# seg7_scan_decoder_flat

seg7_scan_decoder_flat/met3.png
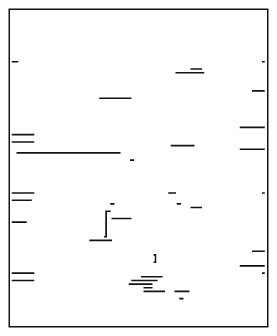
seg7_scan_decoder_flat/met2.png
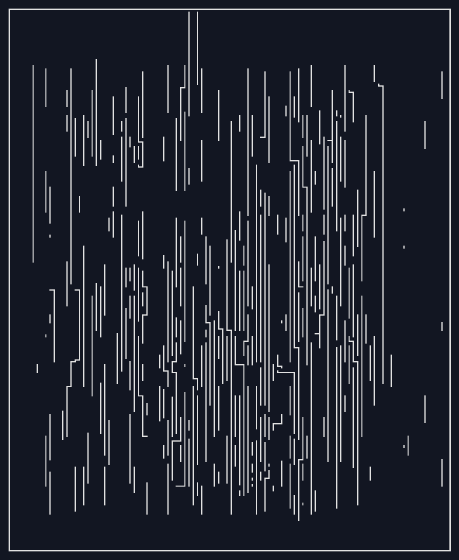
==> src/rtl/seg7_scan_decoder_if.sv <==
// seg7_scan_decoder_if
// Groups the scanned seven-segment bus and the decoded result.
//   seg     : segment pattern, active-low (0 = lit), bit6=g .. bit0=a
//   dig     : digit select, 2'b10 tens, 2'b01 ones, 2'b00 blank, 2'b11 illegal
//   out     : last successfully decoded value 0..31
//   out_val : one-cycle pulse when out is updated
//   err     : one-cycle pulse on an undecodable frame
// master drives the display bus and observes the result; slave is the decoder.
interface seg7_scan_decoder_if;
    logic [6:0] seg;
    logic [1:0] dig;
    logic [4:0] out;
    logic       out_val;
    logic       err;

    modport master (
        output seg,
        output dig,
        input  out,
        input  out_val,
        input  err
    );

    modport slave (
        input  seg,
        input  dig,
        output out,
        output out_val,
        output err
    );
endinterface

==> src/rtl/seg7_scan_decoder.sv <==
// seg7_scan_decoder
// Reconstructs a 0..31 value from a time-multiplexed, active-low two-digit
// seven-segment bus. Each (seg, dig) pair must be held STABLE samples before
// it is accepted; a tens digit is paired with the following ones digit.
// Ports:
//   clk   : clock, rising edge
//   reset : asynchronous active-low reset
//   bus   : seg7_scan_decoder_if.slave (seg/dig in, out/out_val/err out)
module seg7_scan_decoder #(
    parameter int unsigned STABLE = 2  // legal 1..15
) (
    input  logic                   clk,
    input  logic                   reset,
    seg7_scan_decoder_if.slave     bus
);

    typedef enum logic [0:0] {StWaitTens, StWaitOnes} state_e;

    localparam logic [3:0] StableCnt = 4'(STABLE);

    logic [6:0] s_seg_q, s_seg_d;
    logic [1:0] s_dig_q, s_dig_d;
    logic [3:0] run_q, run_d;
    logic       hit_q, hit_d;
    state_e     state_q, state_d;
    logic [1:0] tens_q, tens_d;
    logic [4:0] out_q, out_d;
    logic       out_val_q, out_val_d;
    logic       err_q, err_d;

    logic       changed;
    logic       event_fire;
    logic       dig_valid;
    logic [3:0] dig_value;
    logic [5:0] sum;

    // Input stage and run-length counter. hit marks the single sample on
    // which the run first reaches STABLE, so a held pair fires only once.
    always_comb begin
        s_seg_d = bus.seg;
        s_dig_d = bus.dig;
        changed = (bus.seg != s_seg_q) || (bus.dig != s_dig_q);
        if (changed) begin
            run_d = 4'd1;
        end else if (run_q < StableCnt) begin
            run_d = run_q + 4'd1;
        end else begin
            run_d = run_q;
        end
        hit_d = (run_d == StableCnt) && (changed || (run_q != StableCnt));
    end

    assign event_fire = hit_q && (s_dig_q != 2'b00);

    always_comb begin
        dig_valid = 1'b1;
        dig_value = 4'd0;
        case (s_seg_q)
            7'b100_0000: dig_value = 4'd0;
            7'b111_1001: dig_value = 4'd1;
            7'b010_0100: dig_value = 4'd2;
            7'b011_0000: dig_value = 4'd3;
            7'b001_1001: dig_value = 4'd4;
            7'b001_0010: dig_value = 4'd5;
            7'b000_0010: dig_value = 4'd6;
            7'b111_1000: dig_value = 4'd7;
            7'b000_0000: dig_value = 4'd8;
            7'b001_1000: dig_value = 4'd9;
            default:     dig_valid = 1'b0;
        endcase
    end

    assign sum = ({4'd0, tens_q} * 6'd10) + {2'd0, dig_value};

    // Pairing FSM. A tens event is handled identically in both states, which
    // gives resynchronisation on a repeated tens digit for free.
    always_comb begin
        state_d   = state_q;
        tens_d    = tens_q;
        out_d     = out_q;
        out_val_d = 1'b0;
        err_d     = 1'b0;
        if (event_fire) begin
            unique case (s_dig_q)
                2'b10: begin
                    if (dig_valid && (dig_value <= 4'd3)) begin
                        tens_d  = dig_value[1:0];
                        state_d = StWaitOnes;
                    end else begin
                        err_d   = 1'b1;
                        state_d = StWaitTens;
                    end
                end
                2'b01: begin
                    if (state_q == StWaitOnes) begin
                        if (dig_valid && (sum <= 6'd31)) begin
                            out_d     = sum[4:0];
                            out_val_d = 1'b1;
                        end else begin
                            err_d = 1'b1;
                        end
                        state_d = StWaitTens;
                    end
                end
                2'b11: begin
                    err_d   = 1'b1;
                    state_d = StWaitTens;
                end
                default: ;
            endcase
        end
    end

    always_ff @(posedge clk or negedge reset) begin
        if (!reset) begin
            s_seg_q   <= 7'b111_1111;
            s_dig_q   <= 2'b00;
            run_q     <= 4'd0;
            hit_q     <= 1'b0;
            state_q   <= StWaitTens;
            tens_q    <= 2'd0;
            out_q     <= 5'd0;
            out_val_q <= 1'b0;
            err_q     <= 1'b0;
        end else begin
            s_seg_q   <= s_seg_d;
            s_dig_q   <= s_dig_d;
            run_q     <= run_d;
            hit_q     <= hit_d;
            state_q   <= state_d;
            tens_q    <= tens_d;
            out_q     <= out_d;
            out_val_q <= out_val_d;
            err_q     <= err_d;
        end
    end

    assign bus.out     = out_q;
    assign bus.out_val = out_val_q;
    assign bus.err     = err_q;

endmodule

==> src/flat_wrapper.sv <==
// flat-port wrapper written by rule: the top's interface ports become plain ports
module seg7_scan_decoder_flat 
#(
    parameter int unsigned STABLE = 2                
)
  (clk, reset, bus_seg, bus_dig, bus_out, bus_out_val, bus_err);
  seg7_scan_decoder_if bus_i ();
  input  logic clk;
  input  logic reset;
  input wire logic [$bits(bus_i.seg)-1:0] bus_seg;
  input wire logic [$bits(bus_i.dig)-1:0] bus_dig;
  output wire logic [$bits(bus_i.out)-1:0] bus_out;
  output wire logic [$bits(bus_i.out_val)-1:0] bus_out_val;
  output wire logic [$bits(bus_i.err)-1:0] bus_err;
  assign bus_i.seg = bus_seg;
  assign bus_i.dig = bus_dig;
  assign bus_out = bus_i.out;
  assign bus_out_val = bus_i.out_val;
  assign bus_err = bus_i.err;
  seg7_scan_decoder #(.STABLE(STABLE)) u_core (.clk(clk), .reset(reset), .bus(bus_i));
endmodule
==> config.mk <==
export PLATFORM = sky130hd
export DESIGN_NAME = seg7_scan_decoder_flat
export DESIGN_NICKNAME = d
export VERILOG_FILES = /design/src/rtl/seg7_scan_decoder_if.sv /design/src/rtl/seg7_scan_decoder.sv /design/src/flat_wrapper.sv
export SDC_FILE = /design/constraint.sdc
export NUM_CORES = 1
export LEC_CHECK = 0
export ABC_AREA = 1
export ABC_CLOCK_PERIOD_IN_PS = 4750
export CAP_MARGIN = 20
export CORE_ASPECT_RATIO = 1.25
export CORE_MARGIN = 2
export CORE_UTILIZATION = 61
export CTS_BUF_LIST = sky130_fd_sc_hd__clkbuf_8
export DETAILED_ROUTE_END_ITERATION = 6
export PLACE_DENSITY_LB_ADDON = 0.08
export SYNTH_ARGS = -nofsm -noshare
export SYNTH_HDL_FRONTEND = slang
export SYNTH_SLANG_ARGS = --single-unit
==> constraint.sdc <==
create_clock -name clk -period 4.75 [get_ports clk]
set_clock_uncertainty 0.1 [all_clocks]
set_input_delay 0.475 -clock clk [delete_from_list [all_inputs] [get_ports clk]]
set_output_delay 0.475 -clock clk [all_outputs]
set_load 0.005 [all_outputs]
==> flow_summary.toml <==
# physical design summary
[setup_path]
crit_buf_inv = 3
crit_type = "reg2reg"
rr_startpoint = "u_core.s_seg_q[0]"
start_kind = "register"
arrival_ns = 2.77
reg2reg_depth = 16
path_delay_family = "simple AND/OR/NAND/NOR gates"

[finish]
antenna_cells = 0
flop_area_um2 = 609.3
regMostFlops = "u_core.s_seg_q"
comb_cells = 128
finalNonFillerCells = 231
largest_reg_flops = 7
area_dominant_class = "multi-input combinational cells"
final_layout_top_logic_cell = "nand2_1"
clock_area_frac = 0.04031

[flow_run]
drv_cap = 0
tool_warnings = 27

[clock_network]
cts-root-buf = "clkbuf_8"
cts_tree = "yes"
insertion_delay_ns = 0.27
cts_resized = 0

[power]
p_comb_w = 0.0000443
p_seq_w = 0.000217
power.density_mw_per_mm2 = 248.5

[die]
core_area_mm2 = 0.002235
die-area_mm2 = 0.002828

[synthesis]
post_synth_num_cell_types = 26
area_leaders = "dfrtp_1, dfstp_2, nand2_1, inv_1, ha_1"
syn_avg_cell_area_um2 = 8.280
mux_share = 0
netlist_area_mm2 = 0.001474
ys_seq_frac = 0.4134
ys.flop_type = "dfrtp_1"
yosys_warnings = 0

[routing]
final_antenna_net_count = 0
vias = 1226
drt_wl_total_mm = 2.812
wire_per_inst_um = 12.17
initialDrtViolationCount = 34

[global_routing]
grt_overflow_total = 0
antenna_found_initial = 0

[timing]
slew_violations = 0
fmax_mhz = 376.0

[outcome]
status = "completed"
## Picture notes: seg7_scan_decoder_flat/met3.png
30 nets have wire on it. The wires run mostly horizontal. The layer carries 119 µm of wire.

## Picture notes: seg7_scan_decoder_flat/met2.png
The layer carries 1550 µm of wire. The layer holds 55% of the routed length. The wires run mostly vertical.

[per-stage QoR]
step                hold slack, ns  total power [W]  worst slack [ns]  utilization
CTS                         0.4029        0.0004415             2.109       0.7850
finish                      0.3093        0.0004396             2.090       0.7917
detailed placement          0.3802        0.0002639             2.126       0.7531
global route                0.3051        0.0004603             1.928       0.7917
floorplan                  0.07941        0.0002445             2.365            -
global placement            0.3635        0.0002621             2.245       0.7531
[metal layers]
layer	vias up	share of wire	track usage
met5	-	0	0
met2	48	0.55	0.4438
li1	596	-	-
met1	571	0.38	0.2291
met3	11	0.042	0.03681
met4	0	0.029	0.1236

# mem_access_arbiter

mem_access_arbiter/met1.png
Bar = 50 µm.
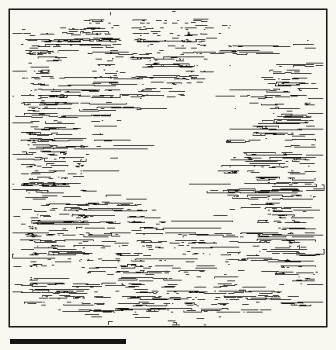
mem_access_arbiter/met2.png
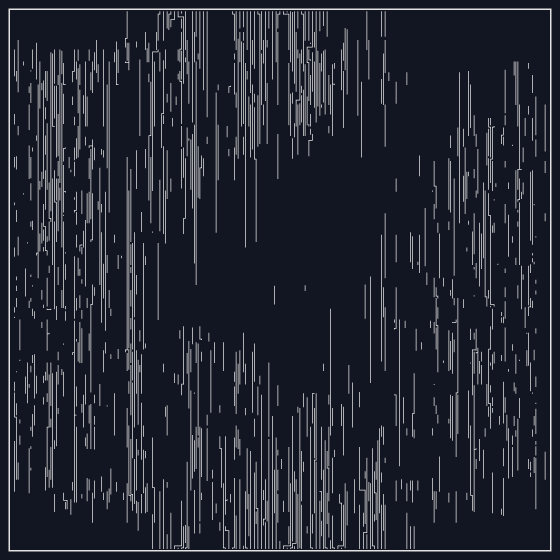
mem_access_arbiter/met3.png
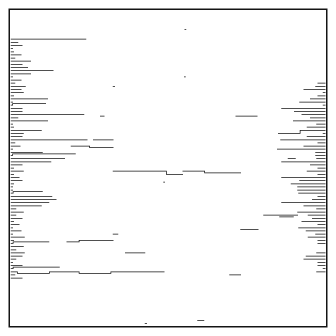
==> config.mk <==
export PLATFORM = sky130hd
export DESIGN_NAME = mem_access_arbiter
export DESIGN_NICKNAME = d
export VERILOG_FILES = /design/src/rtl/mem_access_arbiter.sv
export SDC_FILE = /design/constraint.sdc
export NUM_CORES = 1
export LEC_CHECK = 0
export CORE_UTILIZATION = 28
export CTS_CLUSTER_SIZE = 10
export DETAILED_ROUTE_END_ITERATION = 6
export GPL_TIMING_DRIVEN = 0
export SYNTH_ARGS = -nofsm -noshare
export SYNTH_HDL_FRONTEND = slang
export SYNTH_SLANG_ARGS = --single-unit
==> constraint.sdc <==
create_clock -name clock -period 1.38 [get_ports clock]
set_input_delay 0.138 -clock clock [delete_from_list [all_inputs] [get_ports clock]]
set_output_delay 0.138 -clock clock [all_outputs]
set_load 0.1 [all_outputs]
==> src/rtl/mem_access_arbiter.sv <==
// Round-robin arbiter sharing a single-port RAM between the CPU and the program loader.
// Each access is sequenced over WAIT_CYCLES cycles and finishes with a one-cycle ack to its owner.
module mem_access_arbiter #(
    parameter int ADDR_W      = 9,
    parameter int DATA_W      = 32,
    parameter int WAIT_CYCLES = 1
) (
    input  logic              clock,
    input  logic              reset,
    input  logic              stop,
    input  logic              c_req,
    input  logic              c_we,
    input  logic [ADDR_W-1:0] c_addr,
    input  logic [DATA_W-1:0] c_wdata,
    output logic              c_ack,
    output logic [DATA_W-1:0] c_rdata,
    input  logic              l_req,
    input  logic              l_we,
    input  logic [ADDR_W-1:0] l_addr,
    input  logic [DATA_W-1:0] l_wdata,
    output logic              l_ack,
    output logic [DATA_W-1:0] l_rdata,
    output logic [ADDR_W-1:0] mem_addr,
    output logic [DATA_W-1:0] mem_wdata,
    output logic              mem_re,
    output logic              mem_we,
    input  logic [DATA_W-1:0] mem_rdata,
    output logic              busy,
    output logic              grant
);

    localparam int CNT_W = (WAIT_CYCLES > 1) ? $clog2(WAIT_CYCLES) : 1;
    localparam logic [CNT_W-1:0] CNT_LOAD = CNT_W'(WAIT_CYCLES - 1);

    typedef enum logic [1:0] {
        IDLE   = 2'd0,
        ACCESS = 2'd1,
        RESP   = 2'd2
    } state_t;

    state_t           state;
    state_t           state_next;
    logic [CNT_W-1:0] cnt;
    logic             we_q;
    logic             last_grant;
    logic             pick_l;
    logic             start;
    logic             done;

    always_comb begin
        // NOTE: every signal driven here gets a default first, so no path leaves one unassigned and no latch is inferred.
        state_next = state;
        pick_l     = l_req && (!c_req || !last_grant);
        start      = (state == IDLE) && !stop && (c_req || l_req);
        done       = (state == ACCESS) && (cnt == '0);
        busy       = (state != IDLE);
        mem_re     = (state == ACCESS) && !we_q;
        mem_we     = (state == ACCESS) && we_q && (cnt == CNT_LOAD);
        c_ack      = (state == RESP) && !grant;
        l_ack      = (state == RESP) && grant;

        case (state)
            IDLE:    if (start) state_next = ACCESS;
            ACCESS:  if (done)  state_next = RESP;
            RESP:    state_next = IDLE;
            default: state_next = IDLE;
        endcase
    end

    always_ff @(posedge clock or negedge reset) begin
        // NOTE: state is updated with non-blocking assignments so every flop samples pre-edge values.
        if (!reset) begin
            state <= IDLE;
        end else begin
            state <= state_next;
        end
    end

    // last_grant resets to the loader so the CPU wins the first tie.
    always_ff @(posedge clock or negedge reset) begin
        if (!reset) begin
            cnt        <= '0;
            we_q       <= 1'b0;
            grant      <= 1'b0;
            last_grant <= 1'b1;
            mem_addr   <= '0;
            mem_wdata  <= '0;
            c_rdata    <= '0;
            l_rdata    <= '0;
        end else if (start) begin
            grant      <= pick_l;
            last_grant <= pick_l;
            cnt        <= CNT_LOAD;
            if (pick_l) begin
                we_q      <= l_we;
                mem_addr  <= l_addr;
                mem_wdata <= l_wdata;
            end else begin
                we_q      <= c_we;
                mem_addr  <= c_addr;
                mem_wdata <= c_wdata;
            end
        end else if (state == ACCESS) begin
            if (cnt != '0) begin
                cnt <= cnt - CNT_W'(1);
            end
            if (done && !we_q) begin
                if (grant) begin
                    l_rdata <= mem_rdata;
                end else begin
                    c_rdata <= mem_rdata;
                end
            end
        end
    end

endmodule

==> flow_summary.toml <==
# physical design summary
[outcome]
status = "finished with violations"
violations = "negative setup slack"

[finish]
layout.nonclk_buf_frac = 0.3158
n_clock_buffer = 10
design_area_mm2 = 0.008317
area_dominant_class = "flip-flops and latches"
fin_nets = 695
buffers = 287

[synthesis]
ys_seq_frac = 0.5419
synthMostInstantiatedCell = "dfrtp_1"

[timing]
tightest_slew_ns = 0.6262
setup-violations-final = 112
timing.final.ws_setup_ns = -0.1731
rsz0062_at_grt = "true"

[placement]
dp_slack_ns = -0.6784

[setup_path]
reg2reg_depth = 7

[global_routing]
grtUsageMet2 = 0.2803
grt_usage = 0.1626

[routing]
vias_per_cell = 4.711
final_antenna_net_count = 0

[clock_network]
cts_tree = "yes"
path_clk_slew_ns = 0.08
cts.path.max_buffers = 2
About mem_access_arbiter/met1.png:
The longest straight run is 31.7 µm. The layer holds 41% of the routed length.

About mem_access_arbiter/met2.png:
The wires run mostly vertical. 650 nets have wire on it.

About mem_access_arbiter/met3.png:
The wires run mostly horizontal. The layer carries 1270 µm of wire. 143 nets have wire on it. The longest straight run is 32.9 µm.

[cell usage in the layout, fill, tap and decap left out, types with 2 or more instances in the layout]
cell	instances
clkinv_2	2
buf_4	12
o32ai_1	15
dfrtp_1	106
clkbuf_2	4
inv_6	2
mux2_4	64
clkbuf_8	5
dfrtp_2	3
and2_4	3
clkbuf_4	2
o32ai_4	3
nor3b_4	2
o32ai_2	24
buf_8	4
clkbuf_16	13
buf_12	19
buf_6	11
buf_2	105
buf_16	2
clkdlybuf4s50_1	119
a2bb2oi_2	42

# vga_timing_gen_flat

vga_timing_gen_flat/met1.png
Bar = 20 µm.
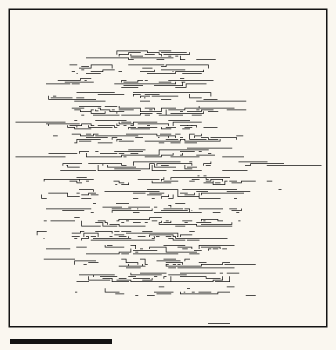
vga_timing_gen_flat/met2.png
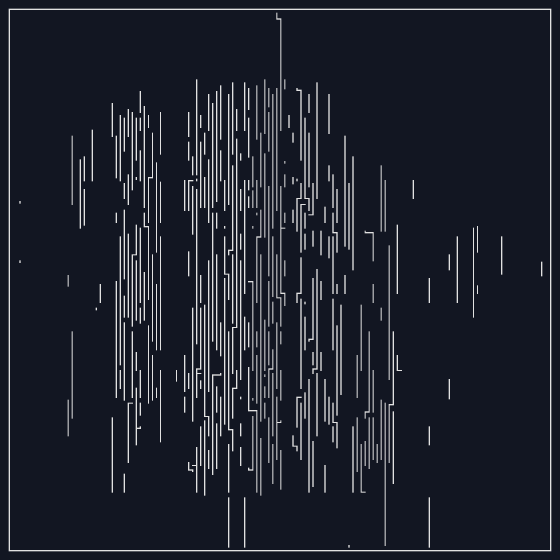
vga_timing_gen_flat/met3.png
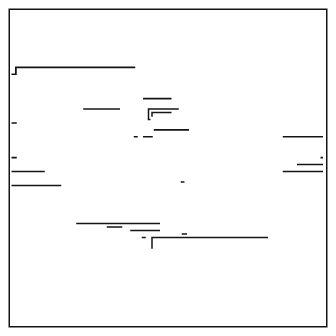
--- config.mk ---
export PLATFORM = sky130hd
export DESIGN_NAME = vga_timing_gen_flat
export DESIGN_NICKNAME = d
export VERILOG_FILES = /design/src/rtl/vga_timing_gen_if.sv /design/src/rtl/vga_timing_gen.sv /design/src/flat_wrapper.sv
export SDC_FILE = /design/constraint.sdc
export NUM_CORES = 1
export LEC_CHECK = 0
export ABC_AREA = 0
export CAP_MARGIN = 20
export CORE_MARGIN = 5
export CORE_UTILIZATION = 49
export DETAILED_ROUTE_END_ITERATION = 12
export PLACE_DENSITY = 0.83
export SKIP_LAST_GASP = 1
export SLEW_MARGIN = 20
export SYNTH_ARGS = -nofsm -noshare
export SYNTH_HDL_FRONTEND = slang
export SYNTH_SLANG_ARGS = --single-unit
export TNS_END_PERCENT = 5
--- constraint.sdc ---
create_clock -name clk_i -period 2.13 [get_ports clk_i]
set_clock_uncertainty 0.05 [all_clocks]
set_input_delay 0.426 -clock clk_i [delete_from_list [all_inputs] [get_ports clk_i]]
set_output_delay 0.426 -clock clk_i [all_outputs]
set_load 0.005 [all_outputs]
--- src/rtl/vga_timing_gen_if.sv ---
// Raster timing bundle between vga_timing_gen and its consumers.
// The timing generator drives it through the master modport.
interface vga_timing_gen_if #(
    parameter int X_W = 10,
    parameter int Y_W = 10
);
    logic           pix_strb_i;
    logic [X_W-1:0] x_o;
    logic [Y_W-1:0] y_o;
    logic           de_o;
    logic           hsync_o;
    logic           vsync_o;
    logic           line_start_o;
    logic           frame_start_o;

    modport master (
        input  pix_strb_i,
        output x_o, y_o, de_o, hsync_o, vsync_o, line_start_o, frame_start_o
    );

    modport slave (
        output pix_strb_i,
        input  x_o, y_o, de_o, hsync_o, vsync_o, line_start_o, frame_start_o
    );
endinterface

--- src/rtl/vga_timing_gen.sv ---
// VGA raster timing: pixel/line counters advanced on the pixel strobe, with
// sync, display-enable and start pulses registered from next-state counters.
module vga_timing_gen #(
    parameter int H_ACTIVE  = 640,
    parameter int H_FP      = 16,
    parameter int H_SYNC    = 96,
    parameter int H_BP      = 48,
    parameter int V_ACTIVE  = 480,
    parameter int V_FP      = 10,
    parameter int V_SYNC    = 2,
    parameter int V_BP      = 33,
    parameter bit HSYNC_POL = 1'b0,
    parameter bit VSYNC_POL = 1'b0
) (
    input  logic               clk_i,
    input  logic               rst_i,
    vga_timing_gen_if.master   bus
);
    localparam int H_TOTAL = H_ACTIVE + H_FP + H_SYNC + H_BP;
    localparam int V_TOTAL = V_ACTIVE + V_FP + V_SYNC + V_BP;
    localparam int X_W     = $clog2(H_TOTAL);
    localparam int Y_W     = $clog2(V_TOTAL);

    localparam logic [X_W-1:0] X_LAST = X_W'(H_TOTAL - 1);
    localparam logic [X_W-1:0] X_ACT  = X_W'(H_ACTIVE);
    localparam logic [X_W-1:0] HS_BEG = X_W'(H_ACTIVE + H_FP);
    localparam logic [X_W-1:0] HS_END = X_W'(H_ACTIVE + H_FP + H_SYNC - 1);
    localparam logic [Y_W-1:0] Y_LAST = Y_W'(V_TOTAL - 1);
    localparam logic [Y_W-1:0] Y_ACT  = Y_W'(V_ACTIVE);
    localparam logic [Y_W-1:0] VS_BEG = Y_W'(V_ACTIVE + V_FP);
    localparam logic [Y_W-1:0] VS_END = Y_W'(V_ACTIVE + V_FP + V_SYNC - 1);

    generate
        if (H_ACTIVE < 1 || H_FP < 1 || H_SYNC < 1 || H_BP < 1 ||
            V_ACTIVE < 1 || V_FP < 1 || V_SYNC < 1 || V_BP < 1) begin : g_bad_timing
            $error("vga_timing_gen: every porch, sync and active length must be at least 1");
        end
    endgenerate

    logic [X_W-1:0] r_x, w_x_nxt;
    logic [Y_W-1:0] r_y, w_y_nxt;
    logic           w_x_wrap, w_y_wrap;
    logic           r_de, r_hs, r_vs, r_ls, r_fs;

    // Wrap by compare so totals need not be powers of two.
    always_comb begin
        w_x_wrap = bus.pix_strb_i && (r_x == X_LAST);
        w_y_wrap = w_x_wrap && (r_y == Y_LAST);
        w_x_nxt  = r_x;
        w_y_nxt  = r_y;
        if (bus.pix_strb_i) begin
            w_x_nxt = w_x_wrap ? '0 : r_x + 1'b1;
            if (w_x_wrap) begin
                w_y_nxt = w_y_wrap ? '0 : r_y + 1'b1;
            end
        end
    end

    always_ff @(posedge clk_i) begin
        if (rst_i) begin
            r_x  <= '0;
            r_y  <= '0;
            r_de <= 1'b1;
            r_hs <= ~HSYNC_POL;
            r_vs <= ~VSYNC_POL;
            r_ls <= 1'b0;
            r_fs <= 1'b0;
        end else begin
            r_x  <= w_x_nxt;
            r_y  <= w_y_nxt;
            r_de <= (w_x_nxt < X_ACT) && (w_y_nxt < Y_ACT);
            r_hs <= (w_x_nxt >= HS_BEG && w_x_nxt <= HS_END) ? HSYNC_POL : ~HSYNC_POL;
            r_vs <= (w_y_nxt >= VS_BEG && w_y_nxt <= VS_END) ? VSYNC_POL : ~VSYNC_POL;
            r_ls <= w_x_wrap;
            r_fs <= w_y_wrap;
        end
    end

    assign bus.x_o           = r_x;
    assign bus.y_o           = r_y;
    assign bus.de_o          = r_de;
    assign bus.hsync_o       = r_hs;
    assign bus.vsync_o       = r_vs;
    assign bus.line_start_o  = r_ls;
    assign bus.frame_start_o = r_fs;
endmodule

--- src/flat_wrapper.sv ---
// flat-port wrapper written by rule: the top's interface ports become plain ports
module vga_timing_gen_flat 
#(
    parameter int H_ACTIVE  = 640,
    parameter int H_FP      = 16,
    parameter int H_SYNC    = 96,
    parameter int H_BP      = 48,
    parameter int V_ACTIVE  = 480,
    parameter int V_FP      = 10,
    parameter int V_SYNC    = 2,
    parameter int V_BP      = 33,
    parameter bit HSYNC_POL = 1'b0,
    parameter bit VSYNC_POL = 1'b0
)
  (clk_i, rst_i, bus_pix_strb_i, bus_x_o, bus_y_o, bus_de_o, bus_hsync_o, bus_vsync_o, bus_line_start_o, bus_frame_start_o);
  vga_timing_gen_if #(.X_W(3), .Y_W(3)) bus_i ();
  input  logic clk_i;
  input  logic rst_i;
  input wire logic [$bits(bus_i.pix_strb_i)-1:0] bus_pix_strb_i;
  output wire logic [$bits(bus_i.x_o)-1:0] bus_x_o;
  output wire logic [$bits(bus_i.y_o)-1:0] bus_y_o;
  output wire logic [$bits(bus_i.de_o)-1:0] bus_de_o;
  output wire logic [$bits(bus_i.hsync_o)-1:0] bus_hsync_o;
  output wire logic [$bits(bus_i.vsync_o)-1:0] bus_vsync_o;
  output wire logic [$bits(bus_i.line_start_o)-1:0] bus_line_start_o;
  output wire logic [$bits(bus_i.frame_start_o)-1:0] bus_frame_start_o;
  assign bus_i.pix_strb_i = bus_pix_strb_i;
  assign bus_x_o = bus_i.x_o;
  assign bus_y_o = bus_i.y_o;
  assign bus_de_o = bus_i.de_o;
  assign bus_hsync_o = bus_i.hsync_o;
  assign bus_vsync_o = bus_i.vsync_o;
  assign bus_line_start_o = bus_i.line_start_o;
  assign bus_frame_start_o = bus_i.frame_start_o;
  vga_timing_gen #(.H_ACTIVE(H_ACTIVE), .H_FP(H_FP), .H_SYNC(H_SYNC), .H_BP(H_BP), .V_ACTIVE(V_ACTIVE), .V_FP(V_FP), .V_SYNC(V_SYNC), .V_BP(V_BP), .HSYNC_POL(HSYNC_POL), .VSYNC_POL(VSYNC_POL)) u_core (.clk_i(clk_i), .rst_i(rst_i), .bus(bus_i));
endmodule
==> flow_summary.toml <==
# physical design summary
[finish]
fill_cells = 204
fin_util = 0.6667
finalNonFillerCells = 216
final_layout_top_logic_cell = "buf_4"

[timing]
timing.final.ws_setup_ns = -0.06260
setup-violations-final = 2
tightest_slew_ns = 0.4741

[flow_run]
drv_cap = 0

[setup_path]
path_delay_family = "simple AND/OR/NAND/NOR gates"

[die]
io_pins = 14
die-area_mm2 = 0.003832

[routing]
vias = 1227

[outcome]
violations = "negative setup slack"
status = "finished with violations"

[power]
p_comb_w = 0.0000409
p_clk_frac = 0.303

[global_routing]
grt_overflow_total = 0

[placement]
hpwlAfterDp_mm = 2.332
Notes on vga_timing_gen_flat/met1.png above:
178 nets have wire on it. The layer carries 1420 µm of wire.

Notes on vga_timing_gen_flat/met2.png above:
The longest straight run is 21.6 µm. The layer carries 1520 µm of wire. 166 nets have wire on it. The layer holds 48% of the routed length.

Notes on vga_timing_gen_flat/met3.png above:
The wires run mostly horizontal. The layer holds 4.6% of the routed length. The layer carries 145 µm of wire. The longest straight run is 23.2 µm.

[per-stage QoR]
step	setup slack [ns]	cell area, µm²	hold WS, ns
final	-0.06260	1682	0.5382
after global routing	-0.1433	1682	0.5889
after CTS	-0.05490	1677	0.5401
after detailed placement	-0.3736	1628	0.5146
after global placement	-0.2957	1628	0.4936
after floorplan	0.005935	1340	0.4399
[state kept, by name, indices dropped and copies added, names as in the netlist]
name and count:
u_core.r_y 10, u_core.bus.line_start_o 1, u_core.bus.vsync_o 1, u_core.bus.hsync_o 1
u_core.r_x 10, u_core.bus.frame_start_o 1, u_core.bus.de_o 1

# dmem_access_arbiter

--- src/rtl/dmem_access_arbiter.sv ---
`default_nettype none
// ============================================================================
// Module      : dmem_access_arbiter
// Description : Round-robin arbiter sharing one data-memory load/store port
//               between the integer (INT, port 0) and floating-point
//               (FP, port 1) load/store stages. Captures the request at
//               grant, drives the memory for ACCESS_CYCLES cycles, then
//               returns a one-cycle done pulse with registered load data.
// Revision    : 1.0 - initial release
// ============================================================================
module dmem_access_arbiter #(
    parameter int ACCESS_CYCLES = 1,
    parameter int ADDR_W        = 8,
    parameter int DATA_W        = 32
) (
    input  logic              clk,
    input  logic              reset,
    input  logic              halt,
    // INT requester
    input  logic              int_req,
    input  logic              int_we,
    input  logic [ADDR_W-1:0] int_addr,
    input  logic [DATA_W-1:0] int_wdata,
    input  logic [2:0]        int_func3,
    output logic              int_gnt,
    output logic              int_done,
    output logic [DATA_W-1:0] int_rdata,
    // FP requester
    input  logic              fp_req,
    input  logic              fp_we,
    input  logic [ADDR_W-1:0] fp_addr,
    input  logic [DATA_W-1:0] fp_wdata,
    input  logic [2:0]        fp_func3,
    output logic              fp_gnt,
    output logic              fp_done,
    output logic [DATA_W-1:0] fp_rdata,
    // Memory side
    output logic              mem_we,
    output logic [ADDR_W-1:0] mem_addr,
    output logic [DATA_W-1:0] mem_wdata,
    output logic [2:0]        mem_func3,
    input  logic [DATA_W-1:0] mem_rdata,
    output logic              busy
);

    // Counter wide enough to hold ACCESS_CYCLES-1 (at least one bit)
    localparam int              CNT_W      = (ACCESS_CYCLES > 1) ? $clog2(ACCESS_CYCLES) : 1;
    localparam logic [CNT_W-1:0] c_cnt_load = CNT_W'(ACCESS_CYCLES - 1);
    localparam logic            c_port_int = 1'b0;
    localparam logic            c_port_fp  = 1'b1;

    typedef enum logic [1:0] {
        S_IDLE   = 2'd0,
        S_ACCESS = 2'd1,
        S_RESP   = 2'd2
    } state_t;

    state_t              r_state;
    state_t              w_state_next;
    logic [CNT_W-1:0]    r_cnt;
    logic                r_last_grant;   // also identifies the owner of the current access
    logic                r_we;
    logic [ADDR_W-1:0]   r_addr;
    logic [DATA_W-1:0]   r_wdata;
    logic [2:0]          r_func3;
    logic                r_int_gnt;
    logic                r_fp_gnt;
    logic [DATA_W-1:0]   r_int_rdata;
    logic [DATA_W-1:0]   r_fp_rdata;

    logic                w_grant_valid;
    logic                w_grant_port;
    logic                w_final;
    logic                w_sel_we;
    logic [ADDR_W-1:0]   w_sel_addr;
    logic [DATA_W-1:0]   w_sel_wdata;
    logic [2:0]          w_sel_func3;

    // Winner selection: a lone requester wins; on a tie the port not granted last wins
    always_comb begin
        w_grant_port = c_port_int;
        if (int_req && fp_req) begin
            w_grant_port = ~r_last_grant;
        end else if (fp_req) begin
            w_grant_port = c_port_fp;
        end
        w_grant_valid = (r_state == S_IDLE) && !halt && (int_req || fp_req);
        w_final       = (r_state == S_ACCESS) && (r_cnt == '0);
        w_sel_we      = (w_grant_port == c_port_fp) ? fp_we    : int_we;
        w_sel_addr    = (w_grant_port == c_port_fp) ? fp_addr  : int_addr;
        w_sel_wdata   = (w_grant_port == c_port_fp) ? fp_wdata : int_wdata;
        w_sel_func3   = (w_grant_port == c_port_fp) ? fp_func3 : int_func3;
    end

    // Next-state logic
    always_comb begin
        w_state_next = r_state;
        case (r_state)
            S_IDLE:   if (w_grant_valid) w_state_next = S_ACCESS;
            S_ACCESS: if (w_final)       w_state_next = S_RESP;
            S_RESP:                      w_state_next = S_IDLE;
            default:                     w_state_next = S_IDLE;
        endcase
    end

    // State register
    always_ff @(posedge clk) begin
        if (reset) begin
            r_state <= S_IDLE;
        end else begin
            r_state <= w_state_next;
        end
    end

    // Request capture, access countdown, grant pulses and read-data capture
    always_ff @(posedge clk) begin
        if (reset) begin
            r_cnt        <= '0;
            r_last_grant <= c_port_fp;
            r_we         <= 1'b0;
            r_addr       <= '0;
            r_wdata      <= '0;
            r_func3      <= '0;
            r_int_gnt    <= 1'b0;
            r_fp_gnt     <= 1'b0;
            r_int_rdata  <= '0;
            r_fp_rdata   <= '0;
        end else begin
            r_int_gnt <= w_grant_valid && (w_grant_port == c_port_int);
            r_fp_gnt  <= w_grant_valid && (w_grant_port == c_port_fp);
            if (w_grant_valid) begin
                r_we         <= w_sel_we;
                r_addr       <= w_sel_addr;
                r_wdata      <= w_sel_wdata;
                r_func3      <= w_sel_func3;
                r_last_grant <= w_grant_port;
                r_cnt        <= c_cnt_load;
            end else if ((r_state == S_ACCESS) && (r_cnt != '0)) begin
                r_cnt <= r_cnt - CNT_W'(1);
            end
            if (w_final) begin
                if (r_last_grant == c_port_fp) begin
                    r_fp_rdata <= mem_rdata;
                end else begin
                    r_int_rdata <= mem_rdata;
                end
            end
        end
    end

    // Write strobe only in the final access cycle so each store writes exactly once
    assign mem_we    = w_final && r_we;
    assign mem_addr  = r_addr;
    assign mem_wdata = r_wdata;
    assign mem_func3 = r_func3;

    assign int_gnt   = r_int_gnt;
    assign fp_gnt    = r_fp_gnt;
    assign int_done  = (r_state == S_RESP) && (r_last_grant == c_port_int);
    assign fp_done   = (r_state == S_RESP) && (r_last_grant == c_port_fp);
    assign int_rdata = r_int_rdata;
    assign fp_rdata  = r_fp_rdata;
    assign busy      = (r_state != S_IDLE);

endmodule
`default_nettype wire

--- config.mk ---
export PLATFORM = sky130hd
export DESIGN_NAME = dmem_access_arbiter
export DESIGN_NICKNAME = d
export VERILOG_FILES = /design/src/rtl/dmem_access_arbiter.sv
export SDC_FILE = /design/constraint.sdc
export NUM_CORES = 1
export LEC_CHECK = 0
export CORE_UTILIZATION = 38
export DETAILED_ROUTE_END_ITERATION = 7
export PLACE_DENSITY = 0.8
export REMOVE_ABC_BUFFERS = 1
export SKIP_CTS_REPAIR_TIMING = 1
export SYNTH_ARGS = -nofsm -noshare
export SYNTH_HDL_FRONTEND = slang
export SYNTH_SLANG_ARGS = --single-unit
export TNS_END_PERCENT = 50
--- constraint.sdc ---
create_clock -name clk -period 1.87 [get_ports clk]
set_clock_uncertainty 0.15 [all_clocks]
set_input_delay 0.374 -clock clk [delete_from_list [all_inputs] [get_ports clk]]
set_output_delay 0.374 -clock clk [all_outputs]
set_load 0.01 [all_outputs]
==> flow_summary.toml <==
# physical design summary
[timing]
slew_violations = 0
setup-violations-final = 1
timing.final.ws_setup_ns = -0.003735
min_period_over_period = 1.002
maxSlewHeadroom = 0.5734

[finish]
buffers = 258
drive_gt1_frac = 0.09220
seq_area_frac = 0.2988
n_clock_buffer = 23
fin_nets = 819
antenna_cells = 0
fill_cells = 762

[power]
pg_clk_w = 0.00283
power.density_mw_per_mm2 = 835.9
top_power_group = "the clock network"

[die]
taps = 140

[synthesis]
numSynthFlops = 114
yosys.area.top_type = "dfxtp_1"
yosys_area_mm2 = 0.004247
edf_count = 0
ys.flop_type = "dfxtp_1"

[worst_hold_path]
worstHoldEndpoint = "r_state[0]"
hold_class = "in2reg"

[routing]
vias_per_cell = 5.108
drc = 0
met1_length_mm = 5.231
wire_per_inst_um = 16.58
dr.pass1.iters = 4

[clock_network]
cts.path.max_buffers = 2
path_clk_slew_ns = 0.05
cts_tree = "yes"

[placement]
io_buffers = 237
hpwlAfterDp_mm = 9.586

[setup_path]
startpoint = "r_state[1]"
path_delay_family = "flip-flops"
start_kind = "register"
cp_slowest_cell = "dfxtp_2"
r2r_end = "mem_wdata[4]"

[outcome]
violations = "negative setup slack"
status = "finished with violations"

[global_routing]
antenna_found_initial = 0
grt_max_degree = 65
grt_pass1_wl_mm = 20.57
==> registers in the layout (all words and copies together), names as in the netlist, 2 cells and up <==
register   count
fp_rdata      32
int_rdata     32
mem_addr       8
mem_func3      3
mem_wdata     32
r_state        2
==> stage by stage <==
step	total power (W)	worst slack [ns]	area [µm²]	TNS (ns)
after floorplan	0.002944	-1.509	4011	-92.62
after global placement	0.003608	-0.1545	6835	-6.117
after detailed placement	0.003630	-0.1820	6835	-6.961
after CTS	0.006469	-0.5449	7352	-9.619
after global routing	0.006651	-0.07492	7646	-0.1169
final	0.006392	-0.003735	7646	-0.003735
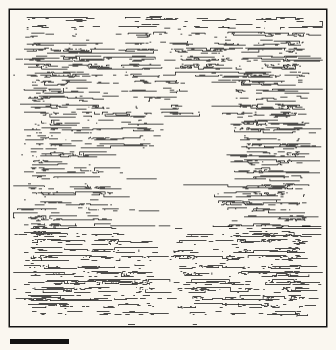
dmem_access_arbiter/met1.png
Bar = 20 µm.
The layer holds 37% of the routed length. The longest straight run is 25.3 µm.

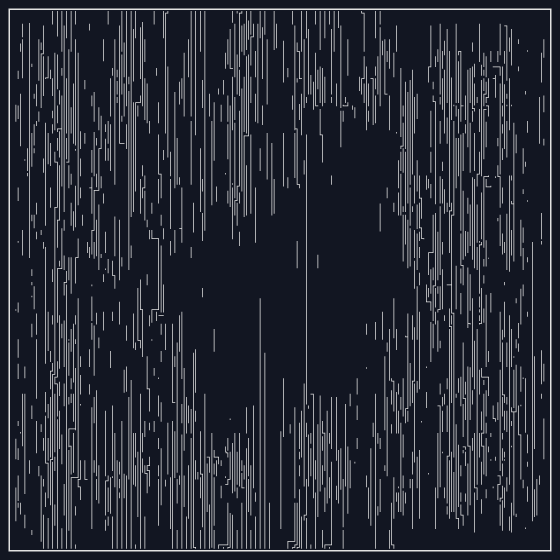
dmem_access_arbiter/met2.png
The layer carries 7030 µm of wire. The wires run mostly vertical. The layer holds 50% of the routed length. The longest straight run is 55.6 µm.

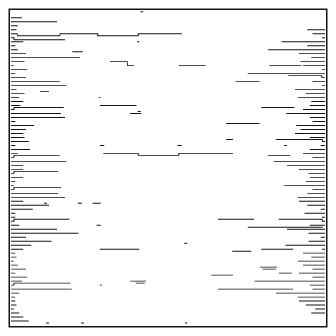
dmem_access_arbiter/met3.png
The layer holds 10% of the routed length. The wires run mostly horizontal. The longest straight run is 26.0 µm.


# rangefinder_sample_capture

rangefinder_sample_capture/met2.png
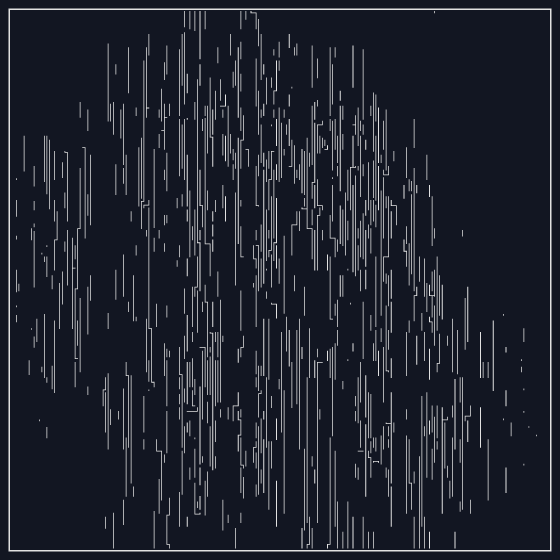
rangefinder_sample_capture/final_congestion.png
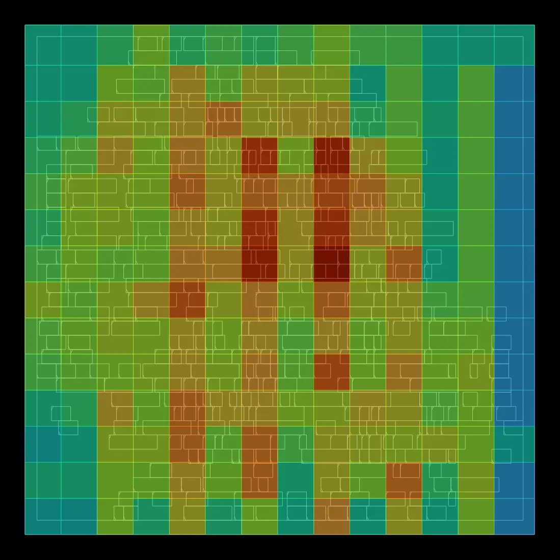
$ cat src/rtl/rangefinder_sample_capture.sv
// Rangefinder echo capture: arm, wait for laser trigger, delay,
// then write DEPTH decimated ADC samples into the sample RAM.
module rangefinder_sample_capture #(
  parameter int DATA_W  = 8,
  parameter int ADDR_W  = 8,
  parameter int DEPTH   = 256,
  parameter int DELAY_W = 16,
  parameter int DECIM_W = 8
) (
  input  logic              clk,
  input  logic              reset_n,
  input  logic [DATA_W-1:0] adc_data,
  input  logic              adc_valid,
  input  logic              trig_in,
  input  logic              arm,
  input  logic              abort,
  input  logic [DELAY_W-1:0] cfg_delay,
  input  logic [DECIM_W-1:0] cfg_decim,
  output logic [ADDR_W-1:0] ram_address,
  output logic [DATA_W-1:0] ram_writedata,
  output logic              ram_write,
  output logic              ram_chipselect,
  output logic              busy,
  output logic              done,
  output logic [ADDR_W:0]   wr_count
);

  typedef enum logic [2:0] {
    IDLE,
    WAIT_TRIG,
    DELAY,
    CAPTURE,
    DONE
  } state_t;

  state_t state, state_nx;

  logic               trig_q;
  logic               trig_edge;
  logic               arm_ok;
  logic               accept;
  logic               at_limit;
  logic               last_write;
  logic [DELAY_W-1:0] delay_cfg;
  logic [DELAY_W-1:0] delay_cnt;
  logic [DECIM_W-1:0] decim_cfg;
  logic [DECIM_W-1:0] decim_cnt;
  logic               write_q;
  logic [DATA_W-1:0]  data_q;
  logic [ADDR_W:0]    count;
  logic [ADDR_W+1:0]  filled;

  assign trig_edge = trig_in & ~trig_q;
  assign arm_ok = arm & ~abort
                & ((state == IDLE) | (state == DONE));

  // A write still in flight counts toward the record length
  assign filled = {1'b0, count}
                + {{(ADDR_W+1){1'b0}}, write_q};
  assign at_limit = filled >= (ADDR_W+2)'(DEPTH);
  assign last_write = write_q
                    & (count == (ADDR_W+1)'(DEPTH-1));

  assign accept = (state == CAPTURE) & adc_valid
                & (decim_cnt == '0) & ~at_limit & ~abort;

  always_comb begin
    state_nx = state;
    if (abort) begin
      state_nx = IDLE;
    end else begin
      unique case (state)
        IDLE, DONE: begin
          if (arm) state_nx = WAIT_TRIG;
        end
        WAIT_TRIG: begin
          if (trig_edge)
            state_nx = (delay_cfg == '0) ? CAPTURE : DELAY;
        end
        DELAY: begin
          if (delay_cnt == DELAY_W'(1)) state_nx = CAPTURE;
        end
        CAPTURE: begin
          if (last_write) state_nx = DONE;
        end
        default: state_nx = IDLE;
      endcase
    end
  end

  always_ff @(posedge clk or negedge reset_n) begin
    if (!reset_n) begin
      state     <= IDLE;
      trig_q    <= 1'b0;
      delay_cfg <= '0;
      delay_cnt <= '0;
      decim_cfg <= '0;
      decim_cnt <= '0;
      write_q   <= 1'b0;
      data_q    <= '0;
      count     <= '0;
    end else begin
      state   <= state_nx;
      trig_q  <= trig_in;
      write_q <= accept;
      if (accept) data_q <= adc_data;
      if (write_q) count <= count + (ADDR_W+1)'(1);

      if (state == WAIT_TRIG && trig_edge)
        delay_cnt <= delay_cfg;
      else if (state == DELAY)
        delay_cnt <= delay_cnt - DELAY_W'(1);

      if (state == CAPTURE && adc_valid) begin
        if (decim_cnt == '0) decim_cnt <= decim_cfg;
        else decim_cnt <= decim_cnt - DECIM_W'(1);
      end

      if (arm_ok) begin
        delay_cfg <= cfg_delay;
        decim_cfg <= cfg_decim;
        decim_cnt <= '0;
        count     <= '0;
      end
    end
  end

  assign ram_address    = count[ADDR_W-1:0];
  assign ram_writedata  = data_q;
  assign ram_write      = write_q;
  assign ram_chipselect = write_q;
  assign busy = (state == WAIT_TRIG) | (state == DELAY)
              | (state == CAPTURE);
  assign done = (state == DONE);
  assign wr_count = count;

endmodule

$ cat config.mk
export PLATFORM = sky130hd
export DESIGN_NAME = rangefinder_sample_capture
export DESIGN_NICKNAME = d
export VERILOG_FILES = /design/src/rtl/rangefinder_sample_capture.sv
export SDC_FILE = /design/constraint.sdc
export NUM_CORES = 1
export LEC_CHECK = 0
export ABC_AREA = 0
export ABC_CLOCK_PERIOD_IN_PS = 1900
export CAP_MARGIN = 20
export CORE_MARGIN = 2
export CORE_UTILIZATION = 41
export CTS_CLUSTER_DIAMETER = 200
export CTS_CLUSTER_SIZE = 8
export DETAILED_ROUTE_END_ITERATION = 10
export MAX_ROUTING_LAYER = met4
export PLACE_DENSITY = 0.68
export RECOVER_POWER = 100
export SYNTH_ARGS = -nofsm -noshare
export SYNTH_HDL_FRONTEND = slang
export SYNTH_SLANG_ARGS = --single-unit
export TNS_END_PERCENT = 100
$ cat constraint.sdc
create_clock -name clk -period 1.9 [get_ports clk]
set_input_delay 0.19 -clock clk [delete_from_list [all_inputs] [get_ports clk]]
set_output_delay 0.19 -clock clk [all_outputs]
set_load 0.01 [all_outputs]
==> flow_summary.toml <==
# physical design summary
[synthesis]
synth_nets = 375
topCombFamilyByArea = "simple AND/OR/NAND/NOR gates"
area_leaders = "dfrtp_1, mux2_2, o21ai_0, nor2_1, buf_4"
numSynthFlops = 70
edf_count = 0
synth.top_cell.area_share = 0.4897
post_synth_num_cell_types = 58
ys.flop_type = "dfrtp_1"
netlist_area_mm2 = 0.003577
synthMostInstantiatedCell = "dfrtp_1"
ys_seq_frac = 0.4897

[die]
fp-row-count = 34
io_pins = 67
die-height_um = 97.41

[setup_path]
cp_num_cells = 7
start_kind = "register"
rr_startpoint = "decim_cnt[0]"
cp_slowest_cell = "dfrtp_1"
regToRegSetupSlack_ns = 0.08
reg2reg_depth = 7
crit_chain = "inv_2, ha_4, nand2b_1, or3_4, nor3_4, buf_12, mux2_2"
crit_buf_inv = 2
crit_type = "reg2reg"

[finish]
logic_area_mm2 = 0.001648
finalNonFillerCells = 531
inverters_excl_clock = 12
comb_cells = 228
clock_area_frac = 0.05234
antenna_cells = 0
comb_share = 0.3499
drive_gt1_frac = 0.2222
seq_area_frac = 0.3722
n_clock_buffer = 9

[timing]
holdWs_ns = 0.4521
slew_violations = 0
finClkSkew_ns = 0.005955
fmax_mhz = 550.4

[power]
power.switching_w = 0.001744
ir_drop_mv = 0.4572
p_leak_nw = 2.077
total_power_w = 0.005350
p_clk_frac = 0.272

[global_routing]
antenna_found_initial = 0
grtUsageMet2 = 0.2621
grt_overflow_total = 0
grt_usage = 0.1790
grt_pass1_vias = 2817

[routing]
met2_length_mm = 3.597
vias = 2846
drc = 0
initialDrtViolationCount = 118
highest_layer = "met4"

[clock_network]
insertion_delay_ns = 0.34
cts-root-buf = "clkbuf_8"

[worst_hold_path]
hold_class = "in2reg"
holdPathStages = 2

[outcome]
status = "completed"

[placement]
hpwlAfterDp_mm = 5.667
dp_slack_ns = -0.02436
About rangefinder_sample_capture/met2.png:
397 nets have wire on it. The layer holds 46% of the routed length. The layer carries 3600 µm of wire.

About rangefinder_sample_capture/final_congestion.png:
DR WL/cell: 14.88 µm
met3 Use GR: 0.03597
M1 GR Usage: 0.2428

[power groups by stage]
stage	Combinational, W	Sequential, W	Clock (W)
after global placement	0.00156	0.00233	0
after global routing	0.00176	0.00237	0.00157
after detailed placement	0.00159	0.00234	0
after CTS	0.00161	0.00232	0.00149
final	0.00157	0.00232	0.00146
after floorplan	0.00103	0.00225	0
[timing repair]
action,4_1_cts,5_1_grt
setup buffers,1,1
endpoints found under the setup margin,4,11
resized,2,5
hold endpoints to repair,70,0
hold buffers,1,0
pin swaps,2,2

# gpr_wb_ctrl

gpr_wb_ctrl/met1.png
Bar = 50 µm.
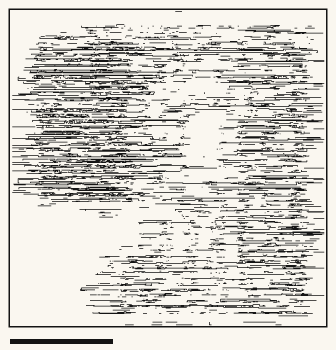
gpr_wb_ctrl/met2.png
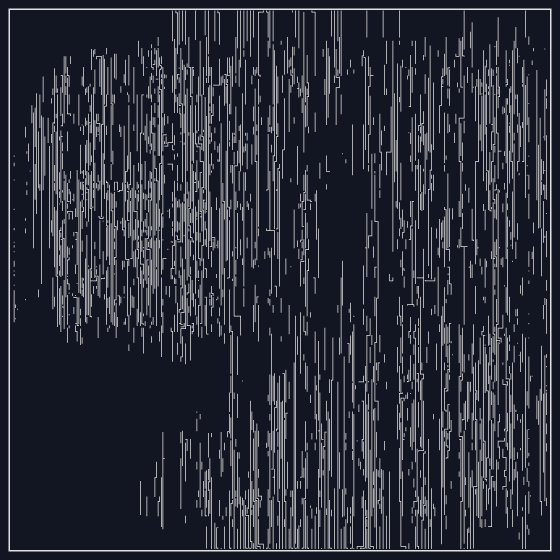
gpr_wb_ctrl/met3.png
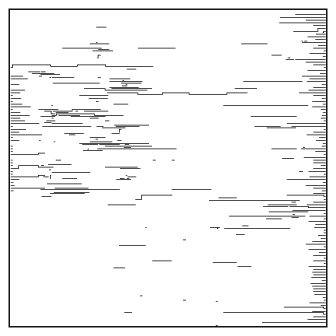
## src/rtl/gpr_wb_ctrl.sv

```systemverilog
// gpr_wb_ctrl: GPR write-port arbiter. The main writeback stage always owns the
// port; results from the secondary source queue in a small FIFO and drain into
// idle port cycles. A per-register pending scoreboard tracks outstanding
// secondary results so decode can stall on them.
module gpr_wb_ctrl #(
    parameter int unsigned DEPTH = 2,
    parameter int unsigned CW    = 2
) (
    input  logic        clk,
    input  logic        reset,
    input  logic        wb_en,
    input  logic [4:0]  wb_dst,
    input  logic [31:0] wb_data,
    input  logic [31:0] wb_pc,
    input  logic        aux_valid,
    output logic        aux_ready,
    input  logic [4:0]  aux_dst,
    input  logic [31:0] aux_data,
    input  logic [31:0] aux_pc,
    input  logic        aux_issue,
    input  logic [4:0]  aux_issue_dst,
    output logic        WriteEnable,
    output logic [4:0]  pos3,
    output logic [31:0] WData,
    output logic [31:0] pc,
    output logic [31:0] pending,
    output logic        err
);

    localparam int unsigned AW = (DEPTH > 1) ? $clog2(DEPTH) : 1;

    typedef struct packed {
        logic [4:0]  dst;
        logic [31:0] data;
        logic [31:0] pc;
    } entry_t;

    entry_t          mem_q [DEPTH];
    logic [AW-1:0]   wr_ptr_q, wr_ptr_d;
    logic [AW-1:0]   rd_ptr_q, rd_ptr_d;
    logic [CW-1:0]   count_q, count_d;
    logic [31:0]     pending_q, pending_d;
    logic            err_q, err_d;

    entry_t          head;
    logic            main_live;
    logic            fifo_empty;
    logic            push;
    logic            pop;
    logic            issue_live;
    logic            issue_released;

    // Handshake and arbitration terms; main writes are ignored while in reset
    always_comb begin
        head           = mem_q[rd_ptr_q];
        main_live      = wb_en && (wb_dst != 5'd0) && !reset;
        fifo_empty     = (count_q == CW'(0));
        aux_ready      = (count_q < CW'(DEPTH));
        push           = aux_valid && aux_ready && (aux_dst != 5'd0);
        pop            = !main_live && !fifo_empty;
        issue_live     = aux_issue && (aux_issue_dst != 5'd0);
        issue_released = pop && (head.dst == aux_issue_dst);
    end

    // Write-port mux: main slot first, then FIFO head, else idle zeros
    always_comb begin
        WriteEnable = 1'b0;
        pos3        = 5'd0;
        WData       = 32'd0;
        pc          = 32'd0;
        if (main_live) begin
            WriteEnable = 1'b1;
            pos3        = wb_dst;
            WData       = wb_data;
            pc          = wb_pc;
        end else if (pop) begin
            WriteEnable = 1'b1;
            pos3        = head.dst;
            WData       = head.data;
            pc          = head.pc;
        end
    end

    // FIFO pointer and occupancy next-state
    always_comb begin
        wr_ptr_d = wr_ptr_q;
        rd_ptr_d = rd_ptr_q;
        count_d  = count_q;
        if (push) begin
            wr_ptr_d = wr_ptr_q + AW'(1);
        end
        if (pop) begin
            rd_ptr_d = rd_ptr_q + AW'(1);
        end
        unique case ({push, pop})
            2'b10:   count_d = count_q + CW'(1);
            2'b01:   count_d = count_q - CW'(1);
            default: count_d = count_q;
        endcase
    end

    // Scoreboard: pop clears, issue sets (set wins); sticky protocol error
    always_comb begin
        pending_d = pending_q;
        err_d     = err_q;
        if (pop) begin
            pending_d[head.dst] = 1'b0;
        end
        if (issue_live) begin
            pending_d[aux_issue_dst] = 1'b1;
        end
        pending_d[0] = 1'b0;
        if (issue_live && pending_q[aux_issue_dst] && !issue_released) begin
            err_d = 1'b1;
        end
        if (main_live && pending_q[wb_dst]) begin
            err_d = 1'b1;
        end
        if (push && !pending_q[aux_dst]) begin
            err_d = 1'b1;
        end
    end

    // Control state registers
    always_ff @(posedge clk or posedge reset) begin
        if (reset) begin
            wr_ptr_q  <= '0;
            rd_ptr_q  <= '0;
            count_q   <= '0;
            pending_q <= '0;
            err_q     <= 1'b0;
        end else begin
            wr_ptr_q  <= wr_ptr_d;
            rd_ptr_q  <= rd_ptr_d;
            count_q   <= count_d;
            pending_q <= pending_d;
            err_q     <= err_d;
        end
    end

    // FIFO storage; contents are only meaningful under the count
    always_ff @(posedge clk) begin
        if (push) begin
            mem_q[wr_ptr_q] <= '{dst: aux_dst, data: aux_data, pc: aux_pc};
        end
    end

    assign pending = pending_q;
    assign err     = err_q;

endmodule

```

## config.mk

```make
export PLATFORM = sky130hd
export DESIGN_NAME = gpr_wb_ctrl
export DESIGN_NICKNAME = d
export VERILOG_FILES = /design/src/rtl/gpr_wb_ctrl.sv
export SDC_FILE = /design/constraint.sdc
export NUM_CORES = 1
export LEC_CHECK = 0
export ABC_AREA = 1
export CORE_MARGIN = 4
export CORE_UTILIZATION = 40
export DETAILED_ROUTE_END_ITERATION = 16
export PLACE_DENSITY = 0.77
export REMOVE_ABC_BUFFERS = 1
export SLEW_MARGIN = 25
export SYNTH_ARGS = -nofsm -noshare
export SYNTH_HDL_FRONTEND = slang
export SYNTH_SLANG_ARGS = --single-unit
```

## constraint.sdc

```tcl
create_clock -name clk -period 9.9 [get_ports clk]
set_input_delay 1.485 -clock clk [delete_from_list [all_inputs] [get_ports clk]]
set_output_delay 1.485 -clock clk [all_outputs]
set_load 0.005 [all_outputs]
```

==> flow_summary.toml <==
# physical design summary
[outcome]
status = "completed"

[timing]
timing.final.ws_setup_ns = 3.762
finClkSkew_ns = 0.01146
hold_violations = 0
maxSlewHeadroom = 0.3592
slew_violations = 0
fmax_mhz = 162.9
holdWs_ns = 0.5812

[finish]
drive_gt1_frac = 0.04601
ff_count = 174
buffers = 259
seq_area_frac = 0.4299
comb_share = 0.2533
layout.nonclk_buf_frac = 0.2190
final_layout_top_logic_cell = "nand2_1"
syn_to_final_growth_pct = 38.67
area_dominant_class = "flip-flops and latches"

[synthesis]
synthMostInstantiatedCell = "nand2_1"
syn_avg_cell_area_um2 = 9.353
ys.flop_type = "edfxtp_1"
edf_count = 138
synth.top_cell.area_share = 0.4896
synth-simple-area-share = 0.2248
netlist_area_mm2 = 0.008464
xor_share = 0.004139
ys_sh_aoi = 0.1186
numSynthFlops = 174
mux_share = 0
synthCells = 905
ys_cells = 905
yosys_area_mm2 = 0.008464

[die]
fp_util = 0.4130
die-height_um = 153.5

[routing]
initialDrtViolationCount = 618
met2_length_mm = 13.01
vias = 7498
dr_wl_met3_mm = 2.437
dr.pass1.iters = 6
final_antenna_net_count = 0
wire_per_inst_um = 19.20

[placement]
io_buffers = 250
gp_congestion = 0.9740

[global_routing]
busiest_layer = "met2"
grt_util_met1 = 0.3102
grt_pass1_vias = 7049
grt_pass1_wl_mm = 41.56
grtUsageMet2 = 0.3663

[clock_network]
cts-root-buf = "clkbuf_16"
cts_sinks = 174
numCtsBuffers = 17
cts-hold-fix-buffers = 0
htree_levels = 4

[setup_path]
cp_common_cell = "clkdlybuf4s50_1"
cp_slowest_cell = "clkdlybuf4s50_1"
critPathRequiredTime_ns = 8.42
path_delay_family = "buffers and inverters"
regToRegSetupSlack_ns = 7.26
start_kind = "input port"
arrival_ns = 4.65
crit_path_end = "pc[12]"

[power]
p_leak_nw = 4.857
power.density_mw_per_mm2 = 260.9

[worst_hold_path]
worstHoldEndpoint = "err"

[flow_run]
tool_warnings = 25
## Picture notes: gpr_wb_ctrl/met1.png
The wires run mostly horizontal. 1167 nets have wire on it.

## Picture notes: gpr_wb_ctrl/met2.png
1003 nets have wire on it. The layer carries 13000 µm of wire. The layer holds 48% of the routed length. The wires run mostly vertical.

## Picture notes: gpr_wb_ctrl/met3.png
239 nets have wire on it. The wires run mostly horizontal. The layer holds 8.9% of the routed length.

## sequential cells by signal, summed over array words and instances, names as in the netlist
signal / flops
pending: 31
err: 1
rd_ptr_q: 1
mem_q: 138
count_q: 2
wr_ptr_q: 1
## where the power goes
group	leakage [nW]	internal (W)	switching, W	total, W
clock network	0.264	0.000331	0.000300	0.000630
registers	1.70	0.000980	0.000123	0.00110
logic	2.89	0.000620	0.000708	0.00133
## stage by stage
step,std cells,area (µm²)
5_1_grt,1422,11740
4_1_cts,1422,11740
3_5_place_dp,1390,11180
2_1_floorplan,861,8254
6_report,1422,11740
3_3_place_gp,1390,11180

# uart_umi_host

uart_umi_host/met1.png
Bar = 100 µm.
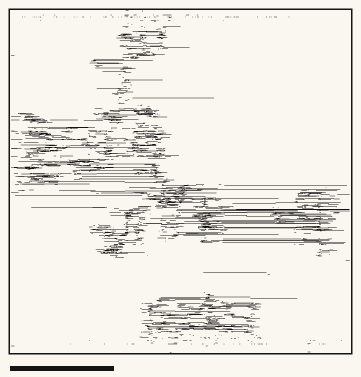
File: config.mk
export PLATFORM = sky130hd
export DESIGN_NAME = uart_umi_host
export DESIGN_NICKNAME = d
export VERILOG_FILES = /design/src/rtl/uart_umi_host.sv
export SDC_FILE = /design/constraint.sdc
export NUM_CORES = 1
export LEC_CHECK = 0
export CAP_MARGIN = 20
export CORE_AREA = 3 3 325 327
export CTS_BUF_LIST = sky130_fd_sc_hd__clkbuf_4 sky130_fd_sc_hd__clkbuf_8
export DETAILED_ROUTE_END_ITERATION = 10
export DIE_AREA = 0 0 328 330
export PLACE_DENSITY = 0.32
export REMOVE_ABC_BUFFERS = 1
export SLEW_MARGIN = 20
export SYNTH_ARGS = -nofsm -noshare
export SYNTH_HDL_FRONTEND = slang
export SYNTH_SLANG_ARGS = --single-unit
File: constraint.sdc
create_clock -name clk -period 7.3 [get_ports clk]
set_input_delay 1.46 -clock clk [delete_from_list [all_inputs] [get_ports clk]]
set_output_delay 1.46 -clock clk [all_outputs]
set_load 0.05 [all_outputs]
File: src/rtl/uart_umi_host.sv
// UART-to-UMI initiator bridge: 8N1 command frames in, one 32-bit UMI read/write per frame, reply bytes out.
// Optional inter-byte timeout while collecting a frame: define UART_UMI_HOST_TIMEOUT_EN.
module uart_umi_host #(
   parameter int            BAUDRATE     = 115200,
   parameter int            CLK_FREQ     = 100000000,
   parameter int            DW           = 256,
   parameter int            AW           = 64,
   parameter int            CW           = 32,
   parameter logic [AW-1:0] SRCADDR      = '0,
   parameter int            TIMEOUT_BITS = 32
) (
   input  logic          clk,
   input  logic          reset,
   input  logic          rx_pad,
   output logic          tx_pad,
   input  logic          umi_req_ready,
   output logic          umi_req_valid,
   output logic [CW-1:0] umi_req_cmd,
   output logic [AW-1:0] umi_req_dstaddr,
   output logic [AW-1:0] umi_req_srcaddr,
   output logic [DW-1:0] umi_req_data,
   output logic          umi_resp_ready,
   input  logic          umi_resp_valid,
   input  logic [CW-1:0] umi_resp_cmd,
   input  logic [DW-1:0] umi_resp_data,
   input  logic [AW-1:0] umi_resp_dstaddr,
   input  logic [AW-1:0] umi_resp_srcaddr,
   output logic [2:0]    o_dbg_state
);

   localparam int BIT_CYCLES = CLK_FREQ / BAUDRATE;
   localparam int CNT_W      = $clog2(BIT_CYCLES);
   localparam logic [CNT_W-1:0] BIT_LAST  = CNT_W'(BIT_CYCLES - 1);
   localparam logic [CNT_W-1:0] HALF_LAST = CNT_W'(BIT_CYCLES / 2 - 1);

   localparam logic [7:0] CH_W = 8'h57;
   localparam logic [7:0] CH_R = 8'h52;
   localparam logic [CW-1:0] CMD_WR = CW'(8'h43);
   localparam logic [CW-1:0] CMD_RD = CW'(8'h41);

   typedef enum logic [2:0] {
      S_IDLE = 3'd0,
      S_ADDR = 3'd1,
      S_DATA = 3'd2,
      S_REQ  = 3'd3,
      S_WAIT = 3'd4,
      S_SEND = 3'd5
   } state_t;

   typedef enum logic [1:0] {
      RX_IDLE,
      RX_START,
      RX_DATA,
      RX_STOP
   } rx_state_t;

   // ---------------- UART receiver ----------------
   logic [1:0]       r_rx_sync;
   logic             r_rx_prev;
   rx_state_t        r_rx_state, w_rx_next;
   logic [CNT_W-1:0] r_rx_cnt;
   logic [2:0]       r_rx_bit;
   logic [7:0]       r_rx_shift;
   logic             r_rx_valid;
   logic             w_rx, w_rx_tick, w_rx_half;

   assign w_rx      = r_rx_sync[1];
   assign w_rx_tick = (r_rx_cnt == BIT_LAST);
   assign w_rx_half = (r_rx_cnt == HALF_LAST);

   always_comb begin
      w_rx_next = r_rx_state;
      case (r_rx_state)
         RX_IDLE:  if (r_rx_prev && !w_rx) w_rx_next = RX_START;
         RX_START: if (w_rx_half) w_rx_next = w_rx ? RX_IDLE : RX_DATA;
         RX_DATA:  if (w_rx_tick && r_rx_bit == 3'd7) w_rx_next = RX_STOP;
         RX_STOP:  if (w_rx_tick) w_rx_next = RX_IDLE;
         default:  w_rx_next = RX_IDLE;
      endcase
   end

   always_ff @(posedge clk or posedge reset) begin
      if (reset) begin
         r_rx_sync  <= 2'b11;
         r_rx_prev  <= 1'b1;
         r_rx_state <= RX_IDLE;
         r_rx_cnt   <= '0;
         r_rx_bit   <= '0;
         r_rx_shift <= '0;
         r_rx_valid <= 1'b0;
      end else begin
         r_rx_sync  <= {r_rx_sync[0], rx_pad};
         r_rx_prev  <= w_rx;
         r_rx_state <= w_rx_next;
         // A bad stop bit simply never raises the byte strobe.
         r_rx_valid <= (r_rx_state == RX_STOP) && w_rx_tick && w_rx;
         if (r_rx_state == RX_IDLE || w_rx_tick || (r_rx_state == RX_START && w_rx_half))
            r_rx_cnt <= '0;
         else
            r_rx_cnt <= r_rx_cnt + 1'b1;
         if (r_rx_state == RX_START) begin
            r_rx_bit <= '0;
         end else if (r_rx_state == RX_DATA && w_rx_tick) begin
            r_rx_shift <= {w_rx, r_rx_shift[7:1]};
            r_rx_bit   <= r_rx_bit + 1'b1;
         end
      end
   end

   // ---------------- Command FSM ----------------
   state_t        r_state, w_next;
   logic [1:0]    r_byte_cnt;
   logic          r_is_write;
   logic [31:0]   r_addr, r_wdata;
   logic [CW-1:0] r_req_cmd;
   logic [39:0]   r_reply;
   logic [2:0]    r_left;
   logic          w_last_byte, w_timeout, w_tx_start, w_tx_done;

   assign w_last_byte = r_rx_valid && (r_byte_cnt == 2'd3);

`ifdef UART_UMI_HOST_TIMEOUT_EN
   localparam int TO_CYCLES = TIMEOUT_BITS * BIT_CYCLES;
   localparam int TO_W      = $clog2(TO_CYCLES);
   logic [TO_W-1:0] r_to_cnt;
   logic            w_collecting;

   assign w_collecting = (r_state == S_ADDR) || (r_state == S_DATA);
   assign w_timeout    = w_collecting && !r_rx_valid && (r_to_cnt == TO_W'(TO_CYCLES - 1));

   always_ff @(posedge clk or posedge reset) begin
      if (reset)
         r_to_cnt <= '0;
      else if (w_collecting && !r_rx_valid)
         r_to_cnt <= r_to_cnt + 1'b1;
      else
         r_to_cnt <= '0;
   end
`else
   assign w_timeout = 1'b0;
`endif

   always_comb begin
      w_next = r_state;
      case (r_state)
         S_IDLE: if (r_rx_valid)
                    w_next = (r_rx_shift == CH_W || r_rx_shift == CH_R) ? S_ADDR : S_SEND;
         S_ADDR: if (w_last_byte) w_next = r_is_write ? S_DATA : S_REQ;
                 else if (w_timeout) w_next = S_SEND;
         S_DATA: if (w_last_byte) w_next = S_REQ;
                 else if (w_timeout) w_next = S_SEND;
         S_REQ:  if (umi_req_ready) w_next = S_WAIT;
         S_WAIT: if (umi_resp_valid) w_next = S_SEND;
         S_SEND: if (w_tx_done && r_left == 3'd0) w_next = S_IDLE;
         default: w_next = S_IDLE;
      endcase
   end

   always_ff @(posedge clk or posedge reset) begin
      if (reset) r_state <= S_IDLE;
      else       r_state <= w_next;
   end

   always_ff @(posedge clk or posedge reset) begin
      if (reset) begin
         r_byte_cnt <= '0;
         r_is_write <= 1'b0;
         r_addr     <= '0;
         r_wdata    <= '0;
         r_req_cmd  <= '0;
         r_reply    <= '0;
         r_left     <= '0;
      end else begin
         case (r_state)
            S_IDLE: if (r_rx_valid) begin
               r_byte_cnt <= '0;
               r_addr     <= '0;
               r_wdata    <= '0;
               r_is_write <= (r_rx_shift == CH_W);
               if (r_rx_shift == CH_W) begin
                  r_req_cmd <= CMD_WR;
               end else if (r_rx_shift == CH_R) begin
                  r_req_cmd <= CMD_RD;
               end else begin
                  r_reply <= {32'd0, 8'h3F};
                  r_left  <= 3'd1;
               end
            end
            S_ADDR: if (r_rx_valid) begin
               r_addr[{r_byte_cnt, 3'b000} +: 8] <= r_rx_shift;
               r_byte_cnt <= r_byte_cnt + 1'b1;
            end else if (w_timeout) begin
               r_reply <= {32'd0, 8'h54};
               r_left  <= 3'd1;
            end
            S_DATA: if (r_rx_valid) begin
               r_wdata[{r_byte_cnt, 3'b000} +: 8] <= r_rx_shift;
               r_byte_cnt <= r_byte_cnt + 1'b1;
            end else if (w_timeout) begin
               r_reply <= {32'd0, 8'h54};
               r_left  <= 3'd1;
            end
            S_WAIT: if (umi_resp_valid) begin
               case (umi_resp_cmd[4:0])
                  5'h02: begin r_reply <= {umi_resp_data[31:0], 8'h72}; r_left <= 3'd5; end
                  5'h04: begin r_reply <= {32'd0, 8'h77};               r_left <= 3'd1; end
                  default: begin r_reply <= {32'd0, 8'h21};             r_left <= 3'd1; end
               endcase
            end
            S_SEND: if (w_tx_start) begin
               r_reply <= r_reply >> 8;
               r_left  <= r_left - 1'b1;
            end
            default: ;
         endcase
      end
   end

   // ---------------- UART transmitter ----------------
   logic             r_tx_busy;
   logic [9:0]       r_tx_shift;
   logic [3:0]       r_tx_bit;
   logic [CNT_W-1:0] r_tx_cnt;

   assign w_tx_done  = r_tx_busy && (r_tx_cnt == BIT_LAST) && (r_tx_bit == 4'd9);
   // Loading on the done cycle makes the next start bit follow the stop bit with no gap.
   assign w_tx_start = (r_state == S_SEND) && (r_left != 3'd0) && (!r_tx_busy || w_tx_done);

   always_ff @(posedge clk or posedge reset) begin
      if (reset) begin
         r_tx_busy  <= 1'b0;
         r_tx_shift <= '1;
         r_tx_bit   <= '0;
         r_tx_cnt   <= '0;
      end else if (w_tx_start) begin
         r_tx_busy  <= 1'b1;
         r_tx_shift <= {1'b1, r_reply[7:0], 1'b0};
         r_tx_bit   <= '0;
         r_tx_cnt   <= '0;
      end else if (r_tx_busy) begin
         if (r_tx_cnt == BIT_LAST) begin
            r_tx_cnt   <= '0;
            r_tx_shift <= {1'b1, r_tx_shift[9:1]};
            r_tx_bit   <= r_tx_bit + 1'b1;
            if (r_tx_bit == 4'd9) r_tx_busy <= 1'b0;
         end else begin
            r_tx_cnt <= r_tx_cnt + 1'b1;
         end
      end
   end

   // Handshakes: a transfer happens on a rising edge where valid and ready are both high;
   // valid/ready here come only from r_state, so neither depends on the other side combinationally.
   assign tx_pad          = r_tx_shift[0];
   assign umi_req_valid   = (r_state == S_REQ);
   assign umi_resp_ready  = (r_state == S_WAIT);
   assign umi_req_cmd     = r_req_cmd;
   assign umi_req_dstaddr = AW'(r_addr);
   assign umi_req_srcaddr = SRCADDR;
   assign umi_req_data    = DW'(r_wdata);
   assign o_dbg_state     = r_state;

   logic w_unused;
   assign w_unused = ^{umi_resp_cmd[CW-1:5], umi_resp_data[DW-1:32], umi_resp_dstaddr, umi_resp_srcaddr};

endmodule
==> flow_summary.toml <==
# physical design summary
[die]
fp-row-count = 118
die-height_um = 330
io_pins = 843
fp_util = 0.09760

[finish]
comb_cells = 776
lay_top_cells = "conb_1, dfrtp_1, clkdlybuf4s50_1, a22o_1, nor2_1"
n_clock_buffer = 17
inverters_excl_clock = 29
syn_to_final_growth_pct = 19.01
comb_share = 0.3595
clock_area_frac = 0.03643

[placement]
dp_slack_ns = 3.064
io_buffers = 114

[worst_hold_path]
hold_class = "reg2reg"

[setup_path]
max_stage_delay_ns = 0.99
crit_path_end = "umi_req_valid"
rr_startpoint = "o_dbg_state[0]"
arrival_ns = 2.89
cp_num_cells = 3

[outcome]
status = "completed"

[power]
p_clk_frac = 0.345
power.switching_w = 0.0009342
power.density_mw_per_mm2 = 184.7
p_leak_nw = 5.060
share_seq_of_total_power = 0.435
swShare = 0.4219
internal-power_w = 0.001280

[synthesis]
async_flop_share = 1.000
ys_sh_aoi = 0.1523
topCombFamilyByArea = "buffers and inverters"
ys_sh_adder = 0.01739
yosys_area_mm2 = 0.01007
edf_count = 0
ys_seq_frac = 0.4139

[timing]
fmax_mhz = 229.9
setup-violations-final = 0
rsz0062_at_grt = "false"
timing.final.ws_setup_ns = 2.949
min_period_over_period = 0.5960
finClkSkew_ns = 0.02072
slew_violations = 0

[routing]
dr_wl_met3_mm = 2.093
highest_layer = "met5"

[global_routing]
grtUsageMet2 = 0.07689
grt_max_degree = 146
use_met3 = 0.01830
grt_pass1_wl_mm = 42.30

[clock_network]
cts_resized = 0
cts_setup_buffers = 0
cts.path.max_buffers = 2

[flow_run]
tool_warnings = 414
About uart_umi_host/met1.png:
821 nets have wire on it. The layer holds 47% of the routed length. The layer carries 13700 µm of wire. The wires run mostly horizontal.

sequential cells by signal, summed over array words and instances (netlist names), named ones only:
register and flops:
o_dbg_state 3, r_addr 32, r_byte_cnt 2, r_is_write 1, r_left 3, r_reply 40
r_rx_bit 3, r_rx_cnt 10, r_rx_prev 1, r_rx_shift 8, r_rx_state 1, r_rx_sync 2
r_rx_valid 1, r_tx_bit 4, r_tx_busy 1, r_tx_cnt 10, r_tx_shift 9, r_wdata 32
umi_req_cmd 2

# wbu_reword

wbu_reword/met1.png
Bar = 20 µm.
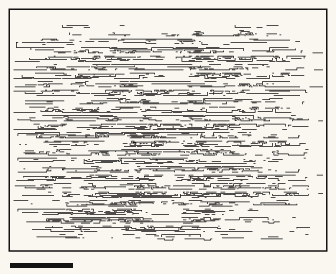
wbu_reword/met2.png
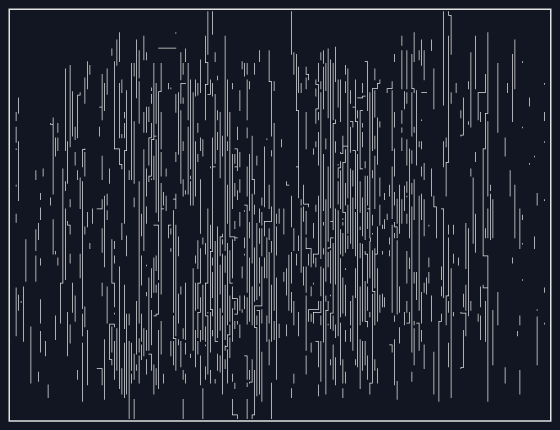
## config.mk

```make
export PLATFORM = sky130hd
export DESIGN_NAME = wbu_reword
export DESIGN_NICKNAME = d
export VERILOG_FILES = /design/src/rtl/wbu_reword.sv
export SDC_FILE = /design/constraint.sdc
export NUM_CORES = 1
export LEC_CHECK = 0
export ABC_CLOCK_PERIOD_IN_PS = 8800
export CAP_MARGIN = 20
export CORE_ASPECT_RATIO = 0.75
export CORE_MARGIN = 2
export CORE_UTILIZATION = 60
export DETAILED_ROUTE_END_ITERATION = 10
export GPL_TIMING_DRIVEN = 0
export HOLD_SLACK_MARGIN = 0.15
export MAX_ROUTING_LAYER = met4
export PLACE_DENSITY = 0.85
export SLEW_MARGIN = 20
export SYNTH_ARGS = -nofsm -noshare
export SYNTH_HDL_FRONTEND = slang
export SYNTH_SLANG_ARGS = --single-unit
```

## constraint.sdc

```tcl
create_clock -name i_clk -period 8.8 [get_ports i_clk]
set_clock_uncertainty 0.15 [all_clocks]
set_input_delay 2.2 -clock i_clk [delete_from_list [all_inputs] [get_ports i_clk]]
set_output_delay 2.2 -clock i_clk [all_outputs]
set_load 0.01 [all_outputs]
```

## src/rtl/wbu_reword.sv

```systemverilog
// Receive-side word assembler: packs 1-6 hex-bits characters, MSB-first, into one
// 36-bit compressed command word. The length of each word comes from its first character.
module wbu_reword #(
  parameter bit OPT_NL_ABORT = 1'b1
) (
  input  logic        i_clk,
  input  logic        i_reset,
  input  logic        i_stb,
  input  logic [6:0]  i_byte,
  output logic        o_stb,
  output logic [35:0] o_word,
  output logic        o_err,
  output logic        o_active
);

  // Handshake: i_stb qualifies i_byte and is always accepted. There is no ready signal.
  // o_stb and o_err are single-cycle pulses with no backpressure, and they are never high together.

  typedef enum logic { IDLE = 1'b0, ASSEMBLE = 1'b1 } state_t;

  state_t      state, nx_state;
  logic [2:0]  r_remaining, nx_remaining;
  logic [2:0]  r_slot, nx_slot;
  logic [35:0] r_word, nx_word, word_ins, nx_out;
  logic        nx_stb, nx_err;
  logic [5:0]  c;
  logic        nl;
  logic [2:0]  first_len;

  assign c  = i_byte[5:0];
  assign nl = i_byte[6];

  function automatic logic [2:0] word_len(input logic [5:0] ch);
    if (ch[5:3] == 3'b000)       return 3'd1;
    else if (ch[5:2] == 4'b0010) return 3'd6;
    else if (ch[5:2] == 4'b0011) return 3'd2 + {1'b0, ch[1:0]};
    else if (ch[5:4] == 2'b01)   return 3'd2;
    else if (ch[5:4] == 2'b10)   return 3'd1;
    else                         return 3'd6;
  endfunction

  assign first_len = word_len(c);

  // Slot k occupies bits [35-6k : 30-6k]. Slot 0 is only ever written from IDLE.
  always_comb begin
    word_ins = r_word;
    case (r_slot)
      3'd0:    word_ins[35:30] = c;
      3'd1:    word_ins[29:24] = c;
      3'd2:    word_ins[23:18] = c;
      3'd3:    word_ins[17:12] = c;
      3'd4:    word_ins[11:6]  = c;
      default: word_ins[5:0]   = c;
    endcase
  end

  always_comb begin
    nx_state     = state;
    nx_remaining = r_remaining;
    nx_slot      = r_slot;
    nx_word      = r_word;
    nx_out       = o_word;
    nx_stb       = 1'b0;
    nx_err       = 1'b0;
    case (state)
      IDLE: begin
        if (i_stb && !nl) begin
          nx_word = {c, 30'h0};
          if (first_len == 3'd1) begin
            nx_stb = 1'b1;
            nx_out = {c, 30'h0};
          end else begin
            nx_remaining = first_len - 3'd1;
            nx_slot      = 3'd1;
            nx_state     = ASSEMBLE;
          end
        end
      end
      ASSEMBLE: begin
        if (i_stb && !nl) begin
          nx_word      = word_ins;
          nx_slot      = r_slot + 3'd1;
          nx_remaining = r_remaining - 3'd1;
          if (r_remaining == 3'd1) begin
            nx_stb   = 1'b1;
            nx_out   = word_ins;
            nx_state = IDLE;
          end
        end else if (i_stb && nl && OPT_NL_ABORT) begin
          nx_remaining = 3'd0;
          nx_slot      = 3'd0;
          nx_err       = 1'b1;
          nx_state     = IDLE;
        end
      end
      default: nx_state = IDLE;
    endcase
  end

  always_ff @(posedge i_clk or posedge i_reset) begin
    if (i_reset) begin
      state       <= IDLE;
      r_remaining <= 3'd0;
      r_slot      <= 3'd0;
      r_word      <= 36'h0;
      o_word      <= 36'h0;
      o_stb       <= 1'b0;
      o_err       <= 1'b0;
    end else begin
      state       <= nx_state;
      r_remaining <= nx_remaining;
      r_slot      <= nx_slot;
      r_word      <= nx_word;
      o_word      <= nx_out;
      o_stb       <= nx_stb;
      o_err       <= nx_err;
    end
  end

  assign o_active = (r_remaining != 3'd0);

endmodule

```

==> flow_summary.toml <==
# physical design summary
[global_routing]
busiest_layer = "met2"
grt_max_degree = 57

[routing]
dr_wl_met3_um = 772
met1_length_mm = 4.575
wire_per_inst_um = 17.52

[power]
swShare = 0.3601

[setup_path]
crit_fanout = 10
cp-end-kind = "register"
startpoint = "i_byte[4]"

[outcome]
status = "completed"

[clock_network]
cts_resized = 0
cts.path.max_buffers = 2

[synthesis]
syn_avg_cell_area_um2 = 10.25
async_flop_share = 1.000

[placement]
placed_cells = 546

[timing]
setup-violations-final = 0

[die]
fp_util = 0.6209
fp-row-count = 26
## Picture notes: wbu_reword/met1.png
The layer carries 4580 µm of wire. The wires run mostly horizontal. The layer holds 46% of the routed length.

## Picture notes: wbu_reword/met2.png
The layer carries 4290 µm of wire. The longest straight run is 40.1 µm.

power by group through the flow:
stage,Sequential (W),Clock [W],Combinational (W)
6_report,0.000616,0.000283,0.000704
2_1_floorplan,0.000626,0,0.000448
4_1_cts,0.000613,0.000287,0.000704
3_5_place_dp,0.000618,0,0.000698
5_1_grt,0.000632,0.000307,0.000770
3_3_place_gp,0.000610,0,0.000676
sequential cells by signal (all words and copies together) (netlist names):
signal and count:
o_word 36, o_err 1, r_slot 3, state 1
r_word 36, o_stb 1, r_remaining 3

# vpu_lane_issue_ctrl

vpu_lane_issue_ctrl/met1.png
Bar = 50 µm.
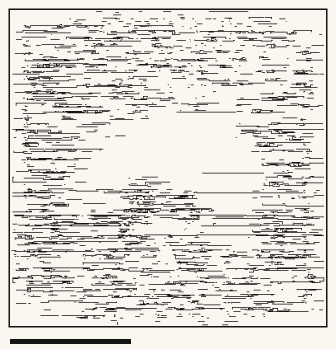
vpu_lane_issue_ctrl/met2.png
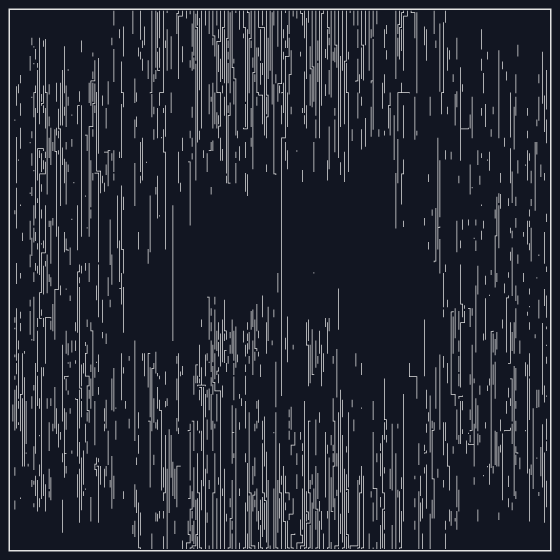
<file path="src/rtl/vpu_lane_issue_ctrl.sv">
// vpu_lane_issue_ctrl: one-in-flight issue/latency-count/capture controller for a VPU lane.
// Define VPU_ISSUE_BACK2BACK_EN to accept the next request in DONE alongside the response handshake.
module vpu_lane_issue_ctrl #(
  parameter int OPERAND_WIDTH = 32,
  parameter int OPERAND_CNT   = 3,
  parameter int MAX_DELAY_LG2 = 4,
  parameter int LAT_UI_ADD    = 1,
  parameter int LAT_UI_MUL    = 2,
  parameter int LAT_UI_DIV    = 8,
  parameter int LAT_FP_ADD    = 3,
  parameter int LAT_FP_MUL    = 3,
  parameter int LAT_FP_DIV    = 12
) (
  input  logic                                 clk,
  input  logic                                 rst,
  input  logic                                 req_valid_i,
  output logic                                 req_ready_o,
  input  logic [2:0]                           req_op_i,
  input  logic [OPERAND_CNT*OPERAND_WIDTH-1:0] req_operand_i,
  input  logic [OPERAND_CNT-1:0]               req_operand_valid_i,
  output logic                                 start_o,
  output logic [7:0]                           op_func_o,
  output logic [MAX_DELAY_LG2-1:0]             delay_o,
  output logic [OPERAND_CNT*OPERAND_WIDTH-1:0] operand_o,
  output logic [OPERAND_CNT-1:0]               operand_valid_o,
  input  logic [OPERAND_WIDTH-1:0]             lane_dout_i,
  output logic                                 rsp_valid_o,
  input  logic                                 rsp_ready_i,
  output logic [OPERAND_WIDTH-1:0]             rsp_data_o,
  output logic                                 busy_o
);
  typedef enum logic [1:0] {IDLE, ISSUE, WAIT, DONE} state_t;
  localparam logic [MAX_DELAY_LG2-1:0] L_UA = MAX_DELAY_LG2'(LAT_UI_ADD);
  localparam logic [MAX_DELAY_LG2-1:0] L_UM = MAX_DELAY_LG2'(LAT_UI_MUL);
  localparam logic [MAX_DELAY_LG2-1:0] L_UD = MAX_DELAY_LG2'(LAT_UI_DIV);
  localparam logic [MAX_DELAY_LG2-1:0] L_FA = MAX_DELAY_LG2'(LAT_FP_ADD);
  localparam logic [MAX_DELAY_LG2-1:0] L_FM = MAX_DELAY_LG2'(LAT_FP_MUL);
  localparam logic [MAX_DELAY_LG2-1:0] L_FD = MAX_DELAY_LG2'(LAT_FP_DIV);
  localparam logic [MAX_DELAY_LG2-1:0] ONE  = MAX_DELAY_LG2'(1);
  state_t state, state_nx;
  logic [2:0] op_q;
  logic [MAX_DELAY_LG2-1:0] cnt, lat;
  logic accept, capture;
  // op[2] selects FP, op[1:0]: 0/1 add/sub, 2 mul, 3 div
  assign lat = req_op_i[1] ? (req_op_i[0] ? (req_op_i[2] ? L_FD : L_UD) : (req_op_i[2] ? L_FM : L_UM))
                           : (req_op_i[2] ? L_FA : L_UA);
  always_comb begin
    state_nx    = state;
    req_ready_o = 1'b0;
    case (state)
      IDLE: begin
        req_ready_o = 1'b1;
        if (req_valid_i) state_nx = ISSUE;
      end
      ISSUE: state_nx = WAIT;
      WAIT: if (cnt == '0) state_nx = DONE;
      DONE: begin
`ifdef VPU_ISSUE_BACK2BACK_EN
        req_ready_o = rsp_ready_i;
        if (rsp_ready_i) state_nx = req_valid_i ? ISSUE : IDLE;
`else
        if (rsp_ready_i) state_nx = IDLE;
`endif
      end
      default: state_nx = IDLE;
    endcase
  end
  assign accept      = req_valid_i && req_ready_o;
  assign capture     = state == WAIT && cnt == '0;
  assign start_o     = state == ISSUE;
  assign rsp_valid_o = state == DONE;
  assign busy_o      = state != IDLE;
  // lane result mux is combinational on op_func, so it stays up until the capture cycle
  assign op_func_o   = (state == ISSUE || state == WAIT) ? 8'h01 << op_q : 8'h00;
  always_ff @(posedge clk or posedge rst)
    if (rst) state <= IDLE;
    else state <= state_nx;
  always_ff @(posedge clk or posedge rst)
    if (rst) begin
      op_q            <= '0;
      operand_o       <= '0;
      operand_valid_o <= '0;
      delay_o         <= '0;
      cnt             <= '0;
      rsp_data_o      <= '0;
    end else begin
      if (accept) begin
        op_q            <= req_op_i;
        operand_o       <= req_operand_i;
        operand_valid_o <= req_operand_valid_i;
        delay_o         <= lat;
      end
      if (state == ISSUE) cnt <= delay_o - ONE;
      else if (state == WAIT) cnt <= cnt - ONE;
      if (capture) rsp_data_o <= lane_dout_i;
    end
endmodule
</file>
<file path="config.mk">
export PLATFORM = sky130hd
export DESIGN_NAME = vpu_lane_issue_ctrl
export DESIGN_NICKNAME = d
export VERILOG_FILES = /design/src/rtl/vpu_lane_issue_ctrl.sv
export SDC_FILE = /design/constraint.sdc
export NUM_CORES = 1
export LEC_CHECK = 0
export ABC_AREA = 1
export CORE_MARGIN = 1
export CORE_UTILIZATION = 36
export CTS_CLUSTER_SIZE = 40
export DETAILED_ROUTE_END_ITERATION = 6
export GPL_ROUTABILITY_DRIVEN = 0
export PLACE_DENSITY = 0.73
export SYNTH_ARGS = -nofsm -noshare
export SYNTH_HDL_FRONTEND = slang
export SYNTH_SLANG_ARGS = --single-unit
</file>
<file path="constraint.sdc">
create_clock -name clk -period 6.06 [get_ports clk]
set_clock_uncertainty 0.1 [all_clocks]
set_input_delay 0.606 -clock clk [delete_from_list [all_inputs] [get_ports clk]]
set_output_delay 0.606 -clock clk [all_outputs]
set_load 0.05 [all_outputs]
</file>
==> flow_summary.toml <==
# physical design summary
[synthesis]
synthTopCellsByCount = "nand2_1, dfrtp_1, inv_1"
netlist_area_mm2 = 0.005929
synth.top_cell.area_share = 0.6077
synth_nets = 809
synthMostInstantiatedCell = "nand2_1"

[routing]
wire_per_inst_um = 13.55
final_antenna_net_count = 0

[timing]
tns_ns = 0
hold_violations = 0
slew_violations = 0
maxSlewHeadroom = 0.2874

[die]
fp-row-count = 46
fp_util = 0.3706
core_area_mm2 = 0.01600

[clock_network]
htree_levels = 4
cts_setup_buffers = 0
cts_tree = "yes"

[finish]
flop_area_mm2 = 0.003603

[flow_run]
tool_warnings = 32

[worst_hold_path]
holdPathStages = 2

[setup_path]
crit_chain = "inv_1, ha_1, nand2_1, nor2_1, clkdlybuf4s50_1"

[outcome]
status = "completed"
Notes on vpu_lane_issue_ctrl/met1.png above:
The wires run mostly horizontal. The layer holds 42% of the routed length. The longest straight run is 43.7 µm. 918 nets have wire on it. The layer carries 6690 µm of wire.

Notes on vpu_lane_issue_ctrl/met2.png above:
The longest straight run is 62.2 µm. The layer carries 7450 µm of wire. The wires run mostly vertical.

==> kinds of logic after synthesis <==
| family | synth area share |
|---|---|
| simple gates | 0.2488 |
| compound gates | 0.06056 |
| buf+inv | 0.06879 |
| xor+xnor | 0.001477 |
| flops | 0.6077 |
| fa+ha+maj | 0.01266 |
==> sequential cells by signal (all words and copies together), names as in the netlist <==
name             flops
cnt                  4
delay_o              4
op_q                 3
operand_o           96
operand_valid_o      3
rsp_data_o          32
state                2
==> layer usage <==
layer  up-vias  track usage
met5         -            0
li1       2555            -
met3        16      0.07257
met2       184       0.2988
met1      2316       0.2308
met4         0      0.07573

# uart_rx

==> src/rtl/uart_rx.sv <==
// UART receiver: 8N1 frames, 2-FF input synchronizer, mid-bit sampling.
// Ports: clk, rst_n (async low), rx_lane in; rx_data/rx_valid/rx_frame_err/rx_busy out.
module uart_rx #(
   parameter int unsigned BAUD_DIV = 868
) (
   input  logic       clk,
   input  logic       rst_n,
   input  logic       rx_lane,
   output logic [7:0] rx_data,
   output logic       rx_valid,
   output logic       rx_frame_err,
   output logic       rx_busy
);

   typedef enum logic [2:0] {
      IDLE,
      START,
      DATA,
      STOP,
      BREAK
   } state_t;

   localparam logic [15:0] HALF_C = 16'(BAUD_DIV / 2 - 1);
   localparam logic [15:0] FULL_C = 16'(BAUD_DIV - 1);

   state_t      state_q, state_d;
   logic [15:0] cnt_q, cnt_d;
   logic [2:0]  idx_q, idx_d;
   logic [7:0]  shift_q, shift_d;
   logic [7:0]  data_q, data_d;
   logic        valid_q, valid_d;
   logic        ferr_q, ferr_d;
   logic        sync1_q, sync2_q;
   logic        rx_sync;

   // Synchronizer resets to the idle (high) line level.
   always_ff @(posedge clk or negedge rst_n) begin
      if (!rst_n) begin
         sync1_q <= 1'b1;
         sync2_q <= 1'b1;
      end else begin
         sync1_q <= rx_lane;
         sync2_q <= sync1_q;
      end
   end

   assign rx_sync = sync2_q;

   always_ff @(posedge clk or negedge rst_n) begin
      if (!rst_n) begin
         state_q <= IDLE;
         cnt_q   <= '0;
         idx_q   <= '0;
         shift_q <= '0;
         data_q  <= '0;
         valid_q <= 1'b0;
         ferr_q  <= 1'b0;
      end else begin
         state_q <= state_d;
         cnt_q   <= cnt_d;
         idx_q   <= idx_d;
         shift_q <= shift_d;
         data_q  <= data_d;
         valid_q <= valid_d;
         ferr_q  <= ferr_d;
      end
   end

   always_comb begin
      state_d = state_q;
      cnt_d   = cnt_q;
      idx_d   = idx_q;
      shift_d = shift_q;
      data_d  = data_q;
      valid_d = 1'b0;
      ferr_d  = 1'b0;
      unique case (state_q)
         IDLE: begin
            if (!rx_sync) begin
               state_d = START;
               cnt_d   = '0;
            end
         end
         START: begin
            // Re-check the line at mid start bit to reject glitches.
            if (cnt_q == HALF_C) begin
               cnt_d = '0;
               if (!rx_sync) begin
                  state_d = DATA;
                  idx_d   = '0;
               end else begin
                  state_d = IDLE;
               end
            end else begin
               cnt_d = cnt_q + 16'd1;
            end
         end
         DATA: begin
            if (cnt_q == FULL_C) begin
               shift_d = {rx_sync, shift_q[7:1]};
               cnt_d   = '0;
               idx_d   = idx_q + 3'd1;
               if (idx_q == 3'd7) begin
                  state_d = STOP;
               end
            end else begin
               cnt_d = cnt_q + 16'd1;
            end
         end
         STOP: begin
            // Leaving at mid stop bit leaves half a bit to catch
            // a start edge that follows immediately.
            if (cnt_q == FULL_C) begin
               cnt_d = '0;
               if (rx_sync) begin
                  data_d  = shift_q;
                  valid_d = 1'b1;
                  state_d = IDLE;
               end else begin
                  ferr_d  = 1'b1;
                  state_d = BREAK;
               end
            end else begin
               cnt_d = cnt_q + 16'd1;
            end
         end
         BREAK: begin
            if (rx_sync) begin
               state_d = IDLE;
            end
         end
         default: begin
            state_d = IDLE;
         end
      endcase
   end

   assign rx_data      = data_q;
   assign rx_valid     = valid_q;
   assign rx_frame_err = ferr_q;
   assign rx_busy      = (state_q != IDLE);

endmodule

==> config.mk <==
export PLATFORM = sky130hd
export DESIGN_NAME = uart_rx
export DESIGN_NICKNAME = d
export VERILOG_FILES = /design/src/rtl/uart_rx.sv
export SDC_FILE = /design/constraint.sdc
export NUM_CORES = 1
export LEC_CHECK = 0
export ABC_AREA = 1
export CORE_ASPECT_RATIO = 1.2
export CORE_MARGIN = 4
export CORE_UTILIZATION = 50
export CTS_CLUSTER_DIAMETER = 40
export DETAILED_ROUTE_END_ITERATION = 10
export PLACE_DENSITY = 0.68
export SETUP_SLACK_MARGIN = 0.02
export SLEW_MARGIN = 20
export SYNTH_ARGS = -nofsm -noshare
export SYNTH_HDL_FRONTEND = slang
export SYNTH_SLANG_ARGS = --single-unit
==> constraint.sdc <==
create_clock -name clk -period 3.2 [get_ports clk]
set_input_delay 0.48 -clock clk [delete_from_list [all_inputs] [get_ports clk]]
set_output_delay 0.48 -clock clk [all_outputs]
set_load 0.005 [all_outputs]
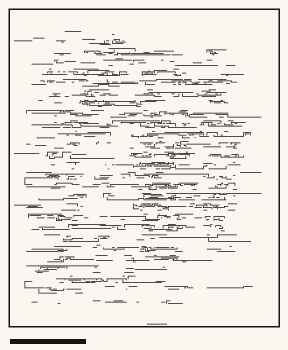
uart_rx/met1.png
Bar = 20 µm.
302 nets have wire on it. The layer holds 44% of the routed length. The longest straight run is 18.9 µm. The wires run mostly horizontal.

==> flow_summary.toml <==
# physical design summary
[routing]
met1_length_mm = 1.983

[power]
p_leak_nw = 1.285
p_clk_frac = 0.444
power.density_mw_per_mm2 = 374.9

[timing]
rsz0062_at_grt = "false"
maxSlewHeadroom = 0.3942
timing.final.ws_setup_ns = 1.230

[synthesis]
xor_share = 0.01493
numSynthFlops = 42

[global_routing]
use_met3 = 0.04237
busiest_layer = "met2"

[finish]
final_layout_top_logic_cell = "nand2_1"
fin_nets = 326
logic_area_mm2 = 0.001102

[clock_network]
cts.path.max_buffers = 2
cts_setup_buffers = 0

[setup_path]
max_stage_delay_ns = 0.45
cp-end-kind = "primary output"

[placement]
gp_congestion = 0.9156
placed_cells = 370

[flow_run]
tool_warnings = 27

[die]
io_pins = 14

[outcome]
status = "completed"
## power groups by stage
stage          registers [W]    logic, W  clock network (W)
2_1_floorplan       0.000543  0.00000284                  0
3_3_place_gp        0.000545   0.0000131                  0
3_5_place_dp        0.000545   0.0000133                  0
4_1_cts             0.000535   0.0000133           0.000454
5_1_grt             0.000535   0.0000149           0.000480
6_report            0.000535   0.0000122           0.000437
## worst max path at each step
stage / end / startpoint
floorplan: rx_data[5] / cnt_q[0]
global route: rx_busy / state_q[2]
CTS: rx_busy / state_q[1]
global placement: rx_busy / state_q[1]
detailed placement: rx_busy / state_q[1]
finish: rx_busy / state_q[1]

# i2s_tx_serializer_flat

i2s_tx_serializer_flat/met1.png
Bar = 20 µm.
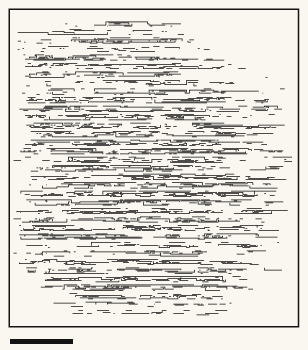
i2s_tx_serializer_flat/met2.png
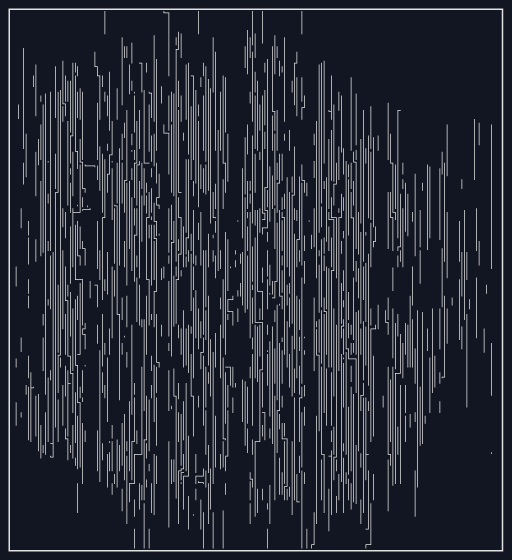
`src/rtl/i2s_tx_serializer_if.sv`:
```
// Sample stream in, I2S serial lines out, for i2s_tx_serializer.
interface i2s_tx_serializer_if #(
   parameter int DATA_WIDTH = 32
);
   logic                         sample_valid;
   logic signed [DATA_WIDTH-1:0] audio_in;
   logic                         bclk;
   logic                         lrclk;
   logic                         sdata;

   modport master (output sample_valid, audio_in, input bclk, lrclk, sdata);
   modport slave  (input sample_valid, audio_in, output bclk, lrclk, sdata);
endinterface

```
`src/rtl/i2s_tx_serializer.sv`:
```
// Mono sample stream to I2S serializer with one-entry holding register and sticky flags.
// Optional: define I2S_TX_UNDERRUN_MUTE_EN to send silence instead of repeating on underrun.
module i2s_tx_serializer #(
   parameter int DATA_WIDTH = 32,
   parameter int OUT_BITS   = 24,
   parameter int SLOT_WIDTH = 32,
   parameter int BCLK_DIV   = 8
) (
   input  logic                    clk,
   input  logic                    reset,
   input  logic                    clear_flags,
   i2s_tx_serializer_if.slave      bus,
   output logic                    frame_start,
   output logic                    underrun,
   output logic                    overflow
);
   localparam int FRAME = 2 * SLOT_WIDTH;
   localparam int CW    = $clog2(BCLK_DIV);
   localparam int BW    = $clog2(FRAME);
   localparam int SW    = $clog2(SLOT_WIDTH);

   logic [CW-1:0]         cnt_q, cnt_d;
   logic [BW-1:0]         bit_cnt_q, bit_cnt_d;
   logic                  bclk_q, bclk_d;
   logic                  lrclk_q, lrclk_d;
   logic                  sdata_q, sdata_d;
   logic                  frame_start_q, frame_start_d;
   logic                  underrun_q, underrun_d;
   logic                  overflow_q, overflow_d;
   logic                  hold_full_q, hold_full_d;
   logic [SLOT_WIDTH-1:0] hold_q, hold_d;
   logic [SLOT_WIDTH-1:0] word_q, word_d;   // current frame word; doubles as last-word
   logic [SLOT_WIDTH-1:0] in_word;
   logic [BW-1:0]         k;
   logic [SW-1:0]         idx;
   logic                  tick, fall, load, underrun_set, overflow_set;
   logic                  unused_audio;

   assign unused_audio = ^bus.audio_in;

   always_comb begin
      tick   = (cnt_q == CW'(BCLK_DIV - 1));
      cnt_d  = tick ? '0 : cnt_q + CW'(1);
      bclk_d = tick ? ~bclk_q : bclk_q;
      fall   = tick & bclk_q;
      load   = fall & (bit_cnt_q == BW'(FRAME - 1));

      in_word = '0;
      in_word[SLOT_WIDTH-1 -: OUT_BITS] = bus.audio_in[DATA_WIDTH-1 -: OUT_BITS];

      word_d       = word_q;
      underrun_set = 1'b0;
      if (load) begin
         if (hold_full_q)
            word_d = hold_q;
         else if (bus.sample_valid)
            word_d = in_word;
         else begin
            underrun_set = 1'b1;
`ifdef I2S_TX_UNDERRUN_MUTE_EN
            word_d = '0;
`endif
         end
      end

      // A write on a load with the register empty bypasses into the frame instead.
      hold_d       = hold_q;
      hold_full_d  = hold_full_q & ~load;
      overflow_set = 1'b0;
      if (bus.sample_valid && !(load && !hold_full_q)) begin
         hold_d       = in_word;
         hold_full_d  = 1'b1;
         overflow_set = hold_full_q & ~load;
      end

      bit_cnt_d = bit_cnt_q;
      if (fall)
         bit_cnt_d = (bit_cnt_q == BW'(FRAME - 1)) ? '0 : bit_cnt_q + BW'(1);
      k   = (bit_cnt_d >= BW'(SLOT_WIDTH)) ? bit_cnt_d - BW'(SLOT_WIDTH) : bit_cnt_d;
      idx = SW'(BW'(SLOT_WIDTH - 1) - k);

      sdata_d = sdata_q;
      lrclk_d = lrclk_q;
      if (fall) begin
         sdata_d = word_d[idx];
         lrclk_d = (bit_cnt_d >= BW'(SLOT_WIDTH - 1)) && (bit_cnt_d != BW'(FRAME - 1));
      end

      frame_start_d = load;
      underrun_d    = underrun_set | (underrun_q & ~clear_flags);
      overflow_d    = overflow_set | (overflow_q & ~clear_flags);
   end

   always_ff @(posedge clk) begin
      if (!reset) begin
         cnt_q         <= '0;
         bit_cnt_q     <= BW'(FRAME - 1);
         bclk_q        <= 1'b0;
         lrclk_q       <= 1'b0;
         sdata_q       <= 1'b0;
         frame_start_q <= 1'b0;
         underrun_q    <= 1'b0;
         overflow_q    <= 1'b0;
         hold_full_q   <= 1'b0;
         hold_q        <= '0;
         word_q        <= '0;
      end else begin
         cnt_q         <= cnt_d;
         bit_cnt_q     <= bit_cnt_d;
         bclk_q        <= bclk_d;
         lrclk_q       <= lrclk_d;
         sdata_q       <= sdata_d;
         frame_start_q <= frame_start_d;
         underrun_q    <= underrun_d;
         overflow_q    <= overflow_d;
         hold_full_q   <= hold_full_d;
         hold_q        <= hold_d;
         word_q        <= word_d;
      end
   end

   assign bus.bclk    = bclk_q;
   assign bus.lrclk   = lrclk_q;
   assign bus.sdata   = sdata_q;
   assign frame_start = frame_start_q;
   assign underrun    = underrun_q;
   assign overflow    = overflow_q;
endmodule

```
`src/flat_wrapper.sv`:
```
// flat-port wrapper written by rule: the top's interface ports become plain ports
module i2s_tx_serializer_flat 
#(
   parameter int DATA_WIDTH = 32,
   parameter int OUT_BITS   = 24,
   parameter int SLOT_WIDTH = 32,
   parameter int BCLK_DIV   = 8
)
  (clk, reset, clear_flags, frame_start, underrun, overflow, bus_sample_valid, bus_audio_in, bus_bclk, bus_lrclk, bus_sdata);
  i2s_tx_serializer_if #(.DATA_WIDTH(DATA_WIDTH)) bus_i ();
  input  logic clk;
  input  logic reset;
  input  logic clear_flags;
  output logic frame_start;
  output logic underrun;
  output logic overflow;
  input wire logic [$bits(bus_i.sample_valid)-1:0] bus_sample_valid;
  input wire logic [$bits(bus_i.audio_in)-1:0] bus_audio_in;
  output wire logic [$bits(bus_i.bclk)-1:0] bus_bclk;
  output wire logic [$bits(bus_i.lrclk)-1:0] bus_lrclk;
  output wire logic [$bits(bus_i.sdata)-1:0] bus_sdata;
  assign bus_i.sample_valid = bus_sample_valid;
  assign bus_i.audio_in = bus_audio_in;
  assign bus_bclk = bus_i.bclk;
  assign bus_lrclk = bus_i.lrclk;
  assign bus_sdata = bus_i.sdata;
  i2s_tx_serializer #(.DATA_WIDTH(DATA_WIDTH), .OUT_BITS(OUT_BITS), .SLOT_WIDTH(SLOT_WIDTH), .BCLK_DIV(BCLK_DIV)) u_core (.clk(clk), .reset(reset), .clear_flags(clear_flags), .bus(bus_i), .frame_start(frame_start), .underrun(underrun), .overflow(overflow));
endmodule
```
`config.mk`:
```
export PLATFORM = sky130hd
export DESIGN_NAME = i2s_tx_serializer_flat
export DESIGN_NICKNAME = d
export VERILOG_FILES = /design/src/rtl/i2s_tx_serializer_if.sv /design/src/rtl/i2s_tx_serializer.sv /design/src/flat_wrapper.sv
export SDC_FILE = /design/constraint.sdc
export NUM_CORES = 1
export LEC_CHECK = 0
export CAP_MARGIN = 20
export CELL_PAD_IN_SITES_DETAIL_PLACEMENT = 1
export CELL_PAD_IN_SITES_GLOBAL_PLACEMENT = 1
export CORE_ASPECT_RATIO = 1.1
export CORE_UTILIZATION = 39
export CTS_BUF_LIST = sky130_fd_sc_hd__clkbuf_2 sky130_fd_sc_hd__clkbuf_4 sky130_fd_sc_hd__clkbuf_8
export CTS_CLUSTER_DIAMETER = 60
export DETAILED_ROUTE_END_ITERATION = 8
export PLACE_DENSITY = 0.79
export SLEW_MARGIN = 15
export SYNTH_ARGS = -nofsm -noshare
export SYNTH_HDL_FRONTEND = slang
export SYNTH_SLANG_ARGS = --single-unit
```
`constraint.sdc`:
```
create_clock -name clk -period 2.47 [get_ports clk]
set_clock_uncertainty 0.05 [all_clocks]
set_input_delay 0.247 -clock clk [delete_from_list [all_inputs] [get_ports clk]]
set_output_delay 0.247 -clock clk [all_outputs]
set_load 0.05 [all_outputs]
```
==> flow_summary.toml <==
# physical design summary
[outcome]
status = "completed"

[power]
comb_power_share = 0.090
swShare = 0.2486
top_power_group = "registers"
p_comb_w = 0.000230
power.density_mw_per_mm2 = 545.2

[routing]
dr.pass1.iters = 4

[finish]
finalNonFillerCells = 590
area_dominant_class = "multi-input combinational cells"
design_area_mm2 = 0.004684
clock_area_frac = 0.04915

[worst_hold_path]
min_from = "bus_audio_in[16]"

[setup_path]
r2r_end = "u_core.bus.sdata"
startpoint = "u_core.cnt_q[0]"

[global_routing]
grt_pass1_wl_mm = 20.11
grt_util_met1 = 0.3115

[timing]
maxSlewHeadroom = 0.6324
hold_violations = 0
rsz0062_at_grt = "true"

[clock_network]
path_clk_slew_ns = 0.08
numCtsBuffers = 9

[placement]
hpwlAfterDp_mm = 7.820
postPlaceCellArea_mm2 = 0.004160

[synthesis]
numSynthFlops = 72
netlist_area_mm2 = 0.003465

[die]
die-height_um = 100.9
taps = 111
Notes on i2s_tx_serializer_flat/met1.png above:
The layer holds 40% of the routed length. 468 nets have wire on it.

Notes on i2s_tx_serializer_flat/met2.png above:
The longest straight run is 56.1 µm. The wires run mostly vertical. The layer holds 52% of the routed length. 468 nets have wire on it. The layer carries 6520 µm of wire.

## repair_timing
| item | in CTS | in global routing |
|---|---|---|
| hold endpoints to repair | 0 | 0 |
| pin swaps | 13 | 8 |
| hold buffers | 0 | 0 |
| gates resized | 26 | 11 |
| endpoints found under the setup margin | 2 | 2 |
| setup buffers | 14 | 0 |

# fetch_unit

fetch_unit/met1.png
Bar = 50 µm.
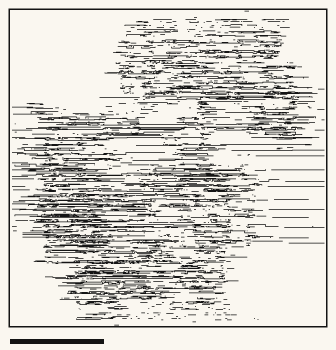
File: config.mk
export PLATFORM = sky130hd
export DESIGN_NAME = fetch_unit
export DESIGN_NICKNAME = d
export VERILOG_FILES = /design/src/rtl/fetch_unit.sv
export SDC_FILE = /design/constraint.sdc
export NUM_CORES = 1
export LEC_CHECK = 0
export CAP_MARGIN = 20
export CORE_MARGIN = 2
export CORE_UTILIZATION = 30
export CTS_CLUSTER_SIZE = 16
export DETAILED_ROUTE_END_ITERATION = 6
export GPL_TIMING_DRIVEN = 0
export PLACE_DENSITY = 0.62
export SETUP_SLACK_MARGIN = 0.2
export SKIP_CTS_REPAIR_TIMING = 1
export SYNTH_ARGS = -nofsm -noshare
export SYNTH_HDL_FRONTEND = slang
export SYNTH_SLANG_ARGS = --single-unit
File: constraint.sdc
create_clock -name clk -period 7.7 [get_ports clk]
set_input_delay 0.77 -clock clk [delete_from_list [all_inputs] [get_ports clk]]
set_output_delay 0.77 -clock clk [all_outputs]
set_load 0.005 [all_outputs]
File: src/rtl/fetch_unit.sv
// -----------------------------------------------------------------------------
// fetch_unit
//   Instruction-fetch stage plus IF/ID pipeline register for the RV32I core.
//   Owns the PC, issues reads to a synchronous instruction memory (data comes
//   back one cycle after the request), accepts redirects from the EX-stage
//   jump controller and holds fetch/decode under a hazard-unit stall without
//   losing or duplicating instructions.
//
// Ports
//   clk          in   1   clock, all state on rising edge
//   rst          in   1   synchronous active-high reset
//   stall        in   1   hold IF and IF/ID
//   jump_flag    in   1   EX redirect request
//   jump_target  in   32  EX redirect address
//   imem_en      out  1   instruction memory read enable
//   imem_addr    out  32  instruction memory read address (word aligned)
//   imem_rdata   in   32  read data for the previous cycle's request
//   id_valid     out  1   IF/ID holds a live instruction
//   id_pc        out  32  PC of id_inst
//   id_inst      out  32  instruction to decode (NOP_INST when !id_valid)
// -----------------------------------------------------------------------------
module fetch_unit #(
    parameter logic [31:0] RESET_PC = 32'h0000_0000,
    parameter logic [31:0] NOP_INST = 32'h0000_0013
) (
    input  logic        clk,
    input  logic        rst,
    input  logic        stall,
    input  logic        jump_flag,
    input  logic [31:0] jump_target,
    output logic        imem_en,
    output logic [31:0] imem_addr,
    input  logic [31:0] imem_rdata,
    output logic        id_valid,
    output logic [31:0] id_pc,
    output logic [31:0] id_inst
);

    // Next sequential fetch address.
    logic [31:0] pc_reg,        pc_next;
    // Request issued in the previous cycle; its data is on imem_rdata now.
    logic        req_v_reg,     req_v_next;
    logic [31:0] req_pc_reg,    req_pc_next;
    // One-entry buffer catching the in-flight read when a stall arrives.
    logic        skid_v_reg,    skid_v_next;
    logic [31:0] skid_pc_reg,   skid_pc_next;
    logic [31:0] skid_inst_reg, skid_inst_next;
    // IF/ID register.
    logic        id_valid_reg,  id_valid_next;
    logic [31:0] id_pc_reg,     id_pc_next;
    logic [31:0] id_inst_reg,   id_inst_next;

    logic [31:0] addr_sel;

    // A redirect always issues, even under stall, so the target is not lost.
    assign addr_sel  = jump_flag ? jump_target : pc_reg;
    assign imem_addr = addr_sel & 32'hFFFF_FFFC;
    assign imem_en   = !rst && (jump_flag || !stall);

    assign id_valid  = id_valid_reg;
    assign id_pc     = id_pc_reg;
    assign id_inst   = id_inst_reg;

    always_comb begin
        pc_next        = pc_reg;
        req_v_next     = req_v_reg;
        req_pc_next    = req_pc_reg;
        skid_v_next    = skid_v_reg;
        skid_pc_next   = skid_pc_reg;
        skid_inst_next = skid_inst_reg;
        id_valid_next  = id_valid_reg;
        id_pc_next     = id_pc_reg;
        id_inst_next   = id_inst_reg;

        if (jump_flag) begin
            // Fetch the target now and drop everything older than it.
            req_v_next    = 1'b1;
            req_pc_next   = imem_addr;
            pc_next       = imem_addr + 32'd4;
            skid_v_next   = 1'b0;
            id_valid_next = 1'b0;
            id_inst_next  = NOP_INST;
        end else if (stall) begin
            // The memory will not hold its output, so park the returning
            // word in the skid buffer until decode can take it.
            if (req_v_reg) begin
                skid_v_next    = 1'b1;
                skid_pc_next   = req_pc_reg;
                skid_inst_next = imem_rdata;
            end
            req_v_next = 1'b0;
        end else begin
            req_v_next  = 1'b1;
            req_pc_next = pc_reg;
            pc_next     = pc_reg + 32'd4;
            // The skid entry is always older than any live request.
            if (skid_v_reg) begin
                id_valid_next = 1'b1;
                id_pc_next    = skid_pc_reg;
                id_inst_next  = skid_inst_reg;
                skid_v_next   = 1'b0;
            end else if (req_v_reg) begin
                id_valid_next = 1'b1;
                id_pc_next    = req_pc_reg;
                id_inst_next  = imem_rdata;
            end else begin
                id_valid_next = 1'b0;
                id_inst_next  = NOP_INST;
            end
        end
    end

    always_ff @(posedge clk) begin
        if (rst) begin
            pc_reg        <= RESET_PC;
            req_v_reg     <= 1'b0;
            req_pc_reg    <= 32'd0;
            skid_v_reg    <= 1'b0;
            skid_pc_reg   <= 32'd0;
            skid_inst_reg <= NOP_INST;
            id_valid_reg  <= 1'b0;
            id_pc_reg     <= 32'd0;
            id_inst_reg   <= NOP_INST;
        end else begin
            pc_reg        <= pc_next;
            req_v_reg     <= req_v_next;
            req_pc_reg    <= req_pc_next;
            skid_v_reg    <= skid_v_next;
            skid_pc_reg   <= skid_pc_next;
            skid_inst_reg <= skid_inst_next;
            id_valid_reg  <= id_valid_next;
            id_pc_reg     <= id_pc_next;
            id_inst_reg   <= id_inst_next;
        end
    end

endmodule

==> flow_summary.toml <==
# physical design summary
[finish]
lay_top_cells = "dfxtp_1, nand2_1, clkdlybuf4s50_1, nor2_1, a21oi_1"
fin_nets = 1223
flop_area_mm2 = 0.003744

[timing]
rsz0062_at_grt = "false"
finClkSkew_ns = 0.01457
min_period_over_period = 0.6011

[outcome]
status = "completed"

[power]
ir_drop_mv = 0.1320

[synthesis]
ys_seq_frac = 0.4660
topCombFamilyByArea = "simple AND/OR/NAND/NOR gates"

[global_routing]
grt_max_degree = 20
antenna_found_initial = 0

[die]
fp_util = 0.3066
die-height_um = 167.6

[clock_network]
cts.path.max_buffers = 2

[routing]
initialDrtViolationCount = 555

[setup_path]
cp_common_cell = "buf_2"
About fetch_unit/met1.png:
The longest straight run is 47.8 µm. The layer carries 11800 µm of wire.

worst paths after layout:
path	startpoint	end	slack [ns]	depth (start not counted)
worst min-delay path	skid_pc_reg[28]	skid_pc_reg[28]	0.46	2
worst max-delay path	jump_flag	pc_reg[22]	3.07	13
worst min register to register	skid_pc_reg[28]	skid_pc_reg[28]	0.46	2
worst max register to register	pc_reg[2]	pc_reg[23]	4.80	5
report_power, final:
part / switching (W) / internal (W) / leakage, nW
logic: 0.000155 / 0.000135 / 1.97
registers: 0.0000327 / 0.00101 / 1.52
clock network: 0.000437 / 0.000500 / 0.303

# serial_add_ctrl

File: config.mk
export PLATFORM = sky130hd
export DESIGN_NAME = serial_add_ctrl
export DESIGN_NICKNAME = d
export VERILOG_FILES = /design/src/rtl/serial_add_ctrl.sv
export SDC_FILE = /design/constraint.sdc
export NUM_CORES = 1
export LEC_CHECK = 0
export ABC_AREA = 1
export CAP_MARGIN = 5
export CORE_MARGIN = 5
export CORE_UTILIZATION = 50
export CTS_CLUSTER_SIZE = 28
export DETAILED_ROUTE_END_ITERATION = 12
export PLACE_DENSITY_LB_ADDON = 0.15
export SLEW_MARGIN = 10
export SYNTH_ARGS = -nofsm -noshare
export SYNTH_HDL_FRONTEND = slang
export SYNTH_SLANG_ARGS = --single-unit
File: constraint.sdc
create_clock -name clk -period 1.6 [get_ports clk]
set_input_delay 0.16 -clock clk [delete_from_list [all_inputs] [get_ports clk]]
set_output_delay 0.16 -clock clk [all_outputs]
set_load 0.03 [all_outputs]
File: src/rtl/serial_add_ctrl.sv
// Bit-serial adder: a sequencer feeds one bit pair per clock, LSB first, into a full_adder cell.
// Optional subtract path is enabled by defining SERIAL_ADD_SUB_EN.

module full_adder (
    input  logic a,
    input  logic b,
    input  logic c,
    output logic s,
    output logic cr
);
    assign s  = a ^ b ^ c;
    assign cr = (a & b) | (c & (a ^ b));
endmodule

module serial_add_ctrl #(
    parameter int WIDTH = 8
) (
    input  logic             clk,
    input  logic             rst_n,
    input  logic             start,
    input  logic [WIDTH-1:0] a,
    input  logic [WIDTH-1:0] b,
    input  logic             cin,
`ifdef SERIAL_ADD_SUB_EN
    input  logic             sub,
`endif
    output logic             busy,
    output logic             done,
    output logic [WIDTH-1:0] sum,
    output logic             cout
);
    localparam int CW = (WIDTH > 1) ? $clog2(WIDTH) : 1;
    localparam logic [CW-1:0] LAST = CW'(WIDTH - 1);

    typedef enum logic [1:0] {IDLE, RUN, DONE} state_t;

    state_t           state_q, state_d;
    logic [WIDTH-1:0] a_q, a_d;
    logic [WIDTH-1:0] b_q, b_d;
    logic [WIDTH-1:0] res_q, res_d;
    logic [WIDTH-1:0] sum_q, sum_d;
    logic             carry_q, carry_d;
    logic             cout_q, cout_d;
    logic [CW-1:0]    cnt_q, cnt_d;

    logic             fa_s, fa_cr;
    logic [WIDTH-1:0] b_load;
    logic             c_load;

`ifdef SERIAL_ADD_SUB_EN
    // Subtract as a + ~b + 1; cout then reads as "no borrow".
    assign b_load = sub ? ~b : b;
    assign c_load = sub ? 1'b1 : cin;
`else
    assign b_load = b;
    assign c_load = cin;
`endif

    full_adder u_fa (
        .a  (a_q[0]),
        .b  (b_q[0]),
        .c  (carry_q),
        .s  (fa_s),
        .cr (fa_cr)
    );

    always_comb begin
        state_d = state_q;
        a_d     = a_q;
        b_d     = b_q;
        res_d   = res_q;
        sum_d   = sum_q;
        carry_d = carry_q;
        cout_d  = cout_q;
        cnt_d   = cnt_q;
        case (state_q)
            IDLE: begin
                if (start) begin
                    a_d     = a;
                    b_d     = b_load;
                    carry_d = c_load;
                    cnt_d   = '0;
                    state_d = RUN;
                end
            end
            RUN: begin
                a_d     = a_q >> 1;
                b_d     = b_q >> 1;
                carry_d = fa_cr;
                res_d   = {fa_s, res_q[WIDTH-1:1]};
                if (cnt_q == LAST) begin
                    // Last bit: publish the full result and final carry together.
                    sum_d   = {fa_s, res_q[WIDTH-1:1]};
                    cout_d  = fa_cr;
                    cnt_d   = '0;
                    state_d = DONE;
                end else begin
                    cnt_d = cnt_q + 1'b1;
                end
            end
            DONE: state_d = IDLE;
            default: state_d = IDLE;
        endcase
    end

    always_ff @(posedge clk or negedge rst_n) begin
        if (!rst_n) begin
            state_q <= IDLE;
            a_q     <= '0;
            b_q     <= '0;
            res_q   <= '0;
            sum_q   <= '0;
            carry_q <= 1'b0;
            cout_q  <= 1'b0;
            cnt_q   <= '0;
        end else begin
            state_q <= state_d;
            a_q     <= a_d;
            b_q     <= b_d;
            res_q   <= res_d;
            sum_q   <= sum_d;
            carry_q <= carry_d;
            cout_q  <= cout_d;
            cnt_q   <= cnt_d;
        end
    end

    assign busy = (state_q != IDLE);
    assign done = (state_q == DONE);
    assign sum  = sum_q;
    assign cout = cout_q;
endmodule
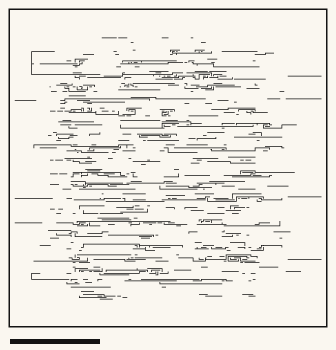
serial_add_ctrl/met1.png
Bar = 20 µm.
The layer carries 1670 µm of wire. 247 nets have wire on it. The layer holds 49% of the routed length. The wires run mostly horizontal.

==> flow_summary.toml <==
# physical design summary
[outcome]
status = "completed"

[timing]
hold_violations = 0
period_needed_ns = 1.545
holdWs_ns = 0.2753

[finish]
lay_top_cells = "nand2_1, nand3_1, dfrtp_1, inv_1, clkdlybuf4s50_1"
drive_gt1_frac = 0.1360
buffers = 37
finalNonFillerCells = 298

[placement]
postPlaceCellArea_mm2 = 0.002160
placed_cells = 289
dp_slack_ns = 0.1992

[setup_path]
crit_fanout = 2
rr_startpoint = "state_q[1]"
start_kind = "register"

[routing]
vias_per_cell = 4.842
met1_length_mm = 1.665
met2_length_mm = 1.547

[global_routing]
grt_overflow_total = 0
grtUsageMet2 = 0.2432
grt_pass1_wl_mm = 6.203
antenna_found_initial = 0

[synthesis]
ys_seq_frac = 0.5234
synth-simple-area-share = 0.2741
yosys.area.top_type = "dfrtp_1"
synth.top_cell.area_share = 0.5234

[clock_network]
cts.path.max_buffers = 2
cts_sinks = 38

[power]
ir_drop_mv = 0.7829

[die]
die-area_mm2 = 0.004939
io_pins = 31
fp_util = 0.5077
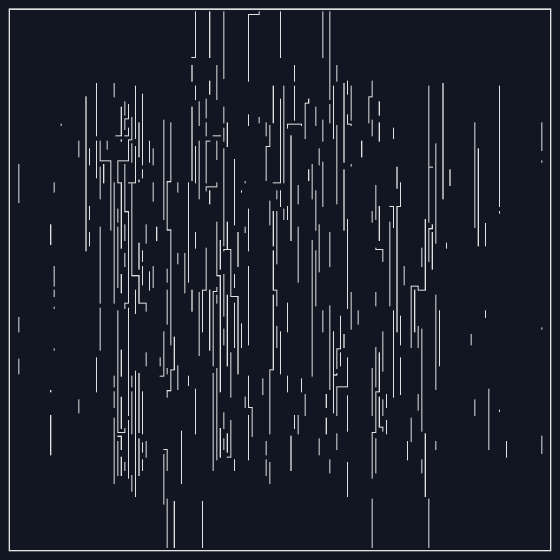
serial_add_ctrl/met2.png
The longest straight run is 20.1 µm. The wires run mostly vertical.

[power breakdown]
group          switching, W  leakage, nW  internal, W
Clock              0.000321       0.0585     0.000529
Sequential         0.000258        0.475      0.00139
Combinational       0.00115        0.755     0.000725
[registers in the layout, summed over array words and instances (netlist names)]
name,flops
sum,8
carry_q,1
b_q,8
cnt_q,3
a_q,8
cout,1
state_q,2
res_q,7
[repair_timing]
action                     in CTS  in global routing
hold buffers                    1                  0
resized                         0                  8
setup buffers                   0                  0
hold endpoints to repair       19                  0
setup endpoints to repair       0                  8


==> layout pictures side by side <==
Met2 routing.
picture 1
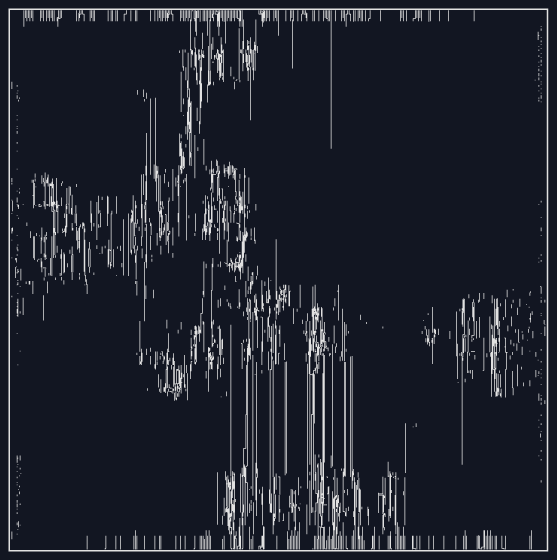
picture 2
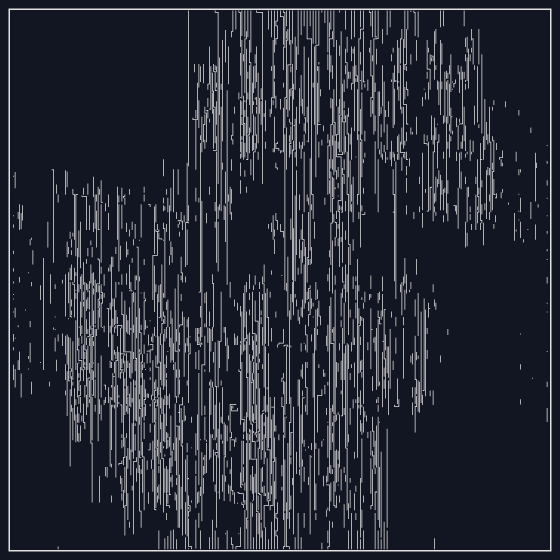
picture 3
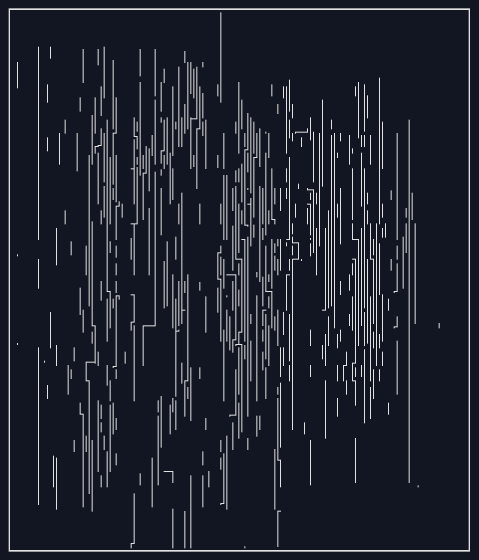
- fetch_unit = picture 2
- uart_rx = picture 3
- uart_umi_host = picture 1


==> screenshots <==
M4 wires.
panel A
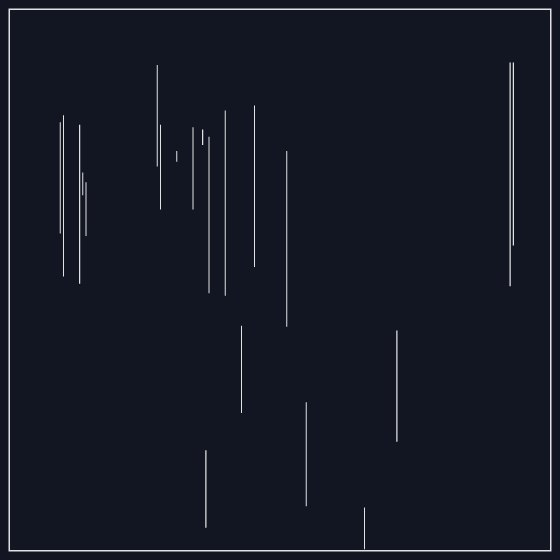
panel B
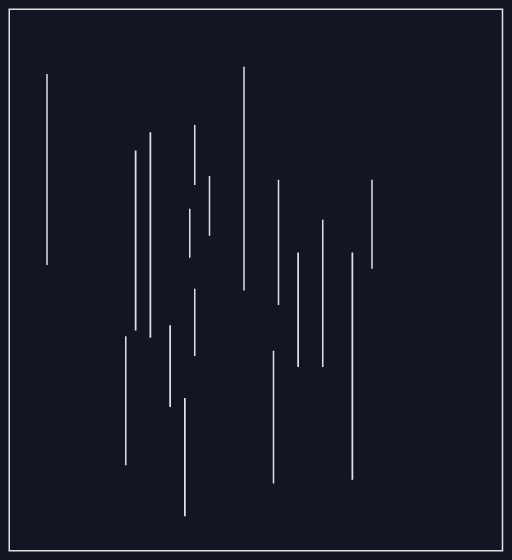
panel C
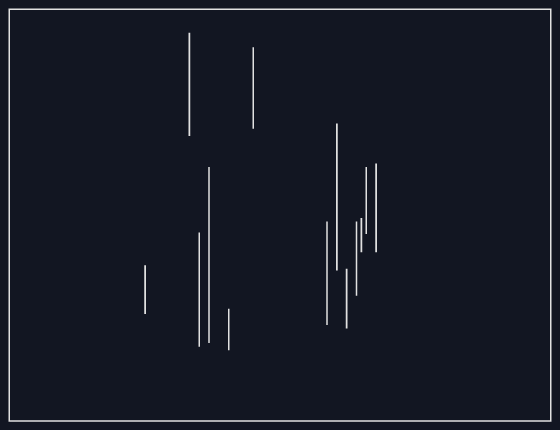
panel D
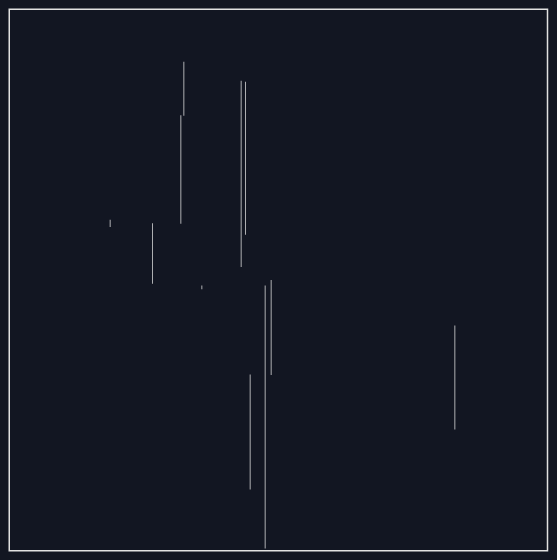
uart_umi_host is panel D.
gpr_wb_ctrl is panel A.
wbu_reword is panel C.
i2s_tx_serializer_flat is panel B.

Key to panel D:
The layer holds 2.4% of the routed length. 5 nets have wire on it. The layer carries 700 µm of wire.

Power figures rest on the tool's default switching activity, not on a simulated workload.
